######## cbus_arbiter_n ########
$ cat src/rtl/cbus_pkg.sv
// Cache-bus request/response types shared by the arbiter and its users.
package cbus_pkg;

    // Burst length encodings: the len field holds (beats - 1).
    localparam logic [7:0] MLEN1  = 8'd0;
    localparam logic [7:0] MLEN4  = 8'd3;
    localparam logic [7:0] MLEN8  = 8'd7;
    localparam logic [7:0] MLEN16 = 8'd15;

    typedef struct packed {
        logic        valid;
        logic        we;
        logic [31:0] addr;
        logic [31:0] wdata;
        logic [3:0]  wstrb;
        logic [7:0]  len;
    } cbus_req_t;

    typedef struct packed {
        logic        ready;
        logic        last;
        logic [31:0] data;
    } cbus_resp_t;

endpackage

$ cat src/rtl/cbus_arbiter_n.sv
// N-to-1 cache-bus arbiter. It grants one channel at a time (round-robin or
// fixed priority) and holds the grant until the downstream signals last.
// Each burst's beat count is checked against its len field, and a mismatch
// raises a sticky error flag that only reset clears.
module cbus_arbiter_n
    import cbus_pkg::*;
#(
    parameter int NUM_CH     = 2,
    parameter int FIXED_PRIO = 0
) (
    input  logic                              clk,
    input  logic                              reset,
    input  cbus_req_t  [NUM_CH-1:0]           ireqs,
    output cbus_resp_t [NUM_CH-1:0]           iresps,
    output cbus_req_t                         oreq,
    input  cbus_resp_t                        oresp,
    output logic                              busy,
    output logic [$clog2(NUM_CH)-1:0]         owner,
    output logic                              len_err
);

    localparam int OW = $clog2(NUM_CH);

    typedef enum logic {
        ST_IDLE = 1'b0,
        ST_BUSY = 1'b1
    } state_t;

    state_t          state_r,    state_s;
    logic [OW-1:0]   owner_r,    owner_s;
    logic [OW-1:0]   rr_ptr_r,   rr_ptr_s;
    logic [7:0]      beat_cnt_r, beat_cnt_s;
    logic            len_err_r,  len_err_s;

    logic            win_valid_s;
    logic [OW-1:0]   win_idx_s;

    // Channel index one above idx, wrapping at NUM_CH.
    function automatic logic [OW-1:0] next_idx(input logic [OW-1:0] idx);
        logic [OW-1:0] res;
        if (int'(idx) >= NUM_CH - 1) begin
            res = '0;
        end else begin
            res = idx + OW'(1);
        end
        return res;
    endfunction

    // Pick the winner: scan upward from rr_ptr (or from 0 in fixed mode) with wrap.
    always_comb begin
        int            base_s;
        int            sum_s;
        logic [OW-1:0] pick_s;
        logic          hit_s;
        win_valid_s = 1'b0;
        win_idx_s   = '0;
        base_s      = (FIXED_PRIO != 0) ? 0 : int'(rr_ptr_r);
        for (int k = 0; k < NUM_CH; k++) begin
            sum_s       = base_s + k;
            pick_s      = OW'((sum_s >= NUM_CH) ? (sum_s - NUM_CH) : sum_s);
            hit_s       = !win_valid_s && ireqs[pick_s].valid;
            win_idx_s   = hit_s ? pick_s : win_idx_s;
            win_valid_s = win_valid_s | hit_s;
        end
    end

    // Next-state logic for the grant FSM, beat counter, pointer and error flag.
    always_comb begin
        state_s    = state_r;
        owner_s    = owner_r;
        rr_ptr_s   = rr_ptr_r;
        beat_cnt_s = beat_cnt_r;
        len_err_s  = len_err_r;
        case (state_r)
            ST_IDLE: begin
                if (win_valid_s) begin
                    state_s    = ST_BUSY;
                    owner_s    = win_idx_s;
                    beat_cnt_s = 8'd0;
                end else begin
                    state_s    = ST_IDLE;
                end
            end
            ST_BUSY: begin
                // Beats are counted on ready alone, even if the owner dropped valid.
                if (oresp.ready) begin
                    beat_cnt_s = beat_cnt_r + 8'd1;
                    if (oresp.last) begin
                        state_s   = ST_IDLE;
                        rr_ptr_s  = (FIXED_PRIO != 0) ? rr_ptr_r : next_idx(owner_r);
                        len_err_s = len_err_r | (beat_cnt_r != ireqs[owner_r].len);
                    end else begin
                        state_s   = ST_BUSY;
                    end
                end else begin
                    state_s = ST_BUSY;
                end
            end
            default: begin
                state_s = ST_IDLE;
            end
        endcase
    end

    // State and bookkeeping registers; reset drops everything at once.
    always_ff @(posedge clk or posedge reset) begin
        if (reset) begin
            state_r    <= ST_IDLE;
            owner_r    <= '0;
            rr_ptr_r   <= '0;
            beat_cnt_r <= 8'd0;
            len_err_r  <= 1'b0;
        end else begin
            state_r    <= state_s;
            owner_r    <= owner_s;
            rr_ptr_r   <= rr_ptr_s;
            beat_cnt_r <= beat_cnt_s;
            len_err_r  <= len_err_s;
        end
    end

    // Zero-latency data path: route the owner's request down and the response back.
    always_comb begin
        oreq   = '0;
        iresps = '0;
        if (state_r == ST_BUSY) begin
            oreq            = ireqs[owner_r];
            iresps[owner_r] = oresp;
        end else begin
            oreq   = '0;
            iresps = '0;
        end
    end

    assign busy    = (state_r == ST_BUSY);
    assign owner   = owner_r;
    assign len_err = len_err_r;

endmodule
$ cat config.mk
export PLATFORM = sky130hd
export DESIGN_NAME = cbus_arbiter_n
export DESIGN_NICKNAME = d
export VERILOG_FILES = /design/src/rtl/cbus_pkg.sv /design/src/rtl/cbus_arbiter_n.sv
export SDC_FILE = /design/constraint.sdc
export NUM_CORES = 1
export LEC_CHECK = 0
export CAP_MARGIN = 20
export CORE_AREA = 2 2 131 133
export CTS_CLUSTER_DIAMETER = 40
export DETAILED_ROUTE_END_ITERATION = 6
export DIE_AREA = 0 0 133 135
export GPL_TIMING_DRIVEN = 0
export SLEW_MARGIN = 20
export SYNTH_ARGS = -nofsm -noshare
export SYNTH_HDL_FRONTEND = slang
export SYNTH_SLANG_ARGS = --single-unit
$ cat constraint.sdc
create_clock -name clk -period 1.7 [get_ports clk]
set_clock_uncertainty 0.15 [all_clocks]
set_input_delay 0.34 -clock clk [delete_from_list [all_inputs] [get_ports clk]]
set_output_delay 0.34 -clock clk [all_outputs]
set_load 0.1 [all_outputs]
######## memory_stage ########
File: src/rtl/memory_stage_pkg.sv
// ---------------------------------------------------------------------------
// memory_stage_pkg
// Shared types for the MEM stage: word/register index types, the write-back
// source select encoding and the data-memory handshake FSM states.
// ---------------------------------------------------------------------------
package memory_stage_pkg;
   localparam int WORD_W = 32;
   localparam int REG_W  = 5;

   typedef logic [WORD_W-1:0] word_t;
   typedef logic [REG_W-1:0]  regbits_t;

   // Write-back source; code 2'd3 is unused and falls back to the ALU result.
   typedef enum logic [1:0] {
      SEL_ALU = 2'd0,
      SEL_MEM = 2'd1,
      SEL_PC  = 2'd2
   } regsel_t;

   typedef enum logic [1:0] {
      IDLE = 2'd0,
      WAIT = 2'd1,
      DONE = 2'd2
   } mem_state_t;
endpackage

File: src/rtl/mem_wb_latch.sv
// ---------------------------------------------------------------------------
// mem_wb_latch
// MEM/WB pipeline register. Loads on an enabled clock edge; flush on that
// same edge loads a bubble (all zero) instead of the incoming values.
// Ports:
//   CLK, nRST            clock, asynchronous active-low reset
//   en                   advance strobe (ihit & ~mem_stall)
//   flush                load a bubble on the next enabled edge
//   regWr_in/regDst_in   write enable / destination from MEM
//   wdat_in              selected write-back data from MEM
//   regWr_wb/regDst_wb/wdat_wb   registered outputs toward WB
// ---------------------------------------------------------------------------
module mem_wb_latch #(
   parameter int DW = 32,
   parameter int RW = 5
) (
   input  logic          CLK,
   input  logic          nRST,
   input  logic          en,
   input  logic          flush,
   input  logic          regWr_in,
   input  logic [RW-1:0] regDst_in,
   input  logic [DW-1:0] wdat_in,
   output logic          regWr_wb,
   output logic [RW-1:0] regDst_wb,
   output logic [DW-1:0] wdat_wb
);

   always_ff @(posedge CLK, negedge nRST) begin
      if (!nRST) begin
         regWr_wb  <= 1'b0;
         regDst_wb <= '0;
         wdat_wb   <= '0;
      end else if (en) begin
         if (flush) begin
            regWr_wb  <= 1'b0;
            regDst_wb <= '0;
            wdat_wb   <= '0;
         end else begin
            regWr_wb  <= regWr_in;
            regDst_wb <= regDst_in;
            wdat_wb   <= wdat_in;
         end
      end
   end

endmodule

File: src/rtl/memory_stage.sv
// ---------------------------------------------------------------------------
// memory_stage
// MEM stage of the 5-stage pipeline. Issues one dcache request per EX/MEM
// instruction, stalls until dhit, picks the write-back value and feeds the
// MEM/WB latch.
// Ports:
//   CLK, nRST                  clock, asynchronous active-low reset
//   ihit, flush                pipeline advance strobe, MEM/WB bubble request
//   nPC_in, ALUOut_in, rdat2_in, dREN_in, dWEN_in, regWr_in, regSel_in,
//   regDst_in                  EX/MEM latch contents
//   dmemREN, dmemWEN, dmemaddr, dmemstore   dcache request
//   dhit, dmemload             dcache completion pulse and read data
//   mem_stall                  stall toward the hazard unit
//   regWr_wb, regDst_wb, wdat_wb            MEM/WB latch outputs
// ---------------------------------------------------------------------------
module memory_stage
   import memory_stage_pkg::*;
#(
   parameter int DW = 32,
   parameter int RW = 5
) (
   input  logic          CLK,
   input  logic          nRST,
   input  logic          ihit,
   input  logic          flush,
   input  logic [DW-1:0] nPC_in,
   input  logic [DW-1:0] ALUOut_in,
   input  logic [DW-1:0] rdat2_in,
   input  logic          dREN_in,
   input  logic          dWEN_in,
   input  logic          regWr_in,
   input  logic [1:0]    regSel_in,
   input  logic [RW-1:0] regDst_in,
   output logic          dmemREN,
   output logic          dmemWEN,
   output logic [DW-1:0] dmemaddr,
   output logic [DW-1:0] dmemstore,
   input  logic          dhit,
   input  logic [DW-1:0] dmemload,
   output logic          mem_stall,
   output logic          regWr_wb,
   output logic [RW-1:0] regDst_wb,
   output logic [DW-1:0] wdat_wb
);

   mem_state_t    state, next_state;
   logic          access, req, capture;
   logic [DW-1:0] ldbuf, lddata, wdat;

   assign access = dREN_in | dWEN_in;
   // DONE means this instruction's transaction already completed; it must
   // not be reissued while the pipeline waits for ihit.
   assign req     = access & (state != DONE);
   assign capture = req & dhit;

   // Load wins when both enables are set.
   assign dmemREN   = req & dREN_in;
   assign dmemWEN   = req & dWEN_in & ~dREN_in;
   assign dmemaddr  = {ALUOut_in[DW-1:2], 2'b00};
   assign dmemstore = rdat2_in;
   assign mem_stall = req & ~dhit;

   always_ff @(posedge CLK, negedge nRST) begin
      if (!nRST) begin
         state <= IDLE;
         ldbuf <= '0;
      end else begin
         state <= next_state;
         if (capture)
            ldbuf <= dmemload;
      end
   end

   // A completion that coincides with ihit retires immediately, so the FSM
   // skips DONE and the latch takes dmemload directly.
   always_comb begin
      next_state = state;
      case (state)
         IDLE:    if (access) next_state = dhit ? (ihit ? IDLE : DONE) : WAIT;
         WAIT:    if (dhit)   next_state = ihit ? IDLE : DONE;
         DONE:    if (ihit)   next_state = IDLE;
         default: next_state = IDLE;
      endcase
   end

   assign lddata = capture ? dmemload : ldbuf;

   always_comb begin
      wdat = ALUOut_in;
      case (regSel_in)
         SEL_MEM: wdat = lddata;
         SEL_PC:  wdat = nPC_in;
         default: wdat = ALUOut_in;
      endcase
   end

   mem_wb_latch #(.DW(DW), .RW(RW)) u_mem_wb (
      .CLK       (CLK),
      .nRST      (nRST),
      .en        (ihit & ~mem_stall),
      .flush     (flush),
      .regWr_in  (regWr_in),
      .regDst_in (regDst_in),
      .wdat_in   (wdat),
      .regWr_wb  (regWr_wb),
      .regDst_wb (regDst_wb),
      .wdat_wb   (wdat_wb)
   );

endmodule

File: config.mk
export PLATFORM = sky130hd
export DESIGN_NAME = memory_stage
export DESIGN_NICKNAME = d
export VERILOG_FILES = /design/src/rtl/memory_stage_pkg.sv /design/src/rtl/mem_wb_latch.sv /design/src/rtl/memory_stage.sv
export SDC_FILE = /design/constraint.sdc
export NUM_CORES = 1
export LEC_CHECK = 0
export CORE_ASPECT_RATIO = 1.4
export CORE_MARGIN = 2
export CORE_UTILIZATION = 35
export CTS_BUF_LIST = sky130_fd_sc_hd__clkbuf_4 sky130_fd_sc_hd__clkbuf_8
export DETAILED_ROUTE_END_ITERATION = 10
export GPL_ROUTABILITY_DRIVEN = 0
export GPL_TIMING_DRIVEN = 0
export PLACE_DENSITY = 0.8
export SLEW_MARGIN = 30
export SYNTH_ARGS = -nofsm -noshare
export SYNTH_HDL_FRONTEND = slang
export SYNTH_SLANG_ARGS = --single-unit
File: constraint.sdc
create_clock -name CLK -period 3.8 [get_ports CLK]
set_clock_uncertainty 0.1 [all_clocks]
set_input_delay 0.38 -clock CLK [delete_from_list [all_inputs] [get_ports CLK]]
set_output_delay 0.38 -clock CLK [all_outputs]
set_load 0.05 [all_outputs]
######## id_opimm_pipe ########
$ cat src/rtl/id_opimm_pkg.sv
// Shared decode constants and ALU op encoding for the ID stage and its helpers.
// Pure definitions: no latency, no flow control.
package id_opimm_pkg;

    localparam int XLEN_DEF    = 32;
    localparam int RADDR_W_DEF = 5;

    localparam logic [6:0] OPCODE_OPIMM = 7'b0010011;

    localparam logic [2:0] F3_ADDI  = 3'b000;
    localparam logic [2:0] F3_SLLI  = 3'b001;
    localparam logic [2:0] F3_SLTI  = 3'b010;
    localparam logic [2:0] F3_SLTIU = 3'b011;
    localparam logic [2:0] F3_XORI  = 3'b100;
    localparam logic [2:0] F3_SRXI  = 3'b101;
    localparam logic [2:0] F3_ORI   = 3'b110;
    localparam logic [2:0] F3_ANDI  = 3'b111;

    localparam logic [4:0] ZERO_REG = 5'd0;

    typedef enum logic [3:0] {
        ALU_ADD  = 4'd0,
        ALU_SLT  = 4'd1,
        ALU_SLTU = 4'd2,
        ALU_XOR  = 4'd3,
        ALU_OR   = 4'd4,
        ALU_AND  = 4'd5,
        ALU_SLL  = 4'd6,
        ALU_SRL  = 4'd7,
        ALU_SRA  = 4'd8
    } alu_op_e;

endpackage

$ cat src/rtl/id_opimm_pipe_fwd_mux.sv
// rs1 operand select (EX > MEM > RF, x0 forced to zero) plus load-use hazard flag.
// Combinational, no latency; hazard is the only backpressure it produces.
module id_fwd_mux #(
    parameter int XLEN    = 32,
    parameter int RADDR_W = 5,
    parameter int FWD_EN  = 1
) (
    input  logic               req,
    input  logic [RADDR_W-1:0] rs_addr,
    input  logic [XLEN-1:0]    rf_data,
    input  logic               ex_we,
    input  logic [RADDR_W-1:0] ex_waddr,
    input  logic [XLEN-1:0]    ex_wdata,
    input  logic               ex_is_load,
    input  logic               mem_we,
    input  logic [RADDR_W-1:0] mem_waddr,
    input  logic [XLEN-1:0]    mem_wdata,
    output logic [XLEN-1:0]    operand,
    output logic               hazard
);

    localparam bit FWD = (FWD_EN != 0);

    logic rs_nz;
    logic ex_hit;
    logic mem_hit;

    assign rs_nz   = (rs_addr != '0);
    assign ex_hit  = FWD && ex_we  && (ex_waddr  == rs_addr);
    assign mem_hit = FWD && mem_we && (mem_waddr == rs_addr);

    // A load in EX has no data yet, so matching it must stall instead of bypass.
    assign hazard = req && ex_is_load && ex_we && (ex_waddr == rs_addr) && rs_nz;

    always_comb begin
        operand = rf_data;
        if (!rs_nz) begin
            operand = '0;
        end else if (ex_hit) begin
            operand = ex_wdata;
        end else if (mem_hit) begin
            operand = mem_wdata;
        end
    end

endmodule

$ cat src/rtl/id_opimm_pipe.sv
// OP-IMM decode stage feeding a registered ID/EX slot; accepted instructions appear one clk later.
// Slot advances when empty or consumed; load-use stalls hold the instruction upstream, flush wins.
module id_opimm_pipe
    import id_opimm_pkg::*;
#(
    parameter int XLEN    = XLEN_DEF,
    parameter int RADDR_W = RADDR_W_DEF,
    parameter int FWD_EN  = 1
) (
    input  logic               clk,
    input  logic               rst_n,
    input  logic [31:0]        inst_i,
    input  logic               inst_valid_i,
    output logic               inst_ready_o,
    input  logic               flush_i,
    output logic [RADDR_W-1:0] reg1_raddr_o,
    output logic               reg1_re_o,
    input  logic [XLEN-1:0]    reg1_rdata_i,
    input  logic               ex_we_i,
    input  logic [RADDR_W-1:0] ex_waddr_i,
    input  logic [XLEN-1:0]    ex_wdata_i,
    input  logic               ex_is_load_i,
    input  logic               mem_we_i,
    input  logic [RADDR_W-1:0] mem_waddr_i,
    input  logic [XLEN-1:0]    mem_wdata_i,
    output logic               ex_valid_o,
    input  logic               ex_ready_i,
    output alu_op_e            alu_op_o,
    output logic [XLEN-1:0]    op1_o,
    output logic [XLEN-1:0]    op2_o,
    output logic               reg_we_o,
    output logic [RADDR_W-1:0] reg_waddr_o,
    output logic               illegal_o
);

    localparam int SHAMT_W = $clog2(XLEN);

    logic [6:0]      opcode;
    logic [2:0]      funct3;
    logic [4:0]      rd;
    logic [XLEN-1:0] imm;
    logic [XLEN-1:0] shamt;
    logic [XLEN-1:0] rs1_val;
    logic            is_opimm;
    logic            hazard;
    logic            adv;
    logic            take;
    alu_op_e         dec_alu;
    logic [XLEN-1:0] dec_op2;
    logic            dec_ill;

    assign opcode   = inst_i[6:0];
    assign funct3   = inst_i[14:12];
    assign rd       = inst_i[11:7];
    assign imm      = {{(XLEN-12){inst_i[31]}}, inst_i[31:20]};
    assign shamt    = XLEN'(inst_i[20 +: SHAMT_W]);
    assign is_opimm = (opcode == OPCODE_OPIMM);

    assign reg1_raddr_o = RADDR_W'(inst_i[19:15]);
    assign reg1_re_o    = is_opimm;

    id_fwd_mux #(
        .XLEN    (XLEN),
        .RADDR_W (RADDR_W),
        .FWD_EN  (FWD_EN)
    ) u_fwd (
        .req        (inst_valid_i),
        .rs_addr    (reg1_raddr_o),
        .rf_data    (reg1_rdata_i),
        .ex_we      (ex_we_i),
        .ex_waddr   (ex_waddr_i),
        .ex_wdata   (ex_wdata_i),
        .ex_is_load (ex_is_load_i),
        .mem_we     (mem_we_i),
        .mem_waddr  (mem_waddr_i),
        .mem_wdata  (mem_wdata_i),
        .operand    (rs1_val),
        .hazard     (hazard)
    );

    // Shift encodings: bits above the shamt field must be clear (bit 30 selects SRA).
    always_comb begin
        dec_alu = ALU_ADD;
        dec_op2 = imm;
        dec_ill = 1'b0;
        if (!is_opimm) begin
            dec_ill = 1'b1;
        end else begin
            case (funct3)
                F3_ADDI:  dec_alu = ALU_ADD;
                F3_SLTI:  dec_alu = ALU_SLT;
                F3_SLTIU: dec_alu = ALU_SLTU;
                F3_XORI:  dec_alu = ALU_XOR;
                F3_ORI:   dec_alu = ALU_OR;
                F3_ANDI:  dec_alu = ALU_AND;
                F3_SLLI: begin
                    dec_alu = ALU_SLL;
                    dec_op2 = shamt;
                    dec_ill = |inst_i[31:20+SHAMT_W];
                end
                F3_SRXI: begin
                    dec_alu = inst_i[30] ? ALU_SRA : ALU_SRL;
                    dec_op2 = shamt;
                    dec_ill = inst_i[31] | (|inst_i[29:20+SHAMT_W]);
                end
            endcase
        end
    end

    assign adv          = !ex_valid_o || ex_ready_i;
    assign take         = adv && inst_valid_i && !hazard;
    assign inst_ready_o = flush_i || (adv && !hazard);

    // Bubbles and flushes clear the whole slot so no stale operands linger.
    always_ff @(posedge clk or negedge rst_n) begin
        if (!rst_n) begin
            ex_valid_o  <= 1'b0;
            alu_op_o    <= ALU_ADD;
            op1_o       <= '0;
            op2_o       <= '0;
            reg_we_o    <= 1'b0;
            reg_waddr_o <= '0;
            illegal_o   <= 1'b0;
        end else if (flush_i || adv) begin
            if (take && !flush_i) begin
                ex_valid_o  <= 1'b1;
                alu_op_o    <= dec_alu;
                op1_o       <= dec_ill ? '0 : rs1_val;
                op2_o       <= dec_ill ? '0 : dec_op2;
                reg_we_o    <= !dec_ill && (rd != ZERO_REG);
                reg_waddr_o <= RADDR_W'(rd);
                illegal_o   <= dec_ill;
            end else begin
                ex_valid_o  <= 1'b0;
                alu_op_o    <= ALU_ADD;
                op1_o       <= '0;
                op2_o       <= '0;
                reg_we_o    <= 1'b0;
                reg_waddr_o <= '0;
                illegal_o   <= 1'b0;
            end
        end
    end

endmodule
$ cat config.mk
export PLATFORM = sky130hd
export DESIGN_NAME = id_opimm_pipe
export DESIGN_NICKNAME = d
export VERILOG_FILES = /design/src/rtl/id_opimm_pkg.sv /design/src/rtl/id_opimm_pipe_fwd_mux.sv /design/src/rtl/id_opimm_pipe.sv
export SDC_FILE = /design/constraint.sdc
export NUM_CORES = 1
export LEC_CHECK = 0
export ABC_AREA = 1
export CAP_MARGIN = 15
export CORE_UTILIZATION = 38
export DETAILED_ROUTE_END_ITERATION = 16
export PLACE_DENSITY = 0.8
export SETUP_SLACK_MARGIN = 0.5
export SYNTH_ARGS = -nofsm -noshare
export SYNTH_HDL_FRONTEND = slang
export SYNTH_SLANG_ARGS = --single-unit
$ cat constraint.sdc
create_clock -name clk -period 1.8 [get_ports clk]
set_input_delay 0.36 -clock clk [delete_from_list [all_inputs] [get_ports clk]]
set_output_delay 0.36 -clock clk [all_outputs]
set_load 0.05 [all_outputs]
######## alu_shift_seq ########
==> config.mk <==
export PLATFORM = sky130hd
export DESIGN_NAME = alu_shift_seq
export DESIGN_NICKNAME = d
export VERILOG_FILES = /design/src/rtl/alu_shift_seq.sv
export SDC_FILE = /design/constraint.sdc
export NUM_CORES = 1
export LEC_CHECK = 0
export CORE_MARGIN = 5
export CORE_UTILIZATION = 59
export CTS_BUF_LIST = sky130_fd_sc_hd__clkbuf_8
export CTS_CLUSTER_SIZE = 20
export DETAILED_ROUTE_END_ITERATION = 6
export DONT_BUFFER_PORTS = 1
export PLACE_DENSITY_LB_ADDON = 0.15
export SLEW_MARGIN = 10
export SYNTH_ARGS = -nofsm -noshare
export SYNTH_HDL_FRONTEND = slang
export SYNTH_SLANG_ARGS = --single-unit
==> constraint.sdc <==
create_clock -name clk -period 4.9 [get_ports clk]
set_clock_uncertainty 0.2 [all_clocks]
set_input_delay 0.49 -clock clk [delete_from_list [all_inputs] [get_ports clk]]
set_output_delay 0.49 -clock clk [all_outputs]
set_load 0.02 [all_outputs]
==> src/rtl/alu_shift_seq.sv <==
// Multi-cycle shift sequencer: steps an external single-bit-shift ALU
// shamt times, feeding each ALU result back as the next operand.
`ifndef WORD_SIZE
`define WORD_SIZE 32
`endif
`ifndef ALU_ADD
`define ALU_ADD 4'd0
`endif
`ifndef ALU_SLL
`define ALU_SLL 4'd5
`endif
`ifndef ALU_SRL
`define ALU_SRL 4'd6
`endif
`ifndef ALU_SLA
`define ALU_SLA 4'd7
`endif
`ifndef ALU_SRA
`define ALU_SRA 4'd8
`endif

module alu_shift_seq #(
  parameter int WORD_SIZE = `WORD_SIZE
) (
  input  logic                 clk,
  input  logic                 reset,
  input  logic                 start,
  input  logic [3:0]           sh_op,
  input  logic [WORD_SIZE-1:0] operand,
  input  logic [4:0]           shamt,
  input  logic                 abort,
  output logic [WORD_SIZE-1:0] alu_in_1,
  output logic [WORD_SIZE-1:0] alu_in_2,
  output logic [3:0]           alu_op,
  input  logic [WORD_SIZE-1:0] alu_out,
  output logic                 busy,
  output logic                 done,
  output logic [WORD_SIZE-1:0] result,
  output logic                 err,
  output logic                 zero
);

  typedef enum logic [1:0] {
    IDLE,
    RUN,
    DONE
  } state_t;

  state_t               state;
  state_t               state_nx;
  logic [WORD_SIZE-1:0] acc;
  logic [3:0]           op;
  logic [4:0]           cnt;
  logic                 accept;
  logic                 op_ok;
  logic                 last;
  logic                 step;

  always_comb begin
    op_ok  = (sh_op == `ALU_SLL) || (sh_op == `ALU_SRL) ||
             (sh_op == `ALU_SLA) || (sh_op == `ALU_SRA);
    accept = start && (state != RUN);
    last   = (cnt == 5'd1);
    step   = (state == RUN) && !abort;
  end

  always_comb begin
    state_nx = state;
    unique case (state)
      IDLE, DONE: begin
        if (!accept)
          state_nx = IDLE;
        else if (op_ok && (shamt != 5'd0))
          state_nx = RUN;
        else
          state_nx = DONE;
      end
      RUN: begin
        if (abort)
          state_nx = IDLE;
        else if (last)
          state_nx = DONE;
      end
      default: state_nx = IDLE;
    endcase
  end

  always_ff @(posedge clk or posedge reset) begin
    if (reset)
      state <= IDLE;
    else
      state <= state_nx;
  end

  // Abort leaves every register untouched, including acc and cnt.
  always_ff @(posedge clk or posedge reset) begin
    if (reset) begin
      acc    <= '0;
      op     <= `ALU_SLL;
      cnt    <= 5'd0;
      result <= '0;
      zero   <= 1'b1;
      err    <= 1'b0;
    end else if (accept) begin
      acc <= operand;
      op  <= sh_op;
      cnt <= shamt;
      if (!op_ok || (shamt == 5'd0)) begin
        result <= operand;
        zero   <= (operand == '0);
        err    <= !op_ok;
      end
    end else if (step) begin
      acc <= alu_out;
      cnt <= cnt - 5'd1;
      if (last) begin
        result <= alu_out;
        zero   <= (alu_out == '0);
        err    <= 1'b0;
      end
    end
  end

  assign alu_in_1 = acc;
  assign alu_in_2 = '0;
  assign alu_op   = op;
  assign busy     = (state == RUN);
  assign done     = (state == DONE);

endmodule

######## m_cnt_gen ########
==> config.mk <==
export PLATFORM = sky130hd
export DESIGN_NAME = m_cnt_gen
export DESIGN_NICKNAME = d
export VERILOG_FILES = /design/src/rtl/m_cnt_gen.sv
export SDC_FILE = /design/constraint.sdc
export NUM_CORES = 1
export LEC_CHECK = 0
export ABC_AREA = 1
export CAP_MARGIN = 40
export CORE_MARGIN = 2
export CORE_UTILIZATION = 49
export DETAILED_ROUTE_END_ITERATION = 10
export PLACE_DENSITY = 0.78
export RECOVER_POWER = 25
export SETUP_SLACK_MARGIN = 0.05
export SLEW_MARGIN = 30
export SYNTH_ARGS = -nofsm -noshare
export SYNTH_HDL_FRONTEND = slang
export SYNTH_SLANG_ARGS = --single-unit
==> constraint.sdc <==
create_clock -name w_clk -period 1.55 [get_ports w_clk]
set_input_delay 0.31 -clock w_clk [delete_from_list [all_inputs] [get_ports w_clk]]
set_output_delay 0.31 -clock w_clk [all_outputs]
set_load 0.03 [all_outputs]
==> src/rtl/m_cnt_gen.sv <==
// m_cnt_gen: parametrised up/down modulo counter with prescaler, synchronous
// load, wrap or saturate mode and a one-cycle terminal-count pulse.
`timescale 1ns/1ps

module m_cnt_gen #(
   parameter int unsigned     WIDTH   = 4,
   parameter longint unsigned MODULUS = 10,
   parameter int unsigned     PRE_W   = 8
) (
   input  logic             w_clk,
   input  logic             w_rst_n,
   input  logic             w_en,
   input  logic             w_dir,
   input  logic             w_sat,
   input  logic             w_ld,
   input  logic [WIDTH-1:0] w_ld_val,
   input  logic [PRE_W-1:0] w_pre,
   output logic [WIDTH-1:0] w_cnt,
   output logic             w_tc,
   output logic             w_tick
);

   // Highest count value; MODULUS may equal 2**WIDTH, so subtract before truncating.
   localparam logic [WIDTH-1:0] CNT_MAX = WIDTH'(MODULUS - 64'd1);

   // Elaboration-time guard on the parameter ranges.
   if (WIDTH < 1 || WIDTH > 32) begin : g_bad_width
      $error("m_cnt_gen: WIDTH must be 1..32");
   end
   if (MODULUS < 2 || MODULUS > (64'd1 << WIDTH)) begin : g_bad_modulus
      $error("m_cnt_gen: MODULUS must be 2..2**WIDTH");
   end
   if (PRE_W < 1) begin : g_bad_pre_w
      $error("m_cnt_gen: PRE_W must be at least 1");
   end

   logic [PRE_W-1:0] pre_q;
   logic [PRE_W-1:0] pre_d;
   logic [WIDTH-1:0] cnt_d;
   logic             tc_d;
   logic             at_end;
   logic [WIDTH-1:0] ld_clamp;

   // Prescaler tick; gated by reset so it reads 0 while the block is held in reset.
   assign w_tick = w_rst_n & w_en & (pre_q == w_pre);

   // Range end for the current direction: top when counting up, zero when counting down.
   assign at_end = w_dir ? (w_cnt == CNT_MAX) : (w_cnt == '0);

   // Out-of-range load values are clamped to the top of the range.
   assign ld_clamp = (64'(w_ld_val) >= MODULUS) ? CNT_MAX : w_ld_val;

   // Next-state logic: load beats step beats hold.
   always_comb begin
      pre_d = pre_q;
      cnt_d = w_cnt;
      tc_d  = 1'b0;

      if (w_ld) begin
         cnt_d = ld_clamp;
         pre_d = '0;
      end else if (w_tick) begin
         pre_d = '0;
         tc_d  = at_end;
         if (at_end) begin
            if (!w_sat) begin
               cnt_d = w_dir ? '0 : CNT_MAX;
            end
         end else if (w_dir) begin
            cnt_d = w_cnt + WIDTH'(1);
         end else begin
            cnt_d = w_cnt - WIDTH'(1);
         end
      end else if (w_en) begin
         // Free-running increment also covers w_pre dropping below the current value.
         pre_d = pre_q + PRE_W'(1);
      end
   end

   // State registers with asynchronous clear.
   always_ff @(posedge w_clk or negedge w_rst_n) begin
      if (!w_rst_n) begin
         pre_q <= '0;
         w_cnt <= '0;
         w_tc  <= 1'b0;
      end else begin
         pre_q <= pre_d;
         w_cnt <= cnt_d;
         w_tc  <= tc_d;
      end
   end

endmodule


==> screenshots <==
The metal 4 layer.
panel A
The bar under the picture is 50 um long.
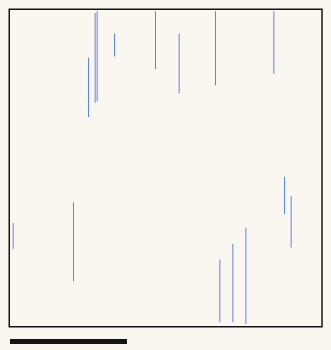
panel B
The bar under the picture is 20 um long.
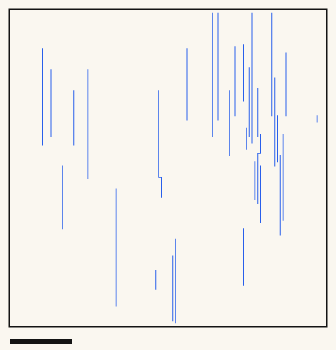
panel C
The bar under the picture is 20 um long.
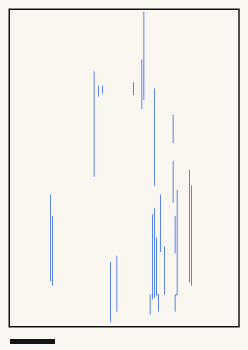
For memory_stage, see panel C.
For cbus_arbiter_n, see panel A.
For id_opimm_pipe, see panel B.
The one with the largest die is panel A.

Key to panel A:
nets with wire on the layer: 15
main direction: vertical
longest straight run: 40.8 um

Fig. 1: alu_shift_seq, pin map
The bar under the picture is 20 um long. Pins as bars across the die edge, other pins in gray.
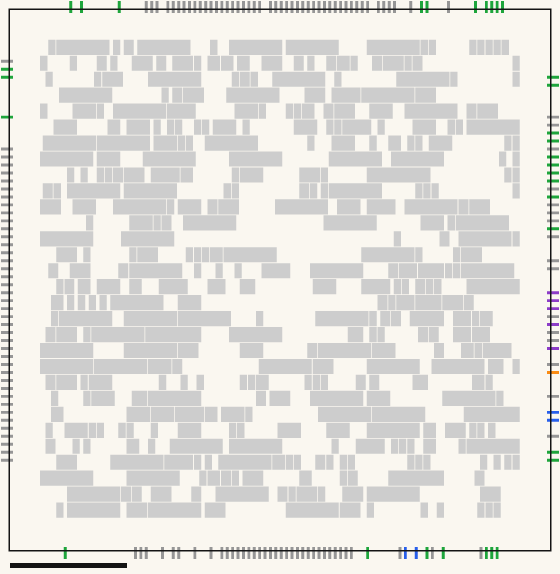
| port | color | pins | direction | edge |
|---|---|---|---|---|
| `done` | orange | 1 | output | right |
| `sh_op` | blue | 4 | input | 2 right, 2 bottom |
| `shamt` | purple | 5 | input | right |
| `alu_in_2` | green | 32 | output | 12 right, 10 top, 7 bottom, 3 left |
all pins by edge: 56 top, 45 bottom, 44 left, 36 right
Die Span X: 92.0 um
vertical die dimension: 92.0 um

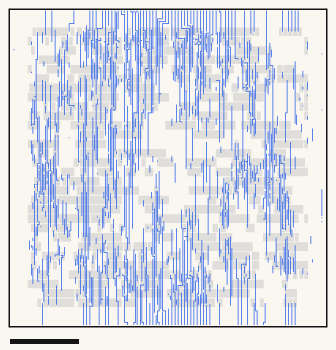
Fig. 2. M2 wires (alu_shift_seq).
The bar under the picture is 20 um long. Cells faint in the background.
main direction: vertical
longest straight run: 46.6 um
routed via count: 2849
wirelength, routed: 9760 um

==> qor.yml, alu_shift_seq <==
outcome: "complete, no violations"
placed_cells_incl_taps: 471
use_met2_pct: 37.4
internal-power_uw: 1110
p_total_uw: 1720
firstDrtPassIters: 4
worstSkewPairLatency_ps: 340
post_cts_resized: 0
power.share.sequential_pct: 57.1
synth.largest_area_cell: "dfrtp_1"
period_needed_ps: 2870
setup.worst_path.start: "state[0]"
fmax_mhz: 348
synth_flops: 77
nNetsFinal: 482
post-dp-hpwl_um: 7060
detail_route.wl_per_cell_um: 20.0
switchingPower_uw: 606
grt_first_pass_wirelength_um: 15500
post_synth_tally_of_flip_flops_with_integrated_enable: 0
globalRouteTotalUtil_pct: 23.3
tns_ps: 0
numCtsBuffers: 9
via_per_inst: 5.84
==> alu_shift_seq: worst max-delay path by stage <==
stage / end / slack, ps / cells past startpoint
after global routing: result[20] / 1850 / 4
final: result[12] / 2030 / 4
after global placement: result[13] / 2040 / 4
after floorplan: alu_in_1[0] / 2250 / 1
after CTS: result[24] / 2000 / 4
after detailed placement: result[13] / 2000 / 4
==> alu_shift_seq: final cells by class <==
class	instances	area [um^2]
Timing Repair Buffer	3	25.0
Inverter	7	27.5
Clock buffer	11	151
Fill cell	580	2590
Clock inverter	5	51.3
Tap cell	80	100
Multi-Input combinational cell	305	1800
Sequential cell	77	1930
==> alu_shift_seq: worst max-delay path: stages, from the launching register on <==
cell	delay (ps)
dfrtp_1	420
nand2b_4	110
nand2_2	490
o21ai_4	1110
mux2_2	420
==> alu_shift_seq: kinds of logic (layout without fill, tap and decap cells) <==
logic type / count (synthesis) / in the layout / synth area share (%)
adder cells (fa/ha/maj): 2 / 2 / 0.630
other: 1 / 32 / 0.0944
multiplexers: 65 / 65 / 17.4
buffers and inverters: 59 / 26 / 9.20
AND/OR/NAND/NOR: 159 / 159 / 17.1
flip-flops: 77 / 77 / 48.6
AND-OR/OR-AND: 47 / 47 / 6.93
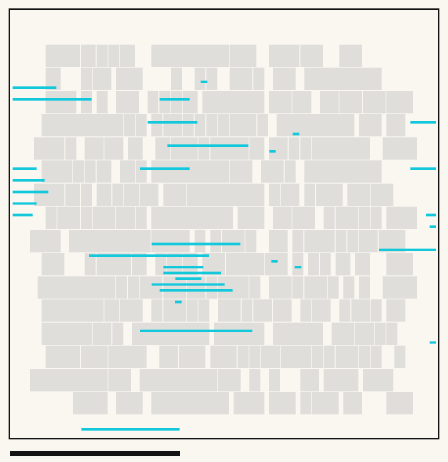
Fig. 3. M3 wires (m_cnt_gen).
The bar under the picture is 20 um long. Cells faint in the background.
share of all routed wire: 4.6%
longest straight run: 13.8 um
nets with wire on the layer: 28
wire length on this layer: 145 um

==> qor.yml, m_cnt_gen <==
outcome: "finished, violations left"
failing_checks: "negative setup slack"
buffer_area_share_pct: 27.4
globalRoute.busiestLayer: "met2"
met3_wire_length_um: 144
timing.clock.skew_ps: 1.38
min_path_type: "input port to asynchronous set/reset pin"
tritoncts: "done"
report.final.setup_viol: 10
flop-count: 13
syn-cell-area_um2: 1050
post_synth_tally_of_flip_flops_with_integrated_enable: 0
synth.yosys.seq_area_share_pct: 31.0
grt_max_degree: 14
final-comb-area_um2: 743
gp_congestion: 0.858
fp-row-count: 16
final.setup.worst_slack_ps: -133
ys_warn_count: 0
power.share.sequential_pct: 36.7
dieHeight_um: 50.3
ys_cells: 155
path_cells: "clkdlybuf4s50_1 -> nand2_1 -> a21oi_2 -> nand3_2 -> nor2_2 -> buf_6"
drt-met1-wl_um: 1290
-- m_cnt_gen: placed cells by master, fill, tap and decap left out, types with 2 or more instances in the layout --
cell type	synthesis	routed
nand4_1	5	5
ha_1	3	2
xnor2_2	0	2
a21oi_1	2	2
buf_4	0	28
dfrtp_1	13	10
o21ai_0	2	2
buf_6	0	2
nand2_2	3	12
nor2_1	18	12
nor2_4	0	3
dfrtp_2	0	3
clkbuf_4	0	3
nand3_1	13	13
nand2_1	50	41
clkbuf_1	0	2
inv_2	3	5
nor3b_2	0	2
nand3_2	2	2
clkdlybuf4s50_1	0	9
inv_1	18	16
xor2_1	5	4
dlygate4sd2_1	0	11
nor2_2	3	6
-- m_cnt_gen: critical path, delay by kind of cell --
| kind | cells | cell delay, ps |
|---|---|---|
| simple gates | 3 | 320 |
| compound gates | 1 | 120 |
| buf+inv | 2 | 610 |
-- m_cnt_gen: sequential cells by signal, indices dropped and copies added, names as in the netlist --
| register | count |
|---|---|
| w_tc | 1 |
| pre_q | 8 |
| w_cnt | 4 |
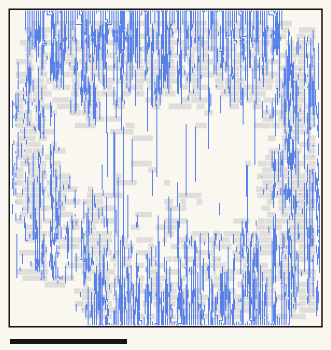
Fig. 4. M2 wires (cbus_arbiter_n).
The bar under the picture is 50 um long. Cells faint in the background.
main direction: vertical
wire length on this layer: 9730 um
longest straight run: 53.4 um

==> qor.yml, cbus_arbiter_n <==
switchingPower_uw: 6700
report.final.setup_viol: 148
grt_antenna_before_repair: 0
fraction_of_final_layout_cells_sized_beyond_drive_strength_1_pct: 63.7
final.setup.worst_slack_ps: -587
outcome: "finished, violations left"
clkPwrFrac_pct: 3.6
residual_overflow_from_global_routing: 0
firstDrtPassIters: 4
rr_startpoint: "owner"
min_path_type: "input port to asynchronous set/reset pin"
power_per_cell_area_nw_per_um2: 1240
failing_checks: "negative setup slack"
hold_violations: 0
fp_nets: 515
placement.setup.worst_slack_ps: -1580
-- cbus_arbiter_n: metrics by stage --
stage	utilization [%]	power (uW)	setup TNS, ps	cells	hold WS, ps
finish	57.9	11800	-73650	917	291
global route	57.9	12100	-80210	917	341
CTS	47.4	10100	-81590	890	306
detailed placement	42.2	8690	-195860	882	320
global placement	42.2	8640	-194950	882	299
floorplan	-	6850	-79170	322	54.7
-- cbus_arbiter_n: state kept, by name, summed over array words and instances, names as in the netlist --
name	flops
owner	1
beat_cnt_r	8
len_err	1
busy	1
rr_ptr_r	1
-- cbus_arbiter_n: synth_stat cells --
master	number	area, um^2
nand4_1	2	12.5
inv_1	2	7.51
a22oi_1	1	7.51
ha_1	1	12.5
buf_4	1	7.51
nor4_2	2	25.0
xnor2_1	8	70.1
o21ai_0	8	40.0
and4_1	1	8.76
dfrtp_1	12	300
nor2_1	86	323
and2_1	35	219
mux2i_1	79	791
xor2_1	2	17.5
or2_1	1	6.26
clkbuf_1	20	75.1
nand3_1	4	20.0
buf_6	2	22.5
and3_1	35	219
a21oi_1	2	10.0
nand2_1	10	37.5
a31oi_1	1	6.26
buf_2	7	35.0
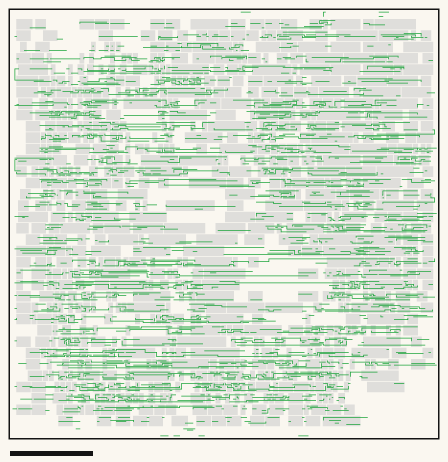
Fig. 5. Met1 routing (id_opimm_pipe).
The bar under the picture is 20 um long. Cells faint in the background.
main direction: horizontal
nets with wire on the layer: 876
GR met1 Demand/Resource: 31.9%
routed via count: 4977
wirelength, routed: 16800 um

==> qor.yml, id_opimm_pipe <==
end_kind: "primary output"
n_tap_cell: 133
fp_util_pct: 39.2
floorplan_die_area_um2: 10500
stdcell_area_um2: 7500
remaining_drc_errors: 0
tritoncts: "done"
tns_ps: 0
netlist_cell_types: 26
slew_headroom_pct: 52.6
fp-row-count: 36
post-dp-hpwl_um: 10500
outcome: "complete, no violations"
synth-adder-area-share_pct: 0
netlist_instances: 590
fillers: 717
grt_first_pass_wirelength_um: 23500
cts_htree_levels: 2
critical-path-slowest-cell: "a21o_4"
n_all_inverters: 90
fin_util_pct: 76.4
tool_warnings: 29
crit_family: "AND-OR/OR-AND gates"
nClkBuffers: 8
grt_setup_unrepaired: "yes"
synth_chip_area_um2: 3850
## id_opimm_pipe: registers in the layout, indices dropped and copies added (netlist names)
signal       count
op1_o           32
op2_o           12
reg_waddr_o      5
alu_op_o         4
ex_valid_o       1
illegal_o        1
reg_we_o         1
## id_opimm_pipe: cells in the mapped netlist
cell type  number  share of area (%)
inv_2           4               0.39
nor2_1         13                1.3
nor2_2          5               0.81
nand2_1       216                 21
a22o_1          1               0.23
clkbuf_1        8               0.78
buf_2          18                2.3
nor3_2          1               0.26
a21o_1          1               0.19
and2_0          1               0.16
o311ai_0        1               0.23
a21oi_1         3               0.39
xor2_1          2               0.45
nand4_1        32                5.2
dfrtp_1        56                 36
nor2_4          1               0.29
nand3b_1        1               0.19
nor3_1          1               0.13
nand3_1        76                9.9
inv_1          86                8.4
o21ai_1        11                1.4
nand2_4         1               0.29
buf_6           3               0.88
buf_4          28                5.5
nand3_2         3               0.78
o21ai_0        17                2.2
## id_opimm_pipe: report_power, final
group | leakage [uW] | switching, uW | internal (uW) | total (uW)
sequential | 0.000775 | 7.96 | 1270 | 1270
clock | 0.0000515 | 405 | 352 | 758
combinational | 0.00311 | 481 | 533 | 1010
total | 0.00394 | 895 | 2150 | 3050
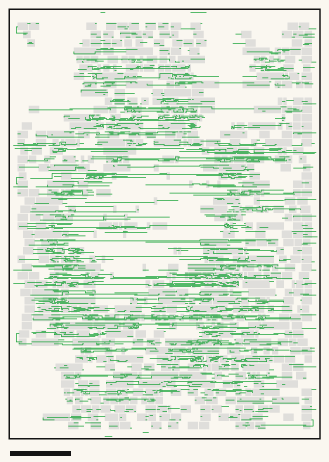
Fig. 6. Met1 routing (memory_stage).
The bar under the picture is 20 um long. Cells faint in the background.
wire length on this layer: 5940 um
nets with wire on the layer: 709
main direction: horizontal
share of all routed wire: 37%
longest straight run: 46.2 um

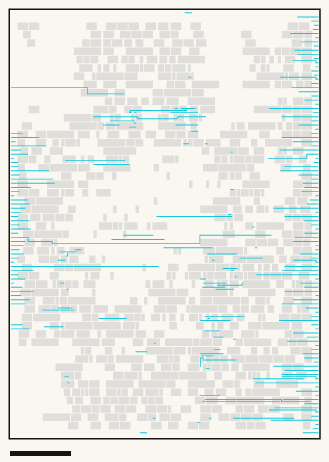
Fig. 7. M3 wires (memory_stage).
The bar under the picture is 20 um long. Cells faint in the background.
wire length on this layer: 1430 um
share of all routed wire: 8.8%
nets with wire on the layer: 188
main direction: horizontal
longest straight run: 48.3 um

==> qor.yml, memory_stage <==
arrival_ps: 2520
synth_area_per_cell_um2: 9.81
post-dp-hpwl_um: 12600
rr_startpoint: "state[0]"
internal-power_uw: 1670
tritoncts: "done"
ir_drop_uv: 154
detail_route.wl_per_cell_um: 19.0
hold_violations: 0
sort_of_element_at_the_start_of_the_critical_path: "input port"
hp-start: "u_mem_wb.wdat_wb[27]"
post_cts_resized: 0
worstSkewPairLatency_ps: 350
outcome: "complete, no violations"
numCtsBuffers: 9
top_cells_by_instance_count_after_synthesis: "72 x dfrtp_1, 70 x nand2_1, 65 x buf_4"
grt_max_degree: 41
slew_headroom_pct: 58.3
worst_ep_required_time_ps: 3320
p_clk_uw: 611
residual_overflow_from_global_routing: 0
remaining_drc_errors: 0
fraction_of_final_layout_cells_sized_beyond_drive_strength_1_pct: 20.1
power.share.sequential_pct: 35.4
ys_warn_count: 0
memory_stage: layout make-up:
type,count,area (um^2)
Fill cell,1136,5720
Timing Repair Buffer,215,2160
Multi-Input combinational cell,292,2140
Sequential cell,72,1800
Buffer,105,674
Tap cell,153,191
Clock buffer,12,153
Clock inverter,1,30.0
Inverter,3,11.3
memory_stage: cells in the final DEF (no fill, tap or decap), types with 18 or more instances in the layout:
cell type          n
nor2b_1           33
a311oi_1          32
a21o_1            32
nand2_1           70
nor4_1            32
mux2_2            18
buf_4             66
o31ai_2           30
clkbuf_1          31
dfrtp_1           72
clkdlybuf4s50_1  212
memory_stage: per-stage QoR:
stage,setup TNS (ps),util (%),power (uW)
floorplan,0,-,1640
global placement,-21090,54.0,2060
detailed placement,0,54.1,2090
CTS,0,55.6,2700
global route,0,55.6,2790
finish,0,55.6,2680
memory_stage: worst max-delay path: stages:
cell,delay (ps)
clkdlybuf4s50_1,490
nor2_2,370
clkbuf_1,430
nor3_1,100
clkdlybuf4s50_1,750
memory_stage: metal layers:
layer	GRT usage (%)	share of wire, %
met5	0	0
met4	10.8	4.0
met2	37.5	50
met3	6.19	8.8
met1	25.7	37

######## exec_result_buffer_flat ########
Fig. 8: exec_result_buffer_flat, M2 wires
The bar under the picture is 50 um long. Cells faint in the background.
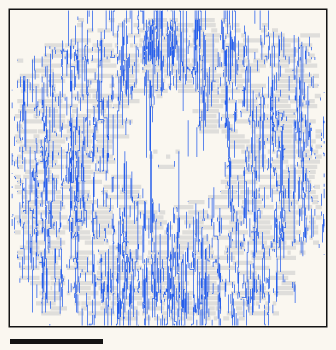

**config.mk**
```make
export PLATFORM = sky130hd
export DESIGN_NAME = exec_result_buffer_flat
export DESIGN_NICKNAME = d
export VERILOG_FILES = /design/src/rtl/exec_result_buffer_pkg.sv /design/src/rtl/exec_result_buffer_if.sv /design/src/rtl/exec_result_buffer.sv /design/src/flat_wrapper.sv
export SDC_FILE = /design/constraint.sdc
export NUM_CORES = 1
export LEC_CHECK = 0
export CORE_MARGIN = 2
export CORE_UTILIZATION = 45
export DETAILED_ROUTE_END_ITERATION = 10
export HOLD_SLACK_MARGIN = 0.06
export PLACE_DENSITY = 0.7
export SYNTH_ARGS = -nofsm -noshare
export SYNTH_HDL_FRONTEND = slang
export SYNTH_SLANG_ARGS = --single-unit
```
**constraint.sdc**
```tcl
create_clock -name clk -period 8 [get_ports clk]
set_input_delay 1.6 -clock clk [delete_from_list [all_inputs] [get_ports clk]]
set_output_delay 1.6 -clock clk [all_outputs]
set_load 0.05 [all_outputs]
```
**src/rtl/exec_result_buffer_pkg.sv**
```systemverilog
// Shared types for the execution-result buffer and its handshake interface.
package exec_result_buffer_pkg;

    // xer[0] is the MSB (SO); bit-0-is-MSB numbering matches the rest of the datapath.
    typedef struct packed {
        logic [0:31] xer;
        logic        xer_valid;
        logic        cr0_valid;
    } cond_exception_t;

endpackage

```
**src/rtl/exec_result_buffer_if.sv**
```systemverilog
// Result handshake from the execution unit plus the CDB drain handshake.
interface exec_result_buffer_if #(
    parameter int RS_ID_WIDTH = 5
);
    import exec_result_buffer_pkg::*;

    logic                   in_valid;
    logic                   in_ready;
    logic [RS_ID_WIDTH-1:0] in_rs_id;
    logic [4:0]             in_reg_addr;
    logic [31:0]            in_result;
    cond_exception_t        in_cr0_xer;

    logic                   cdb_valid;
    logic                   cdb_ready;
    logic [RS_ID_WIDTH-1:0] cdb_rs_id;
    logic [4:0]             cdb_reg_addr;
    logic [31:0]            cdb_result;
    logic                   cdb_cr0_we;
    logic [3:0]             cdb_cr0;
    logic                   cdb_xer_we;
    logic [31:0]            cdb_xer;

    // Buffer side
    modport slave (
        input  in_valid, in_rs_id, in_reg_addr, in_result, in_cr0_xer, cdb_ready,
        output in_ready, cdb_valid, cdb_rs_id, cdb_reg_addr, cdb_result,
               cdb_cr0_we, cdb_cr0, cdb_xer_we, cdb_xer
    );

    // Execution unit / CDB side
    modport master (
        output in_valid, in_rs_id, in_reg_addr, in_result, in_cr0_xer, cdb_ready,
        input  in_ready, cdb_valid, cdb_rs_id, cdb_reg_addr, cdb_result,
               cdb_cr0_we, cdb_cr0, cdb_xer_we, cdb_xer
    );

endinterface

```
**src/rtl/exec_result_buffer.sv**
```systemverilog
// In-order FIFO between an execution unit and the CDB; CR0 is computed on entry
// so the drain side is a pure register read.
module exec_result_buffer #(
    parameter int RS_ID_WIDTH = 5,
    parameter int DEPTH       = 4
) (
    input  logic                     clk,
    input  logic                     rst_n,
    exec_result_buffer_if.slave      bus,
    output logic [$clog2(DEPTH):0]   o_occupancy
);

    localparam int PTR_W = $clog2(DEPTH);
    localparam int CNT_W = PTR_W + 1;

    logic [PTR_W-1:0]       r_wr_ptr;
    logic [PTR_W-1:0]       r_rd_ptr;
    logic [CNT_W-1:0]       r_count;
    logic                   r_rst_done;

    logic [RS_ID_WIDTH-1:0] r_rs_id   [DEPTH];
    logic [4:0]             r_reg     [DEPTH];
    logic [31:0]            r_result  [DEPTH];
    logic                   r_cr0_we  [DEPTH];
    logic [3:0]             r_cr0     [DEPTH];
    logic                   r_xer_we  [DEPTH];
    logic [31:0]            r_xer     [DEPTH];

    logic                   w_push;
    logic                   w_pop;
    logic                   w_not_empty;
    logic                   w_lt;
    logic                   w_gt;
    logic                   w_eq;
    logic                   w_so;

    // r_rst_done keeps in_ready low for the first edge after reset release.
    assign bus.in_ready = rst_n & r_rst_done & (r_count < CNT_W'(DEPTH));
    assign w_not_empty  = (r_count != '0);
    assign w_push       = bus.in_valid & bus.in_ready;
    assign w_pop        = w_not_empty & bus.cdb_ready;

    // in_result[31] is the architectural bit 0 (sign).
    assign w_lt = bus.in_result[31];
    assign w_eq = (bus.in_result == 32'h0);
    assign w_gt = ~w_lt & ~w_eq;
    assign w_so = bus.in_cr0_xer.xer[0];

    always_ff @(posedge clk or negedge rst_n) begin
        if (!rst_n) begin
            r_wr_ptr   <= '0;
            r_rd_ptr   <= '0;
            r_count    <= '0;
            r_rst_done <= 1'b0;
        end else begin
            r_rst_done <= 1'b1;
            if (w_push) r_wr_ptr <= r_wr_ptr + PTR_W'(1);
            if (w_pop)  r_rd_ptr <= r_rd_ptr + PTR_W'(1);
            case ({w_push, w_pop})
                2'b10:   r_count <= r_count + CNT_W'(1);
                2'b01:   r_count <= r_count - CNT_W'(1);
                default: r_count <= r_count;
            endcase
        end
    end

    // Payload storage needs no reset: it is only visible while its entry is valid.
    always_ff @(posedge clk) begin
        if (w_push) begin
            r_rs_id[r_wr_ptr]  <= bus.in_rs_id;
            r_reg[r_wr_ptr]    <= bus.in_reg_addr;
            r_result[r_wr_ptr] <= bus.in_result;
            r_cr0_we[r_wr_ptr] <= bus.in_cr0_xer.cr0_valid;
            r_cr0[r_wr_ptr]    <= {w_lt, w_gt, w_eq, w_so};
            r_xer_we[r_wr_ptr] <= bus.in_cr0_xer.xer_valid;
            r_xer[r_wr_ptr]    <= bus.in_cr0_xer.xer;
        end
    end

    assign bus.cdb_valid    = w_not_empty;
    assign bus.cdb_rs_id    = w_not_empty ? r_rs_id[r_rd_ptr]  : '0;
    assign bus.cdb_reg_addr = w_not_empty ? r_reg[r_rd_ptr]    : '0;
    assign bus.cdb_result   = w_not_empty ? r_result[r_rd_ptr] : '0;
    assign bus.cdb_cr0_we   = w_not_empty & r_cr0_we[r_rd_ptr];
    assign bus.cdb_cr0      = w_not_empty ? r_cr0[r_rd_ptr]    : '0;
    assign bus.cdb_xer_we   = w_not_empty & r_xer_we[r_rd_ptr];
    assign bus.cdb_xer      = w_not_empty ? r_xer[r_rd_ptr]    : '0;
    assign o_occupancy      = r_count;

endmodule
```
**src/flat_wrapper.sv**
```systemverilog
// flat-port wrapper written by rule: the top's interface ports become plain ports
module exec_result_buffer_flat 
#(
    parameter int RS_ID_WIDTH = 5,
    parameter int DEPTH       = 4
)
  (clk, rst_n, o_occupancy, bus_in_valid, bus_in_rs_id, bus_in_reg_addr, bus_in_result, bus_in_cr0_xer, bus_cdb_ready, bus_in_ready, bus_cdb_valid, bus_cdb_rs_id, bus_cdb_reg_addr, bus_cdb_result, bus_cdb_cr0_we, bus_cdb_cr0, bus_cdb_xer_we, bus_cdb_xer);
  exec_result_buffer_if #(.RS_ID_WIDTH(RS_ID_WIDTH)) bus_i ();
  input  logic clk;
  input  logic rst_n;
  output logic [$clog2(DEPTH):0] o_occupancy;
  input wire logic [$bits(bus_i.in_valid)-1:0] bus_in_valid;
  input wire logic [$bits(bus_i.in_rs_id)-1:0] bus_in_rs_id;
  input wire logic [$bits(bus_i.in_reg_addr)-1:0] bus_in_reg_addr;
  input wire logic [$bits(bus_i.in_result)-1:0] bus_in_result;
  input wire logic [$bits(bus_i.in_cr0_xer)-1:0] bus_in_cr0_xer;
  input wire logic [$bits(bus_i.cdb_ready)-1:0] bus_cdb_ready;
  output wire logic [$bits(bus_i.in_ready)-1:0] bus_in_ready;
  output wire logic [$bits(bus_i.cdb_valid)-1:0] bus_cdb_valid;
  output wire logic [$bits(bus_i.cdb_rs_id)-1:0] bus_cdb_rs_id;
  output wire logic [$bits(bus_i.cdb_reg_addr)-1:0] bus_cdb_reg_addr;
  output wire logic [$bits(bus_i.cdb_result)-1:0] bus_cdb_result;
  output wire logic [$bits(bus_i.cdb_cr0_we)-1:0] bus_cdb_cr0_we;
  output wire logic [$bits(bus_i.cdb_cr0)-1:0] bus_cdb_cr0;
  output wire logic [$bits(bus_i.cdb_xer_we)-1:0] bus_cdb_xer_we;
  output wire logic [$bits(bus_i.cdb_xer)-1:0] bus_cdb_xer;
  assign bus_i.in_valid = bus_in_valid;
  assign bus_i.in_rs_id = bus_in_rs_id;
  assign bus_i.in_reg_addr = bus_in_reg_addr;
  assign bus_i.in_result = bus_in_result;
  assign bus_i.in_cr0_xer = bus_in_cr0_xer;
  assign bus_i.cdb_ready = bus_cdb_ready;
  assign bus_in_ready = bus_i.in_ready;
  assign bus_cdb_valid = bus_i.cdb_valid;
  assign bus_cdb_rs_id = bus_i.cdb_rs_id;
  assign bus_cdb_reg_addr = bus_i.cdb_reg_addr;
  assign bus_cdb_result = bus_i.cdb_result;
  assign bus_cdb_cr0_we = bus_i.cdb_cr0_we;
  assign bus_cdb_cr0 = bus_i.cdb_cr0;
  assign bus_cdb_xer_we = bus_i.cdb_xer_we;
  assign bus_cdb_xer = bus_i.cdb_xer;
  exec_result_buffer #(.RS_ID_WIDTH(RS_ID_WIDTH), .DEPTH(DEPTH)) u_core (.clk(clk), .rst_n(rst_n), .bus(bus_i), .o_occupancy(o_occupancy));
endmodule
```
######## mc_control_unit ########
## src/rtl/mc_control_unit.sv

```systemverilog
// mc_control_unit: multicycle MIPS control FSM (FETCH/DECODE/EXEC/MEM/WB) with memory-wait timeout.
// Define MC_CU_LLSC_EN to enable LL/SC link tracking; otherwise LL acts as LW and SC as SW.
module mc_control_unit #(
   parameter int WORD_W      = 32,
   parameter int TIMEOUT_CYC = 64
) (
   input  logic              CLK,
   input  logic              RST,
   input  logic [WORD_W-1:0] instr,
   input  logic              ihit,
   input  logic              dhit,
   input  logic              zero,
   input  logic              snoop_inv,
   output logic              iREN,
   output logic              dREN,
   output logic              dWEN,
   output logic              IRWrite,
   output logic              PCWrite,
   output logic              RegWrite,
   output logic              MemToReg,
   output logic              ALUSrc,
   output logic              LUI,
   output logic              datomic,
   output logic [1:0]        PCSrc,
   output logic [1:0]        RegDst,
   output logic              SignExtend,
   output logic [3:0]        ALUOp,
   output logic              sc_success,
   output logic              Halt,
   output logic              fault,
   output logic [2:0]        state
);
`ifdef MC_CU_LLSC_EN
   localparam bit LLSC = 1'b1;
`else
   localparam bit LLSC = 1'b0;
`endif
   localparam int CW = TIMEOUT_CYC > 1 ? $clog2(TIMEOUT_CYC) : 1;
   localparam logic [CW-1:0] LIM = CW'(TIMEOUT_CYC - 1);
   localparam logic [5:0] OP_R = 6'h00, OP_J = 6'h02, OP_JAL = 6'h03, OP_BEQ = 6'h04, OP_BNE = 6'h05,
      OP_ADDI = 6'h08, OP_ADDIU = 6'h09, OP_SLTI = 6'h0a, OP_SLTIU = 6'h0b, OP_ANDI = 6'h0c,
      OP_ORI = 6'h0d, OP_XORI = 6'h0e, OP_LUI = 6'h0f, OP_LW = 6'h23, OP_SW = 6'h2b,
      OP_LL = 6'h30, OP_SC = 6'h38, OP_HALT = 6'h3f;
   localparam logic [5:0] F_SLL = 6'h00, F_SRL = 6'h02, F_JR = 6'h08, F_ADD = 6'h20, F_ADDU = 6'h21,
      F_SUB = 6'h22, F_SUBU = 6'h23, F_AND = 6'h24, F_OR = 6'h25, F_XOR = 6'h26, F_NOR = 6'h27,
      F_SLT = 6'h2a, F_SLTU = 6'h2b;
   typedef enum logic [2:0] {S_FETCH, S_DECODE, S_EXEC, S_MEM, S_WB, S_HALT, S_FAULT} state_t;
   typedef enum logic [3:0] {ALU_SLL, ALU_SRL, ALU_ADD, ALU_SUB, ALU_AND, ALU_OR, ALU_XOR, ALU_NOR,
      ALU_SLT, ALU_SLTU} aluop_t;
   typedef enum logic [3:0] {C_NOP, C_ALU, C_BR, C_J, C_JAL, C_JR, C_LD, C_ST, C_SC, C_HALT} cls_t;
   state_t            st;
   logic [WORD_W-1:0] ir;
   logic [CW-1:0]     cnt;
   logic              link, sc_ok, tmo, sc_skip, unused;
   logic [5:0]        op, fn;
   cls_t              cls;
   aluop_t            d_alu;
   logic              d_src, d_sext, d_lui;
   assign op      = ir[31:26];
   assign fn      = ir[5:0];
   assign tmo     = TIMEOUT_CYC > 0 && cnt == LIM;
   assign sc_skip = cls == C_SC && !link;
   assign unused  = ^{ir, snoop_inv};
   always_comb begin
      cls    = C_NOP;
      d_alu  = ALU_ADD;
      d_src  = 1'b0;
      d_sext = 1'b1;
      d_lui  = 1'b0;
      case (op)
         OP_R: begin
            cls = C_ALU;
            case (fn)
               F_SLL:         d_alu = ALU_SLL;
               F_SRL:         d_alu = ALU_SRL;
               F_ADD, F_ADDU: d_alu = ALU_ADD;
               F_SUB, F_SUBU: d_alu = ALU_SUB;
               F_AND:         d_alu = ALU_AND;
               F_OR:          d_alu = ALU_OR;
               F_XOR:         d_alu = ALU_XOR;
               F_NOR:         d_alu = ALU_NOR;
               F_SLT:         d_alu = ALU_SLT;
               F_SLTU:        d_alu = ALU_SLTU;
               F_JR:          cls = C_JR;
               default:       cls = C_NOP;
            endcase
         end
         OP_J:                      cls = C_J;
         OP_JAL:                    cls = C_JAL;
         OP_BEQ, OP_BNE:            begin cls = C_BR; d_alu = ALU_SUB; end
         OP_ADDI, OP_ADDIU:         begin cls = C_ALU; d_src = 1'b1; end
         OP_SLTI:                   begin cls = C_ALU; d_src = 1'b1; d_alu = ALU_SLT; end
         OP_SLTIU:                  begin cls = C_ALU; d_src = 1'b1; d_alu = ALU_SLTU; end
         OP_ANDI:                   begin cls = C_ALU; d_src = 1'b1; d_sext = 1'b0; d_alu = ALU_AND; end
         OP_ORI:                    begin cls = C_ALU; d_src = 1'b1; d_sext = 1'b0; d_alu = ALU_OR; end
         OP_XORI:                   begin cls = C_ALU; d_src = 1'b1; d_sext = 1'b0; d_alu = ALU_XOR; end
         OP_LUI:                    begin cls = C_ALU; d_src = 1'b1; d_lui = 1'b1; end
         OP_LW, OP_LL:              begin cls = C_LD; d_src = 1'b1; end
         OP_SW:                     begin cls = C_ST; d_src = 1'b1; end
         OP_SC:                     begin cls = LLSC ? C_SC : C_ST; d_src = 1'b1; end
         OP_HALT:                   cls = C_HALT;
         default:                   cls = C_NOP;
      endcase
   end
   always_ff @(posedge CLK) begin
      if (RST) begin
         st    <= S_FETCH;
         ir    <= '0;
         cnt   <= '0;
         link  <= 1'b0;
         sc_ok <= 1'b0;
      end else begin
         cnt <= '0;
         case (st)
            S_FETCH:
               if (ihit) begin
                  ir <= instr;
                  st <= S_DECODE;
               end else if (tmo) st <= S_FAULT;
               else cnt <= cnt + 1'b1;
            S_DECODE: st <= cls == C_HALT ? S_HALT : cls == C_NOP ? S_FETCH : S_EXEC;
            S_EXEC:   st <= cls == C_ALU ? S_WB : cls inside {C_LD, C_ST, C_SC} ? S_MEM : S_FETCH;
            S_MEM:
               // an unlinked SC never touches memory and reports failure
               if (sc_skip) begin
                  st    <= S_WB;
                  sc_ok <= 1'b0;
               end else if (dhit) begin
                  st    <= cls == C_ST ? S_FETCH : S_WB;
                  sc_ok <= 1'b1;
               end else if (tmo) st <= S_FAULT;
               else cnt <= cnt + 1'b1;
            S_WB:     st <= S_FETCH;
            default:  st <= st;
         endcase
`ifdef MC_CU_LLSC_EN
         link <= (st == S_MEM && op == OP_LL && dhit) ||
                 (link && !snoop_inv && !(st == S_MEM && cls == C_SC && dhit));
`endif
      end
   end
   always_comb begin
      iREN       = st == S_FETCH;
      IRWrite    = iREN && ihit;
      PCWrite    = IRWrite;
      PCSrc      = 2'd0;
      dREN       = 1'b0;
      dWEN       = 1'b0;
      RegWrite   = 1'b0;
      MemToReg   = 1'b0;
      ALUSrc     = 1'b0;
      LUI        = 1'b0;
      datomic    = 1'b0;
      RegDst     = 2'd0;
      SignExtend = 1'b1;
      ALUOp      = ALU_ADD;
      sc_success = 1'b0;
      if (st == S_EXEC) begin
         ALUOp      = d_alu;
         ALUSrc     = d_src;
         SignExtend = d_sext;
         LUI        = d_lui;
         PCWrite    = cls == C_BR ? zero ^ (op == OP_BNE) : cls inside {C_J, C_JAL, C_JR};
         PCSrc      = cls == C_BR ? 2'd1 : cls == C_JR ? 2'd3 : cls inside {C_J, C_JAL} ? 2'd2 : 2'd0;
         RegWrite   = cls == C_JAL;
         RegDst     = cls == C_JAL ? 2'd2 : 2'd0;
      end
      if (st == S_MEM) begin
         dREN    = cls == C_LD;
         dWEN    = cls == C_ST || (cls == C_SC && link);
         datomic = LLSC && (op == OP_LL || cls == C_SC);
      end
      if (st == S_WB) begin
         RegWrite   = 1'b1;
         RegDst     = {1'b0, op == OP_R};
         MemToReg   = cls == C_LD;
         sc_success = cls == C_SC && sc_ok;
      end
   end
   assign Halt  = st inside {S_HALT, S_FAULT};
   assign fault = st == S_FAULT;
   assign state = st;
endmodule

```

## config.mk

```make
export PLATFORM = sky130hd
export DESIGN_NAME = mc_control_unit
export DESIGN_NICKNAME = d
export VERILOG_FILES = /design/src/rtl/mc_control_unit.sv
export SDC_FILE = /design/constraint.sdc
export NUM_CORES = 1
export LEC_CHECK = 0
export CAP_MARGIN = 20
export CORE_ASPECT_RATIO = 1.4
export CORE_MARGIN = 10
export CORE_UTILIZATION = 43
export DETAILED_ROUTE_END_ITERATION = 16
export PLACE_DENSITY = 0.8
export SETUP_SLACK_MARGIN = 0.05
export SLEW_MARGIN = 20
export SYNTH_ARGS = -nofsm -noshare
export SYNTH_HDL_FRONTEND = slang
export SYNTH_SLANG_ARGS = --single-unit
```

## constraint.sdc

```tcl
create_clock -name CLK -period 2.3 [get_ports CLK]
set_clock_uncertainty 0.05 [all_clocks]
set_input_delay 0.46 -clock CLK [delete_from_list [all_inputs] [get_ports CLK]]
set_output_delay 0.46 -clock CLK [all_outputs]
set_load 0.01 [all_outputs]
```

######## photon_count_sample_fifo ########
[src/rtl/photon_count_sample_fifo.sv]
// photon_count_sample_fifo
// Captures BCD count words from the pulse counter and tags each one with a
// sequence number and a BCD-validity flag. Samples are queued in a
// first-word-fall-through FIFO and offered on a valid/ready stream.
// A full FIFO drops samples: the sequence tag still advances, so gaps in
// m_seq show losses, and drop_cnt counts them (saturating).
module photon_count_sample_fifo #(
    parameter int DEPTH  = 16,
    parameter int AW     = 4,
    parameter int DROP_W = 16
) (
    input  logic              clk,
    input  logic              rst,
    input  logic              en,
    input  logic              data_update,
    input  logic [31:0]       din,
    output logic              m_valid,
    input  logic              m_ready,
    output logic [31:0]       m_data,
    output logic [7:0]        m_seq,
    output logic              m_bad_bcd,
    output logic [AW:0]       level,
    output logic              full,
    output logic              empty,
    output logic [DROP_W-1:0] drop_cnt
);

    localparam int ENTRY_W = 41;
    localparam logic [AW-1:0] PTR_ONE  = AW'(1);
    localparam logic [AW:0]   LVL_ONE  = (AW+1)'(1);
    localparam logic [AW:0]   LVL_FULL = (AW+1)'(DEPTH);

    // A word is malformed if any of its eight digits is above 9.
    function automatic logic bcd_bad(input logic [31:0] d);
        logic bad;
        bad = 1'b0;
        for (int i = 0; i < 8; i++) begin
            if (d[i*4 +: 4] > 4'd9) bad = 1'b1;
        end
        return bad;
    endfunction

    // Increment that sticks at all-ones instead of wrapping.
    function automatic logic [DROP_W-1:0] sat_inc(input logic [DROP_W-1:0] v);
        if (&v) return v;
        return v + {{(DROP_W-1){1'b0}}, 1'b1};
    endfunction

    logic [ENTRY_W-1:0] mem [DEPTH];
    logic [AW-1:0]      wr_ptr;
    logic [AW-1:0]      rd_ptr;
    logic [AW:0]        level_q;
    logic [AW:0]        level_next;
    logic               full_q;
    logic               empty_q;
    logic [7:0]         seq;
    logic [DROP_W-1:0]  drop_q;
    logic               push_req;
    logic               pop;
    logic               push;
    logic               drop;
    logic [ENTRY_W-1:0] head;

    // Handshake decode; pop only looks at registered state, so m_ready
    // never reaches m_valid combinationally. A full FIFO still accepts a
    // push when the head leaves in the same cycle.
    always_comb begin
        push_req   = en & data_update;
        pop        = ~empty_q & m_ready;
        push       = push_req & (~full_q | pop);
        drop       = push_req & full_q & ~pop;
        level_next = level_q;
        if (push && !pop)      level_next = level_q + LVL_ONE;
        else if (pop && !push) level_next = level_q - LVL_ONE;
    end

    // Control state: pointers, occupancy, flags, sequence tag, drop count.
    always_ff @(posedge clk) begin
        if (rst) begin
            wr_ptr  <= '0;
            rd_ptr  <= '0;
            level_q <= '0;
            full_q  <= 1'b0;
            empty_q <= 1'b1;
            seq     <= 8'd0;
            drop_q  <= '0;
        end else begin
            if (push)     wr_ptr <= wr_ptr + PTR_ONE;
            if (pop)      rd_ptr <= rd_ptr + PTR_ONE;
            if (push_req) seq    <= seq + 8'd1;
            if (drop)     drop_q <= sat_inc(drop_q);
            level_q <= level_next;
            full_q  <= (level_next == LVL_FULL);
            empty_q <= (level_next == '0);
        end
    end

    // Sample storage; entries carry the tag value from before this strobe.
    always_ff @(posedge clk) begin
        if (push) mem[wr_ptr] <= {bcd_bad(din), seq, din};
    end

    assign head      = mem[rd_ptr];
    assign m_valid   = ~empty_q;
    assign m_bad_bcd = head[40];
    assign m_seq     = head[39:32];
    assign m_data    = head[31:0];
    assign level     = level_q;
    assign full      = full_q;
    assign empty     = empty_q;
    assign drop_cnt  = drop_q;

endmodule
[config.mk]
export PLATFORM = sky130hd
export DESIGN_NAME = photon_count_sample_fifo
export DESIGN_NICKNAME = d
export VERILOG_FILES = /design/src/rtl/photon_count_sample_fifo.sv
export SDC_FILE = /design/constraint.sdc
export NUM_CORES = 1
export LEC_CHECK = 0
export CAP_MARGIN = 15
export CORE_ASPECT_RATIO = 1.75
export CORE_MARGIN = 3
export CORE_UTILIZATION = 30
export CTS_BUF_LIST = sky130_fd_sc_hd__clkbuf_4 sky130_fd_sc_hd__clkbuf_8
export CTS_CLUSTER_SIZE = 16
export DETAILED_ROUTE_END_ITERATION = 12
export PLACE_DENSITY = 0.56
export SYNTH_ARGS = -nofsm -noshare
export SYNTH_HDL_FRONTEND = slang
export SYNTH_SLANG_ARGS = --single-unit
[constraint.sdc]
create_clock -name clk -period 6.5 [get_ports clk]
set_input_delay 1.3 -clock clk [delete_from_list [all_inputs] [get_ports clk]]
set_output_delay 1.3 -clock clk [all_outputs]
set_load 0.01 [all_outputs]
######## irr_latch_bank_flat ########
--- config.mk ---
export PLATFORM = sky130hd
export DESIGN_NAME = irr_latch_bank_flat
export DESIGN_NICKNAME = d
export VERILOG_FILES = /design/src/rtl/pic_pkg.sv /design/src/rtl/irr_latch_bank_if.sv /design/src/rtl/irr_sync.sv /design/src/rtl/irr_latch_bank.sv /design/src/flat_wrapper.sv
export SDC_FILE = /design/constraint.sdc
export NUM_CORES = 1
export LEC_CHECK = 0
export CORE_ASPECT_RATIO = 2
export CORE_MARGIN = 2
export CORE_UTILIZATION = 43
export DETAILED_ROUTE_END_ITERATION = 8
export HOLD_SLACK_MARGIN = 0.03
export PLACE_DENSITY = 0.73
export SLEW_MARGIN = 20
export SYNTH_ARGS = -nofsm -noshare
export SYNTH_HDL_FRONTEND = slang
export SYNTH_HIERARCHICAL = 1
export SYNTH_SLANG_ARGS = --single-unit
export TNS_END_PERCENT = 20
--- constraint.sdc ---
create_clock -name clk -period 2.6 [get_ports clk]
set_clock_uncertainty 0.05 [all_clocks]
set_input_delay 0.26 -clock clk [delete_from_list [all_inputs] [get_ports clk]]
set_output_delay 0.26 -clock clk [all_outputs]
set_load 0.05 [all_outputs]
--- src/rtl/pic_pkg.sv ---
// pic_pkg: shared constants for the PIC interrupt request register
package pic_pkg;
    localparam logic LE_LEVEL = 1'b0;
    localparam logic LE_EDGE = 1'b1;
    localparam int N_IRQ_DEFAULT = 8;
    localparam int SYNC_STAGES_DEFAULT = 2;
endpackage

--- src/rtl/irr_latch_bank_if.sv ---
// irr_latch_bank_if: request pins, per-channel control and IRR outputs of the interrupt request register
interface irr_latch_bank_if #(
    parameter int N_IRQ = pic_pkg::N_IRQ_DEFAULT
);
    localparam int ID_W = $clog2(N_IRQ);
    logic [N_IRQ-1:0] i_wires, level_edge_flag, mask, irr_raw, irr;
    logic ack_valid, clear_all, irq_any;
    logic [ID_W-1:0] ack_id;
    modport master(
        output i_wires, level_edge_flag, mask, ack_valid, ack_id, clear_all,
        input irr_raw, irr, irq_any
    );
    modport slave(
        input i_wires, level_edge_flag, mask, ack_valid, ack_id, clear_all,
        output irr_raw, irr, irq_any
    );
endinterface

--- src/rtl/irr_sync.sv ---
// irr_sync: one-bit multi-flop synchroniser for an asynchronous request pin
module irr_sync #(
    parameter int STAGES = pic_pkg::SYNC_STAGES_DEFAULT
) (
    input  logic clk,
    input  logic rst_n,
    input  logic d,
    output logic q
);
    logic [STAGES-1:0] ff;
    always_ff @(posedge clk or negedge rst_n) begin
        if (!rst_n) ff <= '0;
        else ff <= {ff[STAGES-2:0], d};
    end
    assign q = ff[STAGES-1];
endmodule

--- src/rtl/irr_latch_bank.sv ---
// irr_latch_bank: synchronised interrupt request register with per-channel level/edge mode,
// edge latching until acknowledged, and output masking toward the priority resolver
module irr_latch_bank
    import pic_pkg::*;
#(
    parameter int N_IRQ = N_IRQ_DEFAULT,
    parameter int SYNC_STAGES = SYNC_STAGES_DEFAULT
) (
    input logic clk,
    input logic rst_n,
    irr_latch_bank_if.slave bus
);
    localparam int ID_W = $clog2(N_IRQ);
    localparam int ARM_MAX = SYNC_STAGES + 1;
    localparam int CNT_W = $clog2(ARM_MAX + 1);
    logic [N_IRQ-1:0] s, prev, mode, latch, latch_nxt, rise, clr, ack_hit, mode_chg, irr_raw;
    logic [CNT_W-1:0] arm_cnt;
    logic armed;
    for (genvar i = 0; i < N_IRQ; i++) begin : g_ch
        irr_sync #(.STAGES(SYNC_STAGES)) u_sync (
            .clk(clk),
            .rst_n(rst_n),
            .d(bus.i_wires[i]),
            .q(s[i])
        );
        // ids at or above N_IRQ never match any channel
        assign ack_hit[i] = bus.ack_valid && bus.ack_id == ID_W'(i);
    end
    // edge detection waits until the sync chain and prev hold real pin values
    assign armed = arm_cnt == CNT_W'(ARM_MAX);
    assign mode_chg = bus.level_edge_flag ^ mode;
    assign rise = {N_IRQ{armed}} & s & ~prev & bus.level_edge_flag & ~mode_chg;
    assign clr = ack_hit | {N_IRQ{bus.clear_all}} | mode_chg | ~bus.level_edge_flag;
    assign latch_nxt = rise | (latch & ~clr);
    always_ff @(posedge clk or negedge rst_n) begin
        if (!rst_n) begin
            prev <= '0;
            mode <= '0;
            latch <= '0;
            irr_raw <= '0;
            arm_cnt <= '0;
        end else begin
            prev <= s;
            mode <= bus.level_edge_flag;
            latch <= latch_nxt;
            irr_raw <= (bus.level_edge_flag & latch_nxt) | (~bus.level_edge_flag & s);
            arm_cnt <= armed ? arm_cnt : arm_cnt + 1'b1;
        end
    end
    assign bus.irr_raw = irr_raw;
    assign bus.irr = irr_raw & ~bus.mask;
    assign bus.irq_any = |bus.irr;
endmodule

--- src/flat_wrapper.sv ---
// flat-port wrapper written by rule: the top's interface ports become plain ports
module irr_latch_bank_flat import pic_pkg::*;
#(
    parameter int N_IRQ = N_IRQ_DEFAULT,
    parameter int SYNC_STAGES = SYNC_STAGES_DEFAULT
)
  (clk, rst_n, bus_i_wires, bus_level_edge_flag, bus_mask, bus_ack_valid, bus_ack_id, bus_clear_all, bus_irr_raw, bus_irr, bus_irq_any);
  irr_latch_bank_if #(.N_IRQ(N_IRQ)) bus_i ();
  input logic clk;
  input logic rst_n;
  input wire logic [$bits(bus_i.i_wires)-1:0] bus_i_wires;
  input wire logic [$bits(bus_i.level_edge_flag)-1:0] bus_level_edge_flag;
  input wire logic [$bits(bus_i.mask)-1:0] bus_mask;
  input wire logic [$bits(bus_i.ack_valid)-1:0] bus_ack_valid;
  input wire logic [$bits(bus_i.ack_id)-1:0] bus_ack_id;
  input wire logic [$bits(bus_i.clear_all)-1:0] bus_clear_all;
  output wire logic [$bits(bus_i.irr_raw)-1:0] bus_irr_raw;
  output wire logic [$bits(bus_i.irr)-1:0] bus_irr;
  output wire logic [$bits(bus_i.irq_any)-1:0] bus_irq_any;
  assign bus_i.i_wires = bus_i_wires;
  assign bus_i.level_edge_flag = bus_level_edge_flag;
  assign bus_i.mask = bus_mask;
  assign bus_i.ack_valid = bus_ack_valid;
  assign bus_i.ack_id = bus_ack_id;
  assign bus_i.clear_all = bus_clear_all;
  assign bus_irr_raw = bus_i.irr_raw;
  assign bus_irr = bus_i.irr;
  assign bus_irq_any = bus_i.irq_any;
  irr_latch_bank #(.N_IRQ(N_IRQ), .SYNC_STAGES(SYNC_STAGES)) u_core (.clk(clk), .rst_n(rst_n), .bus(bus_i));
endmodule
Fig. 9: exec_result_buffer_flat, the metal 4 layer
The bar under the picture is 50 um long.
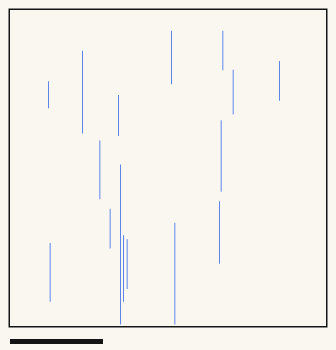
wire length on this layer: 532 um
longest straight run: 85.7 um
main direction: vertical
nets with wire on the layer: 9
share of all routed wire: 2.3%

## Picture notes: Fig. 8
nets with wire on the layer: 755
share of all routed wire: 52%

==> qor.yml, exec_result_buffer_flat <==
outcome: "complete, no violations"
cts_htree_levels: 2
power.leakage_uw: 0.00497
end_kind: "primary output"
grt_util_met1_pct: 20.8
tritoncts: "done"
largest_registers: "u_core.r_result x127, u_core.r_xer x124"
synth_flops: 320
placement.setup.worst_slack_ps: 2990
drt.antenna.violating_nets: 0
detail_route.wl_per_cell_um: 21.3
synth-adder-area-share_pct: 0.666
gp_congestion: 0.715
switchingPower_uw: 2290
crit_buf_inv: 2
num_io_pins: 165
critical_path.max_fanout: 10
placeableCoreArea_um2: 27000
timing.clock.skew_ps: 13.9
post_synth_tally_of_flip_flops_with_integrated_enable: 312
dieHeight_um: 170
ys_warn_count: 0
tns_ps: 0
setup.worst_path.start: "rst_n"
fp_nets: 638
post_cts_resized: 0
-- exec_result_buffer_flat: layout make-up --
class	count	share of cell area, %
multi-input cells	196	16.5
clock inverters	20	1.39
well taps	341	2.76
repair buffers	172	11.0
flip-flops and latches	320	62.0
inverters	6	0.146
clock buffers	42	6.12
-- exec_result_buffer_flat: per-stage QoR --
| step | instance area (um^2) | power (uW) |
|---|---|---|
| CTS | 15400 | 6310 |
| detailed placement | 14300 | 4700 |
| finish | 15400 | 6230 |
| floorplan | 12400 | 3960 |
| global placement | 14300 | 4680 |
| global route | 15400 | 6480 |
-- exec_result_buffer_flat: power by group through the flow --
stage	registers, uW	logic [uW]	clock network [uW]
floorplan	2010	1950	0
global placement	1980	2700	0
detailed placement	1990	2710	0
CTS	1950	2730	1630
global route	1960	2820	1700
finish	1950	2680	1590
-- exec_result_buffer_flat: worst min-delay path: stages, from the launching register on --
cell     delay [ps]
dfrtp_1         390
nand2_1          60
o21ai_0          60
-- exec_result_buffer_flat: cells by family after synthesis --
logic type,count (synthesis)
adders and majority gates,6
DFF,320
xor gates and xnor gates,6
other,1
AOI/OAI and AO/OA,3
and+or+nand+nor,102
muxes,78
buffers and inverters,36
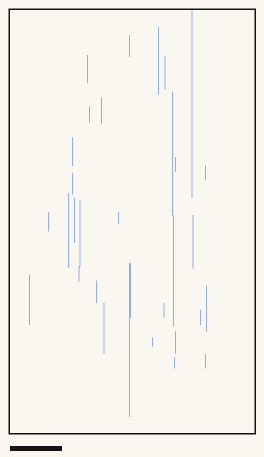
Fig. 10. The metal 4 layer (photon_count_sample_fifo).
The bar under the picture is 50 um long.
share of all routed wire: 2.1%
main direction: vertical
longest straight run: 178 um
wire length on this layer: 1370 um

==> qor.yml, photon_count_sample_fifo <==
n_tap_cell: 1176
cts_htree_levels: 3
power.leakage_uw: 0.00973
hold_violations: 0
outcome: "complete, no violations"
timing.clock.skew_ps: 38.2
maxCapViolations: 0
vias: 12600
final.setup.worst_slack_ps: 1440
firstDrtPassIters: 5
synth_compound_gate_area_share_pct: 0.948
end_kind: "primary output"
post_synth_tally_of_flip_flops_with_integrated_enable: 656
synth_chip_area_um2: 27000
n_all_inverters: 6
final_cell_mix: "656 x edfxtp_1, 124 x mux4_2, 101 x clkbuf_8, 100 x clkdlybuf4s50_1, 81 x mux4_1"
hold-path-cell-count: 2
antennaDiodeCount: 4
route.final.wire_length_um: 65000
globalRouteTotalUtil_pct: 13.9
clkCellAreaFrac_pct: 6.27
worst_r2r_path_depth: 5
fraction_of_met3_tracks_used_by_global_routing_pct: 2.57
-- photon_count_sample_fifo: power groups by stage --
stage | logic (uW) | registers [uW] | clock network (uW)
after global routing | 1140 | 5040 | 3740
after global placement | 1090 | 5130 | 0
after detailed placement | 1100 | 5130 | 0
after floorplan | 718 | 5080 | 0
after CTS | 1100 | 5030 | 3550
final | 1060 | 5030 | 3440
-- photon_count_sample_fifo: state kept, by name (all words and copies together) (netlist names), named ones only --
| register | cells |
|---|---|
| mem | 656 |
| drop_cnt | 16 |
| seq | 8 |
| level | 5 |
| rd_ptr | 4 |
| wr_ptr | 4 |
| empty | 1 |
| full | 1 |
-- photon_count_sample_fifo: per-stage QoR --
stage               instance area (um^2)  hold WS [ps]  std cells
global placement                   29700           512       2427
CTS                                31700           524       2611
global route                       31700           548       2612
detailed placement                 29700           515       2427
floorplan                          27000           468       1159
finish                             31700           518       2615
-- photon_count_sample_fifo: metal layers --
layer	part of all wire [%]	routed length (um)
met4	2.1	1370
met5	0	0
met2	55	35600
met1	38	24900
met3	4.7	3070
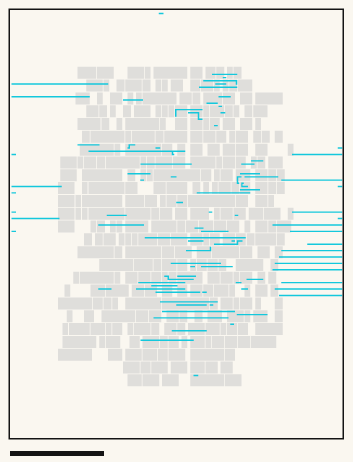
Fig. 11. M3 wires (mc_control_unit).
The bar under the picture is 20 um long. Cells faint in the background.
longest straight run: 21.2 um
wire length on this layer: 549 um
main direction: horizontal
fraction of met3 tracks used by global routing: 4.29%
wirelength, routed: 6380 um

==> qor.yml, mc_control_unit <==
outcome: "finished, violations left"
failing_checks: "negative setup slack"
synth.yosys.seq_area_share_pct: 27.3
final.setup.worst_slack_ps: -171
via_per_inst: 6.03
crit_family: "simple AND/OR/NAND/NOR gates"
ys_cells: 225
post-dp-hpwl_um: 3760
end_kind: "primary output"
fp-row-count: 25
ys_sh_simple_pct: 36.9
worstSkewPairLatency_ps: 260
critical_path.max_fanout: 4
synth_chip_area_um2: 1540
residual_overflow_from_global_routing: 0
report.final.setup_viol: 8
mc_control_unit: area by class of cell:
type	instances	area share, %
Inverter	8	1.16
Tap cell	40	1.93
Multi-Input combinational cell	179	45.6
Timing Repair Buffer	106	32.9
Sequential cell	21	16.7
Clock buffer	4	1.73
mc_control_unit: flip-flops by register name, indices dropped and copies added, names as in the netlist:
name	count
cnt	6
ir	12
state	3
mc_control_unit: timing repair:
item | in CTS | in global routing
setup buffers | 3 | 15
pin swaps | 9 | 12
resized | 78 | 35
gates cloned | 0 | 0
endpoints found under the setup margin | 17 | 18
mc_control_unit: layer usage:
layer / vias up / part of all wire, % / track usage (%)
li1: 980 / - / -
met1: 1015 / 35 / 16.4
met2: 126 / 51 / 28.9
met3: 37 / 8.6 / 4.29
met4: 0 / 5.2 / 9.22
met5: - / 0 / 0
mc_control_unit: power by group:
part           internal, uW  switching, uW  total [uW]
Clock                   124            116         240
Sequential              424           71.4         496
Combinational           625            636        1260
mc_control_unit: metrics by stage:
stage               power (uW)  utilization [%]  area, um^2  cells
finish                    2000             76.2        2600    358
global route              2090             76.2        2600    358
CTS                       1780             70.3        2400    344
detailed placement        1480             66.6        2270    337
global placement          1460             66.6        2270    337
floorplan                  987                -        1550    226
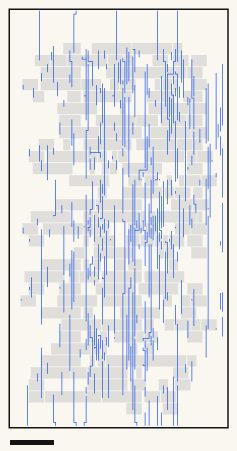
Fig. 12. M2 wires (irr_latch_bank_flat).
The bar under the picture is 10 um long. Cells faint in the background.
main direction: vertical
wire length on this layer: 1750 um

==> qor.yml, irr_latch_bank_flat <==
worst_hold_slack_ps: 303
final.setup.worst_slack_ps: 292
hold-path-cell-count: 0
synth_compound_gate_area_share_pct: 11.2
drt-met1-wl_um: 1170
post_cts_resized: 0
worstSkewPairLatency_ps: 290
drt.antenna.violating_nets: 0
tritoncts: "done"
crit_buf_inv: 1
postCtsSetupRepairBufs: 0
sort_of_element_at_the_start_of_the_critical_path: "register"
netlist_cell_types: 21
outcome: "complete, no violations"
arrival_ps: 2000
-- irr_latch_bank_flat: metrics by stage --
step,total power [uW],cells
6_report,1500,240
3_5_place_dp,1070,231
5_1_grt,1580,240
4_1_cts,1520,239
2_1_floorplan,953,134
3_3_place_gp,1060,231
-- irr_latch_bank_flat: sequential cells by signal, indices dropped and copies added (netlist names) --
name	count
u_core/prev	8
u_core/arm_cnt	2
u_core/bus.irr_raw	8
u_core/latch	8
u_core/g_ch.u_sync/ff	16
u_core/mode	8
-- irr_latch_bank_flat: cell usage in the layout (no fill, tap or decap) --
cell and count:
nor2b_1 22, inv_1 4, xnor2_1 1, o311ai_1 1
clkinv_2 1, o311ai_0 6, dfrtp_1 50, clkdlybuf4s50_1 46
buf_4 1, nand2_1 17, nand2b_1 2, nand3b_1 1
mux2_2 1, nor4_1 2, a21oi_2 1, o221ai_1 1
a21oi_1 7, o21ai_2 1, ha_1 1, nand3_2 1
o21ai_0 6, a31oi_1 7, clkbuf_8 6, or4b_4 1
clkinvlp_4 1, dlygate4sd3_1 1

######## addsub_arbiter ########
$ cat src/rtl/addsub_arbiter.sv
// Two-requester round-robin front end for the shared AddSub unit.
// One transaction at a time: grant in IDLE, drive operands in ISSUE,
// sample the unit's registered result in CAPTURE, hold it in RESPOND
// until the winning requester takes it.
module addsub_arbiter #(
  parameter logic [4:0] OP_ADD  = 5'd6,
  parameter logic [4:0] OP_SUB  = 5'd7,
  parameter logic [4:0] OP_IDLE = 5'd0
) (
  input  logic        soc_clk,
  input  logic        reset,

  input  logic        req0_valid,
  output logic        req0_ready,
  input  logic [31:0] req0_a,
  input  logic [31:0] req0_b,
  input  logic        req0_sub,
  output logic        rsp0_valid,
  input  logic        rsp0_ready,
  output logic [31:0] rsp0_result,
  output logic        rsp0_carry,
  output logic        rsp0_zero,

  input  logic        req1_valid,
  output logic        req1_ready,
  input  logic [31:0] req1_a,
  input  logic [31:0] req1_b,
  input  logic        req1_sub,
  output logic        rsp1_valid,
  input  logic        rsp1_ready,
  output logic [31:0] rsp1_result,
  output logic        rsp1_carry,
  output logic        rsp1_zero,

  output logic        dat_ready,
  output logic [31:0] ALU_dat1,
  output logic [31:0] ALU_dat2,
  output logic [4:0]  decryptedOP,
  input  logic [31:0] AddSub_out,
  input  logic        AddSub_overflow,
  input  logic        AddSub_zero
);

  typedef enum logic [1:0] {
    IDLE    = 2'd0,
    ISSUE   = 2'd1,
    CAPTURE = 2'd2,
    RESPOND = 2'd3
  } state_t;

  state_t      state_q;
  logic        ptr_q;       // requester favoured on a tie
  logic        win_q;       // requester owning the current transaction
  logic        dat_ready_q;
  logic [31:0] alu_dat1_q;
  logic [31:0] alu_dat2_q;
  logic [4:0]  op_q;
  logic [1:0]  rsp_vld_q;   // one-hot per requester, only set in RESPOND
  logic [31:0] res_q;
  logic        carry_q;
  logic        zero_q;

  logic        grant0;
  logic        grant1;
  logic [31:0] a_d;
  logic [31:0] b_d;
  logic        sub_d;
  logic        rsp_hs;

  // Combinational grant: only in IDLE and never while reset is held, so
  // req*_ready reads 0 during reset along with every other output.
  always_comb begin
    grant0 = 1'b0;
    grant1 = 1'b0;
    if (reset && (state_q == IDLE)) begin
      if (req0_valid && (!req1_valid || !ptr_q)) begin
        grant0 = 1'b1;
      end else if (req1_valid) begin
        grant1 = 1'b1;
      end
    end
  end

  // Operand mux for the winning requester.
  always_comb begin
    a_d   = grant1 ? req1_a   : req0_a;
    b_d   = grant1 ? req1_b   : req0_b;
    sub_d = grant1 ? req1_sub : req0_sub;
  end

  assign rsp_hs = (rsp_vld_q[0] && rsp0_ready) || (rsp_vld_q[1] && rsp1_ready);

  // Transaction sequencer; all AddSub-facing and response outputs are registered here.
  always_ff @(posedge soc_clk or negedge reset) begin
    if (!reset) begin
      state_q     <= IDLE;
      ptr_q       <= 1'b0;
      win_q       <= 1'b0;
      dat_ready_q <= 1'b0;
      alu_dat1_q  <= '0;
      alu_dat2_q  <= '0;
      op_q        <= OP_IDLE;
      rsp_vld_q   <= 2'b00;
      res_q       <= '0;
      carry_q     <= 1'b0;
      zero_q      <= 1'b0;
    end else begin
      case (state_q)
        IDLE: begin
          if (grant0 || grant1) begin
            // The operand registers double as the request holding registers.
            win_q       <= grant1;
            dat_ready_q <= 1'b1;
            alu_dat1_q  <= a_d;
            alu_dat2_q  <= b_d;
            op_q        <= sub_d ? OP_SUB : OP_ADD;
            state_q     <= ISSUE;
          end
        end
        ISSUE: begin
          dat_ready_q <= 1'b0;
          alu_dat1_q  <= '0;
          alu_dat2_q  <= '0;
          op_q        <= OP_IDLE;
          state_q     <= CAPTURE;
        end
        CAPTURE: begin
          // AddSub presents its result the cycle after dat_ready.
          res_q     <= AddSub_out;
          carry_q   <= AddSub_overflow;
          zero_q    <= AddSub_zero;
          rsp_vld_q <= win_q ? 2'b10 : 2'b01;
          state_q   <= RESPOND;
        end
        RESPOND: begin
          if (rsp_hs) begin
            rsp_vld_q <= 2'b00;
            res_q     <= '0;
            carry_q   <= 1'b0;
            zero_q    <= 1'b0;
            ptr_q     <= ~win_q;
            state_q   <= IDLE;
          end
        end
        default: begin
          state_q <= IDLE;
        end
      endcase
    end
  end

  assign req0_ready  = grant0;
  assign req1_ready  = grant1;

  assign dat_ready   = dat_ready_q;
  assign ALU_dat1    = alu_dat1_q;
  assign ALU_dat2    = alu_dat2_q;
  assign decryptedOP = op_q;

  // Response data is steered only to the owning channel; the other reads 0.
  assign rsp0_valid  = rsp_vld_q[0];
  assign rsp0_result = rsp_vld_q[0] ? res_q   : 32'd0;
  assign rsp0_carry  = rsp_vld_q[0] ? carry_q : 1'b0;
  assign rsp0_zero   = rsp_vld_q[0] ? zero_q  : 1'b0;

  assign rsp1_valid  = rsp_vld_q[1];
  assign rsp1_result = rsp_vld_q[1] ? res_q   : 32'd0;
  assign rsp1_carry  = rsp_vld_q[1] ? carry_q : 1'b0;
  assign rsp1_zero   = rsp_vld_q[1] ? zero_q  : 1'b0;

endmodule
$ cat config.mk
export PLATFORM = sky130hd
export DESIGN_NAME = addsub_arbiter
export DESIGN_NICKNAME = d
export VERILOG_FILES = /design/src/rtl/addsub_arbiter.sv
export SDC_FILE = /design/constraint.sdc
export NUM_CORES = 1
export LEC_CHECK = 0
export CORE_ASPECT_RATIO = 1.1
export CORE_UTILIZATION = 41
export CTS_CLUSTER_DIAMETER = 30
export DETAILED_ROUTE_END_ITERATION = 10
export GPL_TIMING_DRIVEN = 0
export MAX_ROUTING_LAYER = met4
export PLACE_DENSITY = 0.8
export REMOVE_ABC_BUFFERS = 1
export SETUP_SLACK_MARGIN = 0.15
export SLEW_MARGIN = 20
export SYNTH_ARGS = -nofsm -noshare
export SYNTH_HDL_FRONTEND = slang
export SYNTH_SLANG_ARGS = --single-unit
$ cat constraint.sdc
create_clock -name soc_clk -period 2.43 [get_ports soc_clk]
set_input_delay 0.729 -clock soc_clk [delete_from_list [all_inputs] [get_ports soc_clk]]
set_output_delay 0.729 -clock soc_clk [all_outputs]
set_load 0.05 [all_outputs]
######## h80cpu_uart_tx ########
===== src/rtl/h80cpu_uart_tx.sv =====
// Memory-mapped 8N1 UART transmitter for the h80cpu IO bus: toggle run/done handshake,
// circular TX FIFO and a pollable STATUS register. Bus commands: 1=read_w 2=read_b 3=write_w 4=write_b.
module h80cpu_uart_tx #(
  parameter int CLK_FREQ   = 27000000,
  parameter int BAUD       = 115200,
  parameter int FIFO_DEPTH = 8
) (
  input  logic        clk,
  input  logic        reset,
  input  logic [15:0] addr,
  input  logic [2:0]  cmd,
  input  logic        run,
  input  logic [15:0] wr_data,
  output logic [15:0] rd_data,
  output logic        done,
  output logic        uart_txp
);

  localparam int DIV  = CLK_FREQ / BAUD;
  localparam int CW   = (DIV > 1) ? $clog2(DIV) : 1;
  localparam int PW   = $clog2(FIFO_DEPTH);
  localparam int CNTW = PW + 1;
  localparam logic [CW-1:0]   BAUD_LAST = CW'(DIV - 1);
  localparam logic [CNTW-1:0] FULL_CNT  = CNTW'(FIFO_DEPTH);

  typedef enum logic [2:0] {
    bus_cmd_read_w  = 3'd1,
    bus_cmd_read_b  = 3'd2,
    bus_cmd_write_w = 3'd3,
    bus_cmd_write_b = 3'd4
  } bus_cmd_t;

  typedef enum logic [1:0] {S_IDLE, S_START, S_DATA, S_STOP} state_t;

  state_t          state;
  logic [CW-1:0]   baud_cnt;
  logic [2:0]      bit_cnt;
  logic [7:0]      shreg;
  logic [7:0]      mem [FIFO_DEPTH];
  logic [PW-1:0]   wr_ptr, rd_ptr;
  logic [CNTW-1:0] count;
  logic            overrun;

  logic        pending, is_write, is_read, sel_data, sel_status;
  logic        fifo_empty, fifo_full, baud_last;
  logic        pop, push, push_ok, ovr_set, ovr_clr;
  logic [31:0] count_w;
  logic [3:0]  cnt_sat;
  logic [15:0] status, rd_next;
  logic        unused_ok;

  assign unused_ok = &{1'b0, addr[0], wr_data[15:8]};

  always_comb begin
    pending    = run != done;
    is_write   = (cmd == bus_cmd_write_w) || (cmd == bus_cmd_write_b);
    is_read    = (cmd == bus_cmd_read_w) || (cmd == bus_cmd_read_b);
    sel_data   = addr[15:1] == 15'h0000;
    sel_status = addr[15:1] == 15'h0001;
    fifo_empty = count == '0;
    fifo_full  = count == FULL_CNT;
    baud_last  = baud_cnt == BAUD_LAST;
    pop        = !fifo_empty && ((state == S_IDLE) || ((state == S_STOP) && baud_last));
    push       = pending && is_write && sel_data;
    // A pop in the same cycle frees a slot, so a push to a full FIFO still lands.
    push_ok    = push && (!fifo_full || pop);
    ovr_set    = push && !push_ok;
    ovr_clr    = pending && is_write && sel_status && wr_data[3];
    count_w    = 32'(count);
    cnt_sat    = (count_w > 32'd15) ? 4'hF : count_w[3:0];
    status     = {8'h00, cnt_sat, overrun, state != S_IDLE, fifo_empty, fifo_full};
    rd_next    = (is_read && sel_status) ? status : '0;
  end

  always_ff @(posedge clk) begin
    if (push_ok) mem[wr_ptr] <= wr_data[7:0];
  end

  always_ff @(posedge clk) begin
    if (reset) begin
      state    <= S_IDLE;
      baud_cnt <= '0;
      bit_cnt  <= '0;
      shreg    <= '0;
      uart_txp <= 1'b1;
      wr_ptr   <= '0;
      rd_ptr   <= '0;
      count    <= '0;
      overrun  <= 1'b0;
      done     <= 1'b0;
      rd_data  <= '0;
    end else begin
      if (pending) begin
        done    <= ~done;
        rd_data <= rd_next;
      end
      if (push_ok) wr_ptr <= wr_ptr + PW'(1);
      if (pop)     rd_ptr <= rd_ptr + PW'(1);
      if (push_ok && !pop)      count <= count + CNTW'(1);
      else if (pop && !push_ok) count <= count - CNTW'(1);
      if (ovr_set)      overrun <= 1'b1;
      else if (ovr_clr) overrun <= 1'b0;

      case (state)
        S_IDLE: begin
          if (pop) begin
            state    <= S_START;
            shreg    <= mem[rd_ptr];
            uart_txp <= 1'b0;
            baud_cnt <= '0;
          end
        end
        S_START: begin
          if (baud_last) begin
            state    <= S_DATA;
            uart_txp <= shreg[0];
            shreg    <= shreg >> 1;
            baud_cnt <= '0;
            bit_cnt  <= '0;
          end else begin
            baud_cnt <= baud_cnt + CW'(1);
          end
        end
        S_DATA: begin
          if (baud_last) begin
            baud_cnt <= '0;
            if (bit_cnt == 3'd7) begin
              state    <= S_STOP;
              uart_txp <= 1'b1;
            end else begin
              bit_cnt  <= bit_cnt + 3'd1;
              uart_txp <= shreg[0];
              shreg    <= shreg >> 1;
            end
          end else begin
            baud_cnt <= baud_cnt + CW'(1);
          end
        end
        S_STOP: begin
          if (baud_last) begin
            baud_cnt <= '0;
            // Back-to-back frames: reload straight into START without an idle gap.
            if (pop) begin
              state    <= S_START;
              shreg    <= mem[rd_ptr];
              uart_txp <= 1'b0;
            end else begin
              state <= S_IDLE;
            end
          end else begin
            baud_cnt <= baud_cnt + CW'(1);
          end
        end
        default: state <= S_IDLE;
      endcase
    end
  end

endmodule


===== config.mk =====
export PLATFORM = sky130hd
export DESIGN_NAME = h80cpu_uart_tx
export DESIGN_NICKNAME = d
export VERILOG_FILES = /design/src/rtl/h80cpu_uart_tx.sv
export SDC_FILE = /design/constraint.sdc
export NUM_CORES = 1
export LEC_CHECK = 0
export ABC_AREA = 0
export CORE_MARGIN = 5
export CORE_UTILIZATION = 62
export CTS_BUF_LIST = sky130_fd_sc_hd__clkbuf_2
export CTS_CLUSTER_SIZE = 20
export DETAILED_ROUTE_END_ITERATION = 8
export HOLD_SLACK_MARGIN = 0.03
export PLACE_DENSITY = 0.86
export SYNTH_ARGS = -nofsm -noshare
export SYNTH_HDL_FRONTEND = slang
export SYNTH_SLANG_ARGS = --single-unit

===== constraint.sdc =====
create_clock -name clk -period 6.3 [get_ports clk]
set_input_delay 0.945 -clock clk [delete_from_list [all_inputs] [get_ports clk]]
set_output_delay 0.945 -clock clk [all_outputs]
set_load 0.005 [all_outputs]


## Gallery

M3 wires.
The bar under the picture is 20 um long. Cells faint in the background.
(a)
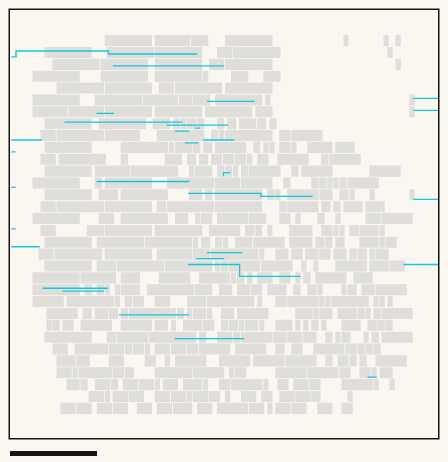
(b)
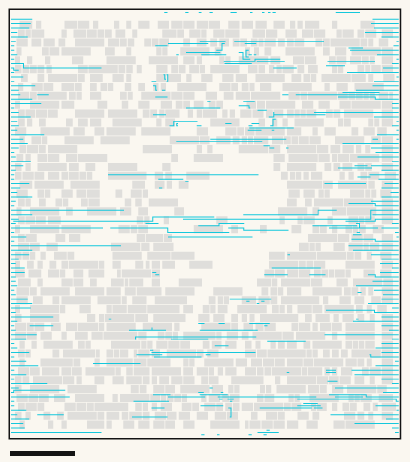
addsub_arbiter: (b)
h80cpu_uart_tx: (a)
- largest die: (b)

Key to (b):
main direction: horizontal
nets with wire on the layer: 249
share of all routed wire: 8.8%

Fig. 13: h80cpu_uart_tx, met1 routing
The bar under the picture is 20 um long. Cells faint in the background.
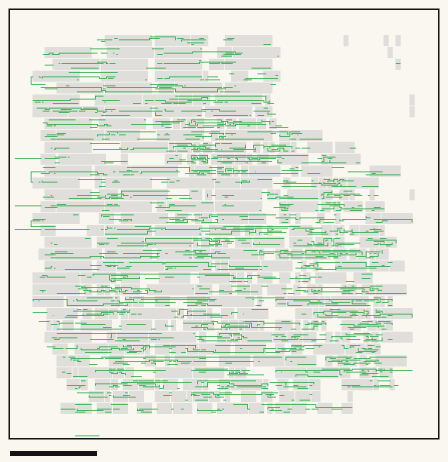
share of all routed wire: 43%
nets with wire on the layer: 432
main direction: horizontal
wire length on this layer: 3820 um
longest straight run: 41.4 um

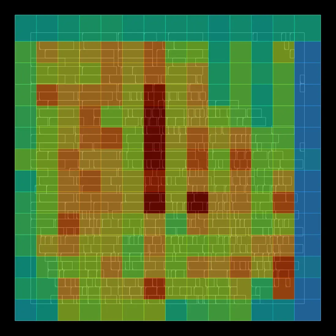
Fig. 14. Congestion heat map (h80cpu_uart_tx).
GR met1 Demand/Resource: 24.0%
average wire length per cell after detail routing: 16.8 um
fraction of met3 tracks used by global routing: 4.43%

==> qor.yml, h80cpu_uart_tx <==
clock_sink_count: 109
arrival_ps: 4080
postCtsSetupRepairBufs: 0
post_synth_tally_of_flip_flops_with_integrated_enable: 64
tns_ps: 0
numPortBuffers: 38
grt_setup_unrepaired: "no"
outcome: "complete, no violations"
rr_startpoint: "baud_cnt[0]"
topCombFamilyByArea: "simple AND/OR/NAND/NOR gates"
nMultiInputCombCells: 252
clock-root-buffer: "clkbuf_2"
fillers: 530
nNetsFinal: 475
fp-row-count: 32
synth_chip_area_um2: 4820
final-comb-area_um2: 1870
internal-power_uw: 1160
p_clk_uw: 320
ys.flop_type: "edfxtp_1"
h80cpu_uart_tx: stage by stage:
stage | power, uW | util [%] | setup slack (ps) | std cells | hold slack (ps)
2_1_floorplan | 1360 | - | 2880 | 392 | 433
6_report | 1820 | 70.5 | 2750 | 529 | 486
3_3_place_gp | 1480 | 68.8 | 2300 | 513 | 445
5_1_grt | 1940 | 70.5 | 2580 | 529 | 507
4_1_cts | 1830 | 70.5 | 2770 | 529 | 486
3_5_place_dp | 1510 | 68.8 | 2130 | 513 | 458
h80cpu_uart_tx: layout by cell type (no fill, tap or decap), types with 5 or more instances in the layout:
cell             synthesis  routed
o22ai_1                  7       7
ha_1                    14      14
a211oi_1                 7       7
nor3_1                  19      19
nor2_1                  53      53
mux4_2                   8       8
inv_1                    8       8
clkbuf_2                 0       9
mux2_2                  14      14
a22oi_1                  9       9
o21ai_0                  9       9
mux2i_1                  5       5
a21oi_1                 14      14
dfxtp_1                 45      45
edfxtp_1                64      64
clkdlybuf4s50_1          0      38
nand2_1                 12      12
conb_1                   1       8
xnor2_1                  5       5
h80cpu_uart_tx: worst min-delay path, cell delays in order (launching register included):
cell	delay (ps)
dfxtp_1	390
nand2_1	50
a21oi_1	50
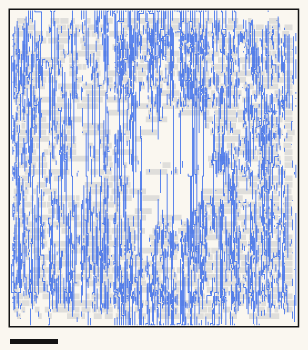
Fig. 15. M2 wires (addsub_arbiter).
The bar under the picture is 20 um long. Cells faint in the background.
nets with wire on the layer: 931
main direction: vertical
longest straight run: 55.2 um
share of all routed wire: 47%
wire length on this layer: 12300 um
routed via count: 7008
wirelength, routed: 26000 um

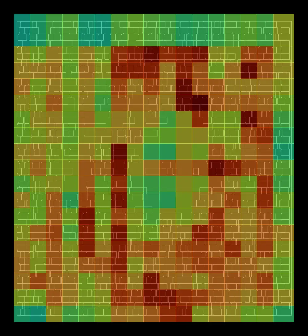
Fig. 16. Congestion heat map (addsub_arbiter).
GR met1 Demand/Resource: 40.2%
busiest layer in global routing: met2

==> qor.yml, addsub_arbiter <==
residual_overflow_from_global_routing: 0
placed_cell_area_um2: 9410
post-dp-hpwl_um: 14200
final-max-slew-violation-count: 0
stdcell_count: 1126
synth-xor-area-share_pct: 0
critical-path-slowest-cell: "clkdlybuf4s50_1"
crit_path_max_incr_delay_ps: 820
clkPwrFrac_pct: 11.3
post_synth_tally_of_flip_flops_with_integrated_enable: 0
stdcell_area_um2: 9890
fin_util_pct: 67.6
outcome: "complete, no violations"
syn-cell-area_um2: 6200
synthDominantCellAreaShare_pct: 42.8
## addsub_arbiter: Yosys cell counts, types with 3 or more instances
master / count
o2111ai_1: 65
nand4_1: 65
buf_2: 40
and2_1: 69
ha_1: 5
inv_1: 3
dfrtp_1: 106
buf_4: 7
and3_1: 67
o21ai_0: 3
buf_6: 7
a22o_1: 35
clkbuf_1: 41
nand3_1: 132
## addsub_arbiter: stage by stage
step                      setup slack (ps)  hold WS, ps  power, uW
final                                  173          215      13300
after global routing                   150          205      13900
after CTS                             59.6          213      13300
after detailed placement             -1390          481      11600
after global placement               -9380          472      11100
after floorplan                      -1620          433       8200
## addsub_arbiter: final cells by class
cell class / instances / share of cell area [%]
diodes: 1 / 0.0253
multi-input cells: 466 / 31.9
flip-flops and latches: 106 / 26.9
clock buffers: 11 / 2.56
well taps: 192 / 2.43
inverters: 3 / 0.114
repair buffers: 344 / 35.7
clock inverters: 3 / 0.405
## addsub_arbiter: layer usage
metal	global-route usage [%]	part of all wire, %
met2	52.0	47
met5	-	0
met1	40.2	39
met3	6.64	8.8
met4	16.5	4.8

######## txd_check_flat ########
Fig. 17: txd_check_flat, M3 wires
The bar under the picture is 20 um long. Cells faint in the background.
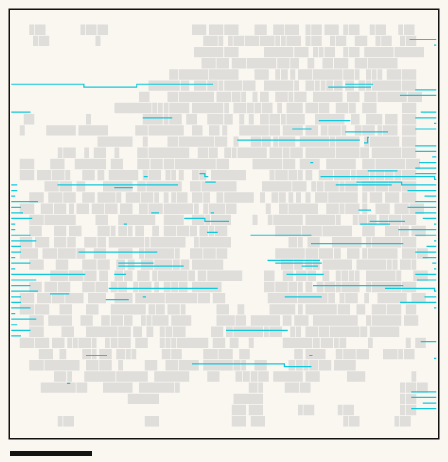

--- src/rtl/txd_check_if.sv ---
// AXI-Stream beat channel from the DMA MM2S path into the pattern checker.
interface txd_check_if;
  logic [31:0] axi_str_tdata;
  logic        axi_str_tlast;
  logic        axi_str_tvalid;
  logic        axi_str_tready;

  modport master (
    output axi_str_tdata,
    output axi_str_tlast,
    output axi_str_tvalid,
    input  axi_str_tready
  );

  modport slave (
    input  axi_str_tdata,
    input  axi_str_tlast,
    input  axi_str_tvalid,
    output axi_str_tready
  );
endinterface

--- src/rtl/txd_check.sv ---
// Pattern checker: verifies incrementing frames with TLAST on word FRAME_LEN-1, 1-cycle result latency.
// Backpressure: registered tready, 2-cycle gap after each TLAST; optional TXD_THROTTLE_EN drops tready every 4th RECV cycle.
module txd_check #(
  parameter int unsigned FRAME_LEN    = 256,
  parameter logic [31:0] KEYHOLE_ADDR = 32'h8001_2000,
  parameter int unsigned ERR_W        = 16
) (
  input  logic             aclk,
  input  logic             areset,
  txd_check_if.slave       axi_str,
  input  logic             tx_enable,
  output logic [1:0]       state,
  output logic             frame_done,
  output logic [31:0]      frame_cnt,
  output logic [ERR_W-1:0] err_cnt,
  output logic             err_sticky,
  output logic [31:0]      keyhole_addr
);

  typedef enum logic [1:0] {
    S_IDLE = 2'd0,
    S_RECV = 2'd1,
    S_DONE = 2'd2,
    S_BAD  = 2'd3
  } state_e;

  localparam logic [31:0] LAST_IDX = 32'(FRAME_LEN - 1);

  state_e           state_q;
  logic             tready_q;
  logic             frame_done_q;
  logic [31:0]      frame_cnt_q;
  logic [ERR_W-1:0] err_cnt_q;
  logic             err_sticky_q;
  logic [31:0]      exp_q;

  logic             beat;
  logic             data_err;
  logic             last_err;
  logic             beat_err;
  logic [31:0]      exp_d;
  logic [31:0]      frame_cnt_d;
  logic [ERR_W-1:0] err_cnt_d;
  logic             tready_recv_d;

  assign beat        = axi_str.axi_str_tvalid & tready_q;
  assign data_err    = axi_str.axi_str_tdata != exp_q;
  assign last_err    = axi_str.axi_str_tlast != (exp_q == LAST_IDX);
  assign beat_err    = beat & (data_err | last_err);
  assign exp_d       = exp_q + 32'd1;
  assign frame_cnt_d = frame_cnt_q + 32'd1;
  assign err_cnt_d   = (&err_cnt_q) ? err_cnt_q : err_cnt_q + 1'b1;

`ifdef TXD_THROTTLE_EN
  logic [1:0] thr_q;
  logic [1:0] thr_d;

  assign thr_d = thr_q + 2'd1;
  // tready is registered, so look one count ahead to drop it on the 4th cycle.
  assign tready_recv_d = (thr_d != 2'd3);

  always_ff @(posedge aclk) begin
    if (areset || state_q != S_RECV) begin
      thr_q <= 2'd0;
    end else begin
      thr_q <= thr_d;
    end
  end
`else
  assign tready_recv_d = 1'b1;
`endif

  always_ff @(posedge aclk) begin
    if (areset) begin
      state_q      <= S_IDLE;
      tready_q     <= 1'b0;
      frame_done_q <= 1'b0;
      frame_cnt_q  <= '0;
      err_cnt_q    <= '0;
      err_sticky_q <= 1'b0;
      exp_q        <= '0;
    end else begin
      frame_done_q <= 1'b0;
      case (state_q)
        S_IDLE: begin
          exp_q <= '0;
          if (tx_enable) begin
            state_q  <= S_RECV;
            tready_q <= 1'b1;
          end else begin
            tready_q <= 1'b0;
          end
        end
        S_RECV: begin
          if (beat_err) begin
            err_cnt_q    <= err_cnt_d;
            err_sticky_q <= 1'b1;
          end
          if (beat && axi_str.axi_str_tlast) begin
            state_q      <= S_DONE;
            tready_q     <= 1'b0;
            frame_done_q <= 1'b1;
            frame_cnt_q  <= frame_cnt_d;
            exp_q        <= '0;
          end else begin
            if (beat) begin
              exp_q <= exp_d;
            end
            // Abort takes effect after any beat on this edge has been checked.
            if (!tx_enable) begin
              state_q  <= S_IDLE;
              tready_q <= 1'b0;
            end else begin
              tready_q <= tready_recv_d;
            end
          end
        end
        S_DONE: begin
          state_q  <= S_IDLE;
          tready_q <= 1'b0;
        end
        S_BAD: begin
          state_q  <= S_IDLE;
          tready_q <= 1'b0;
        end
        default: begin
          state_q  <= S_IDLE;
          tready_q <= 1'b0;
        end
      endcase
    end
  end

  assign axi_str.axi_str_tready = tready_q;
  assign state                  = state_q;
  assign frame_done             = frame_done_q;
  assign frame_cnt              = frame_cnt_q;
  assign err_cnt                = err_cnt_q;
  assign err_sticky             = err_sticky_q;
  assign keyhole_addr           = KEYHOLE_ADDR;

endmodule

--- src/flat_wrapper.sv ---
// flat-port wrapper written by rule: the top's interface ports become plain ports
module txd_check_flat 
#(
  parameter int unsigned FRAME_LEN    = 256,
  parameter logic [31:0] KEYHOLE_ADDR = 32'h8001_2000,
  parameter int unsigned ERR_W        = 16
)
  (aclk, areset, tx_enable, state, frame_done, frame_cnt, err_cnt, err_sticky, keyhole_addr, axi_str_axi_str_tdata, axi_str_axi_str_tlast, axi_str_axi_str_tvalid, axi_str_axi_str_tready);
  txd_check_if axi_str_i ();
  input  logic aclk;
  input  logic areset;
  input  logic tx_enable;
  output logic [1:0] state;
  output logic frame_done;
  output logic [31:0] frame_cnt;
  output logic [ERR_W-1:0] err_cnt;
  output logic err_sticky;
  output logic [31:0] keyhole_addr;
  input wire logic [$bits(axi_str_i.axi_str_tdata)-1:0] axi_str_axi_str_tdata;
  input wire logic [$bits(axi_str_i.axi_str_tlast)-1:0] axi_str_axi_str_tlast;
  input wire logic [$bits(axi_str_i.axi_str_tvalid)-1:0] axi_str_axi_str_tvalid;
  output wire logic [$bits(axi_str_i.axi_str_tready)-1:0] axi_str_axi_str_tready;
  assign axi_str_i.axi_str_tdata = axi_str_axi_str_tdata;
  assign axi_str_i.axi_str_tlast = axi_str_axi_str_tlast;
  assign axi_str_i.axi_str_tvalid = axi_str_axi_str_tvalid;
  assign axi_str_axi_str_tready = axi_str_i.axi_str_tready;
  txd_check #(.FRAME_LEN(FRAME_LEN), .KEYHOLE_ADDR(KEYHOLE_ADDR), .ERR_W(ERR_W)) u_core (.aclk(aclk), .areset(areset), .axi_str(axi_str_i), .tx_enable(tx_enable), .state(state), .frame_done(frame_done), .frame_cnt(frame_cnt), .err_cnt(err_cnt), .err_sticky(err_sticky), .keyhole_addr(keyhole_addr));
endmodule
--- config.mk ---
export PLATFORM = sky130hd
export DESIGN_NAME = txd_check_flat
export DESIGN_NICKNAME = d
export VERILOG_FILES = /design/src/rtl/txd_check_if.sv /design/src/rtl/txd_check.sv /design/src/flat_wrapper.sv
export SDC_FILE = /design/constraint.sdc
export NUM_CORES = 1
export LEC_CHECK = 0
export CAP_MARGIN = 20
export CORE_MARGIN = 2
export CORE_UTILIZATION = 44
export DETAILED_ROUTE_END_ITERATION = 8
export GPL_TIMING_DRIVEN = 0
export MAX_ROUTING_LAYER = met4
export PLACE_DENSITY = 0.87
export SYNTH_ARGS = -nofsm -noshare
export SYNTH_HDL_FRONTEND = slang
export SYNTH_SLANG_ARGS = --single-unit
--- constraint.sdc ---
create_clock -name aclk -period 2.1 [get_ports aclk]
set_input_delay 0.315 -clock aclk [delete_from_list [all_inputs] [get_ports aclk]]
set_output_delay 0.315 -clock aclk [all_outputs]
set_load 0.005 [all_outputs]
######## mem_arbiter ########
### config.mk
export PLATFORM = sky130hd
export DESIGN_NAME = mem_arbiter
export DESIGN_NICKNAME = d
export VERILOG_FILES = /design/src/rtl/mem_arbiter.sv
export SDC_FILE = /design/constraint.sdc
export NUM_CORES = 1
export LEC_CHECK = 0
export CAP_MARGIN = 20
export CORE_AREA = 2 2 88 90
export CTS_BUF_LIST = sky130_fd_sc_hd__clkbuf_16
export DETAILED_ROUTE_END_ITERATION = 10
export DIE_AREA = 0 0 90 92
export PLACE_DENSITY = 0.84
export REMOVE_ABC_BUFFERS = 1
export SLEW_MARGIN = 20
export SYNTH_ARGS = -nofsm -noshare
export SYNTH_HDL_FRONTEND = slang
export SYNTH_SLANG_ARGS = --single-unit
### constraint.sdc
create_clock -name clk -period 2.3 [get_ports clk]
set_clock_uncertainty 0.1 [all_clocks]
set_input_delay 0.345 -clock clk [delete_from_list [all_inputs] [get_ports clk]]
set_output_delay 0.345 -clock clk [all_outputs]
set_load 0.01 [all_outputs]
### src/rtl/mem_arbiter.sv
// Shared main-memory arbiter for the I-cache and D-cache controllers: block fills,
// D-side write-throughs, response routing and one-transaction fairness for the I side.
module mem_arbiter #(
   parameter int unsigned WORDS       = 8,
   parameter int unsigned MEM_LATENCY = 4
) (
   input  logic                     clk,
   input  logic                     rst,
   input  logic                     icache_req,
   input  logic [15:0]              icache_addr,
   output logic                     icache_grant,
   output logic [15:0]              icache_data,
   output logic                     icache_data_valid,
   output logic [$clog2(WORDS)-1:0] icache_word,
   output logic                     icache_done,
   input  logic                     dcache_req,
   input  logic                     dcache_write,
   input  logic [15:0]              dcache_addr,
   input  logic [15:0]              dcache_wdata,
   output logic                     dcache_grant,
   output logic [15:0]              dcache_data,
   output logic                     dcache_data_valid,
   output logic [$clog2(WORDS)-1:0] dcache_word,
   output logic                     dcache_done,
   output logic                     mem_en,
   output logic                     mem_wr,
   output logic [15:0]              mem_addr,
   output logic [15:0]              mem_wdata,
   input  logic [15:0]              mem_rdata,
   input  logic                     mem_valid
);

   localparam int unsigned CW        = $clog2(WORDS);
   localparam logic [CW:0] ISSUE_N   = (CW+1)'(WORDS);
   localparam logic [CW-1:0] LAST_W  = CW'(WORDS - 1);
   localparam logic [15:0] BLK_MASK  = ~16'(2 * WORDS - 1);

   typedef enum logic [1:0] {IDLE, IFILL, DFILL, DWRITE} state_t;

   state_t        state;
   logic [CW:0]   issue_cnt;
   logic [CW-1:0] recv_cnt;
   logic [15:0]   base;
   logic          fair;
   logic          fill;
   logic          rx;
   logic          last_rx;

   always_comb begin
      fill              = (state == IFILL) || (state == DFILL);
      rx                = fill && mem_valid;
      last_rx           = rx && (recv_cnt == LAST_W);
      icache_data_valid = rx && (state == IFILL);
      icache_data       = icache_data_valid ? mem_rdata : '0;
      icache_word       = icache_data_valid ? recv_cnt : '0;
      icache_done       = last_rx && (state == IFILL);
      dcache_data_valid = rx && (state == DFILL);
      dcache_data       = dcache_data_valid ? mem_rdata : '0;
      dcache_word       = dcache_data_valid ? recv_cnt : '0;
      dcache_done       = (last_rx && (state == DFILL)) || (state == DWRITE);
   end

   // Memory strobes are registered: the entry edge already presents the first access.
   always_ff @(posedge clk or negedge rst) begin
      if (!rst) begin
         state        <= IDLE;
         issue_cnt    <= '0;
         recv_cnt     <= '0;
         base         <= '0;
         fair         <= 1'b0;
         icache_grant <= 1'b0;
         dcache_grant <= 1'b0;
         mem_en       <= 1'b0;
         mem_wr       <= 1'b0;
         mem_addr     <= '0;
         mem_wdata    <= '0;
      end else begin
         mem_en    <= 1'b0;
         mem_wr    <= 1'b0;
         mem_addr  <= '0;
         mem_wdata <= '0;
         case (state)
            IDLE: begin
               if (dcache_req && (!icache_req || !fair)) begin
                  dcache_grant <= 1'b1;
                  mem_en       <= 1'b1;
                  if (dcache_write) begin
                     state     <= DWRITE;
                     mem_wr    <= 1'b1;
                     mem_addr  <= dcache_addr;
                     mem_wdata <= dcache_wdata;
                  end else begin
                     state     <= DFILL;
                     base      <= dcache_addr & BLK_MASK;
                     mem_addr  <= dcache_addr & BLK_MASK;
                     issue_cnt <= (CW+1)'(1);
                  end
               end else if (icache_req) begin
                  state        <= IFILL;
                  icache_grant <= 1'b1;
                  fair         <= 1'b0;
                  base         <= icache_addr & BLK_MASK;
                  mem_en       <= 1'b1;
                  mem_addr     <= icache_addr & BLK_MASK;
                  issue_cnt    <= (CW+1)'(1);
               end
            end
            IFILL, DFILL: begin
               if (issue_cnt < ISSUE_N) begin
                  mem_en    <= 1'b1;
                  mem_addr  <= base + (16'(issue_cnt) << 1);
                  issue_cnt <= issue_cnt + 1'b1;
               end
               if (rx) recv_cnt <= recv_cnt + 1'b1;
               if (last_rx) begin
                  state        <= IDLE;
                  icache_grant <= 1'b0;
                  dcache_grant <= 1'b0;
                  issue_cnt    <= '0;
                  recv_cnt     <= '0;
                  if (state == DFILL && icache_req) fair <= 1'b1;
               end
            end
            DWRITE: begin
               state        <= IDLE;
               dcache_grant <= 1'b0;
               if (icache_req) fair <= 1'b1;
            end
            default: state <= IDLE;
         endcase
      end
   end

   a_first_word_latency : assert property (@(posedge clk) disable iff (!rst)
      (rx && recv_cnt == '0) |-> $past(mem_en, MEM_LATENCY));
   a_single_grant : assert property (@(posedge clk) disable iff (!rst)
      !(icache_grant && dcache_grant));

endmodule

Fig. 18: mem_arbiter, M2 wires
The bar under the picture is 20 um long. Cells faint in the background.
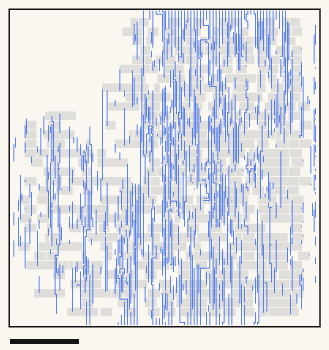
main direction: vertical
nets with wire on the layer: 438
share of all routed wire: 52%
longest straight run: 36.2 um

==> qor.yml, mem_arbiter <==
fp-row-count: 32
powerComb_uw: 2310
clock_sink_count: 58
postCtsSetupRepairBufs: 3
synth-adder-area-share_pct: 3.51
num-nonclk-buffers: 163
stdcell_area_um2: 4770
outcome: "complete, no violations"
synth_flops: 58
drt-met1-wl_um: 3230
globalRouteTotalUtil_pct: 19.3
netlist_instances: 278
arrival_ps: 1790
power_per_cell_area_nw_per_um2: 1090
detail_route.wl_per_cell_um: 14.6
residual_overflow_from_global_routing: 0
nMultiInputCombCells: 187
n_tap_cell: 102
die.size.x_um: 90
dominant-cell-class: "non-clock buffers"
[mem_arbiter: placed cells by master, fill, tap and decap left out, types with 3 or more instances in the layout]
master / n
a21oi_1: 7
nand2_1: 22
clkinvlp_4: 3
and3_1: 23
dlygate4sd2_1: 39
ha_1: 7
o21ai_0: 14
and2_1: 38
dfrtp_1: 58
buf_4: 16
a22oi_1: 4
o22a_1: 3
clkdlybuf4s50_1: 100
inv_1: 14
mux2i_1: 23
clkbuf_16: 9
clkdlybuf4s15_1: 3
nor2_1: 13
[mem_arbiter: critical path, stage by stage (launching register included)]
cell           delay (ps)
dfrtp_1               390
inv_2                 110
ha_4                  220
and3_4                180
buf_6                 130
and2_1                150
dlygate4sd2_1         280
[mem_arbiter: how the worst min path moves through the flow]
stage                     startpoint          end  slack [ps]  cells after the start
final                            rst  recv_cnt[2]         360                      2
after detailed placement         rst  recv_cnt[2]         160                      1
after CTS                        rst  recv_cnt[2]         360                      2
after floorplan                  rst     base[10]         -50                      0
after global routing             rst  recv_cnt[2]         380                      2
after global placement           rst  recv_cnt[2]         150                      1
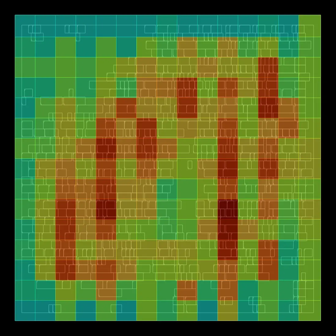
Fig. 19. Congestion heat map (txd_check_flat).
GR Util met2: 36.7%
busiest layer in global routing: met2
average wire length per cell after detail routing: 14.4 um
GR met1 Demand/Resource: 24.4%

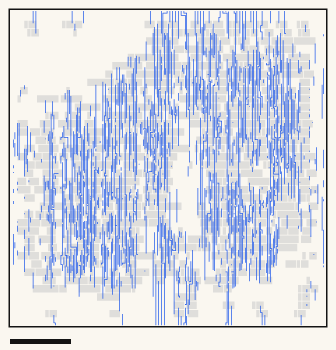
Fig. 20. M2 wires (txd_check_flat).
The bar under the picture is 20 um long. Cells faint in the background.
share of all routed wire: 52%
nets with wire on the layer: 605
wire length on this layer: 6020 um
main direction: vertical
longest straight run: 40.5 um
wirelength, routed: 11500 um
routed via count: 4038

Notes on Fig. 17 above:
longest straight run: 29.4 um
wire length on this layer: 771 um
share of all routed wire: 6.7%
main direction: horizontal
nets with wire on the layer: 104

==> qor.yml, txd_check_flat <==
ys_warn_count: 0
final-max-slew-violation-count: 0
final.setup.worst_slack_ps: -84.1
worstHoldEndpoint: "u_core.exp_q[20]"
synthTopCellsByArea: "dfxtp_1 39%, xor2_1 14%, nor2_1 6.3%"
residual_overflow_from_global_routing: 0
clkPwrFrac_pct: 39.9
timing.clock.skew_ps: 15.1
postCtsSetupRepairBufs: 15
buffer_area_share_pct: 21.5
end_kind: "register"
comb_power_share_pct: 7.9
dieHeight_um: 104
hold-path-cell-count: 2
area.share.combinational_pct: 43.5
fraction_of_area_in_registers_pct: 28.3
critical_path.max_fanout: 4
failing_checks: "negative setup slack"
sort_of_element_at_the_start_of_the_critical_path: "register"
flop-count: 85
report.final.setup_viol: 7
critical_path.endpoint: "u_core.err_cnt[13]"
fraction_of_final_layout_cells_sized_beyond_drive_strength_1_pct: 20.5
outcome: "finished, violations left"
stdcell_area_um2: 6240
crit_path_max_incr_delay_ps: 470
post-route-period-util_pct: 104
txd_check_flat: sequential cells by signal, summed over array words and instances (netlist names):
name / flops
u_core.axi_str.axi_str_tready: 1
u_core.frame_done: 1
u_core.err_sticky: 1
u_core.exp_q: 32
u_core.state: 2
u_core.err_cnt: 16
u_core.frame_cnt: 32
txd_check_flat: logic make-up after synthesis:
kind of cell / after synthesis / share of synthesized area [%]
other: 2 / 0.170
AOI/OAI and AO/OA: 36 / 5.31
muxes: 2 / 0.454
and+or+nand+nor: 230 / 27.8
adders and majority gates: 3 / 0.852
xor gates and xnor gates: 96 / 19.1
buffers and inverters: 58 / 7.75
DFF: 85 / 38.6
txd_check_flat: power by group through the flow:
stage / logic (uW) / clock network [uW] / registers (uW)
2_1_floorplan: 124 / 0 / 1660
3_3_place_gp: 225 / 0 / 1660
3_5_place_dp: 229 / 0 / 1660
4_1_cts: 234 / 1230 / 1610
5_1_grt: 266 / 1310 / 1610
6_report: 245 / 1230 / 1610
txd_check_flat: metrics by stage:
step           total power [uW]  cells
6_report                   3080    798
5_1_grt                    3180    798
2_1_floorplan              1780    542
3_3_place_gp               1890    764
4_1_cts                    3080    792
3_5_place_dp               1890    764

==> screenshots <==
Met1 routing.
The bar under the picture is 20 um long. Cells faint in the background.
Plate I
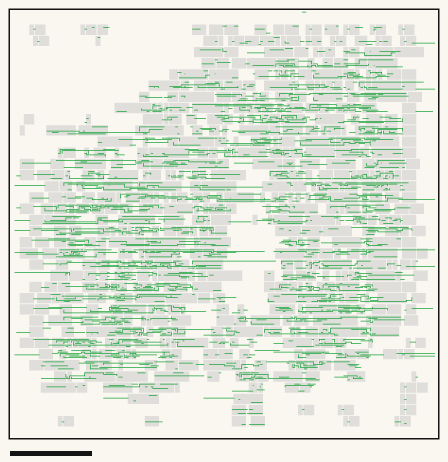
Plate II
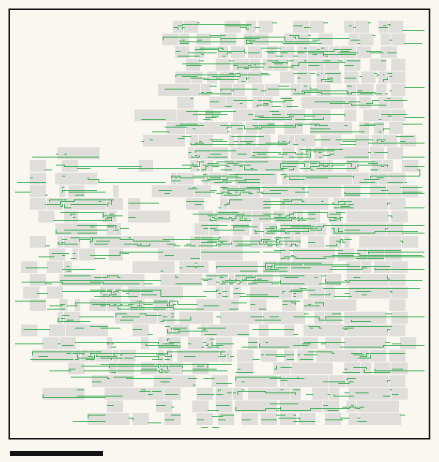
Plate II comes from mem_arbiter.
Plate I comes from txd_check_flat.



==> notes/layouts.md <==
Pictures saved along the way, in no particular order.

Congestion heat map.
image #1
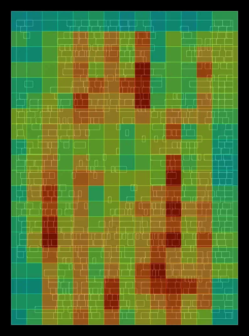
image #2
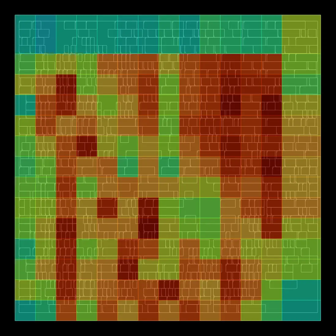
image #3
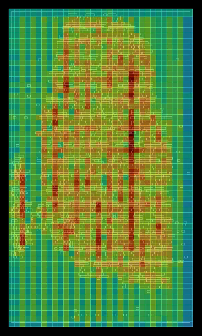
image #4
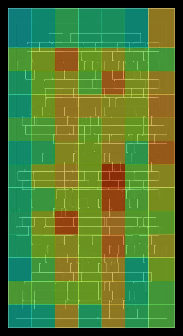
image #5
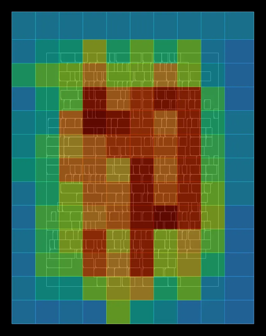
image #6
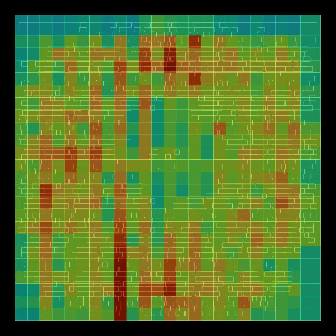
The one with the highest track usage is image #2.
The one with the least wire per cell is image #4.
| picture | from |
|---|---|
| image #6 | exec_result_buffer_flat |
| image #3 | photon_count_sample_fifo |
| image #2 | id_opimm_pipe |
| image #4 | irr_latch_bank_flat |
| image #5 | mc_control_unit |
| image #1 | memory_stage |


## Gallery

Met1 routing.
picture 1
The bar under the picture is 50 um long. Cells faint in the background.
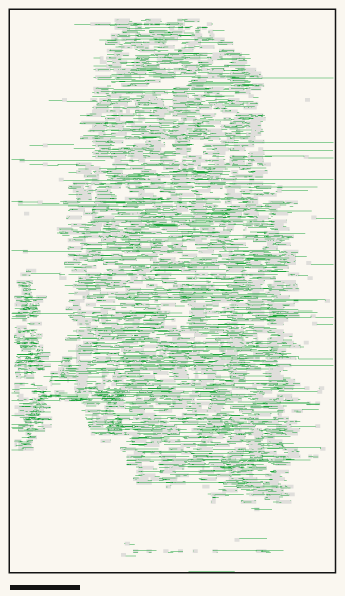
picture 2
The bar under the picture is 20 um long. Cells faint in the background.
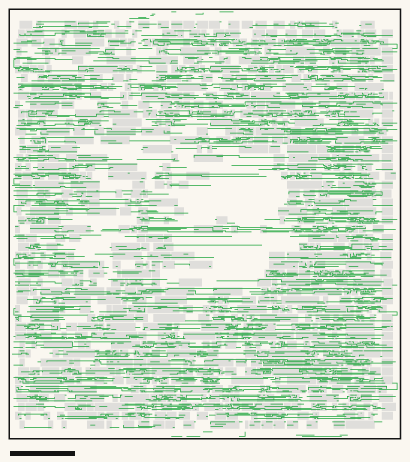
picture 3
The bar under the picture is 10 um long. Cells faint in the background.
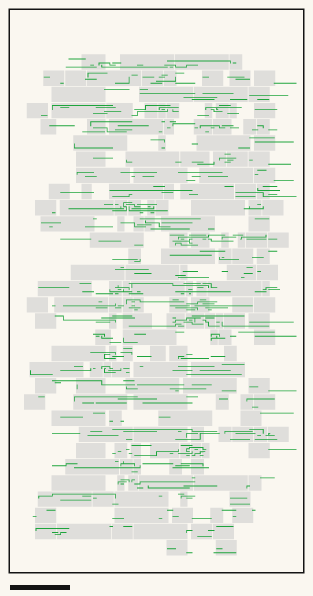
picture 4
The bar under the picture is 20 um long. Cells faint in the background.
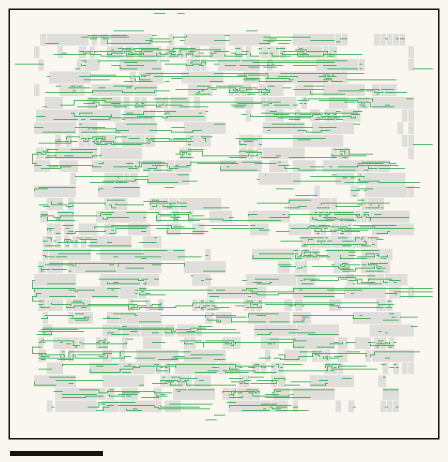
picture 5
The bar under the picture is 20 um long. Cells faint in the background.
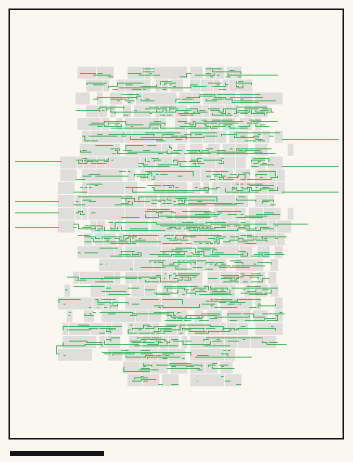
picture 6
The bar under the picture is 50 um long. Cells faint in the background.
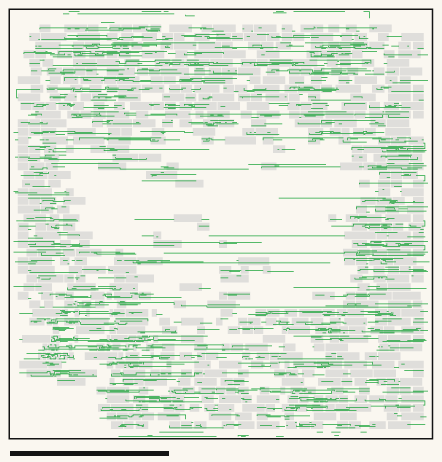
picture 6: cbus_arbiter_n
picture 1: photon_count_sample_fifo
picture 2: addsub_arbiter
picture 4: alu_shift_seq
picture 5: mc_control_unit
picture 3: irr_latch_bank_flat
- largest die: picture 1

Power figures rest on the tool's default switching activity, not on a simulated workload.
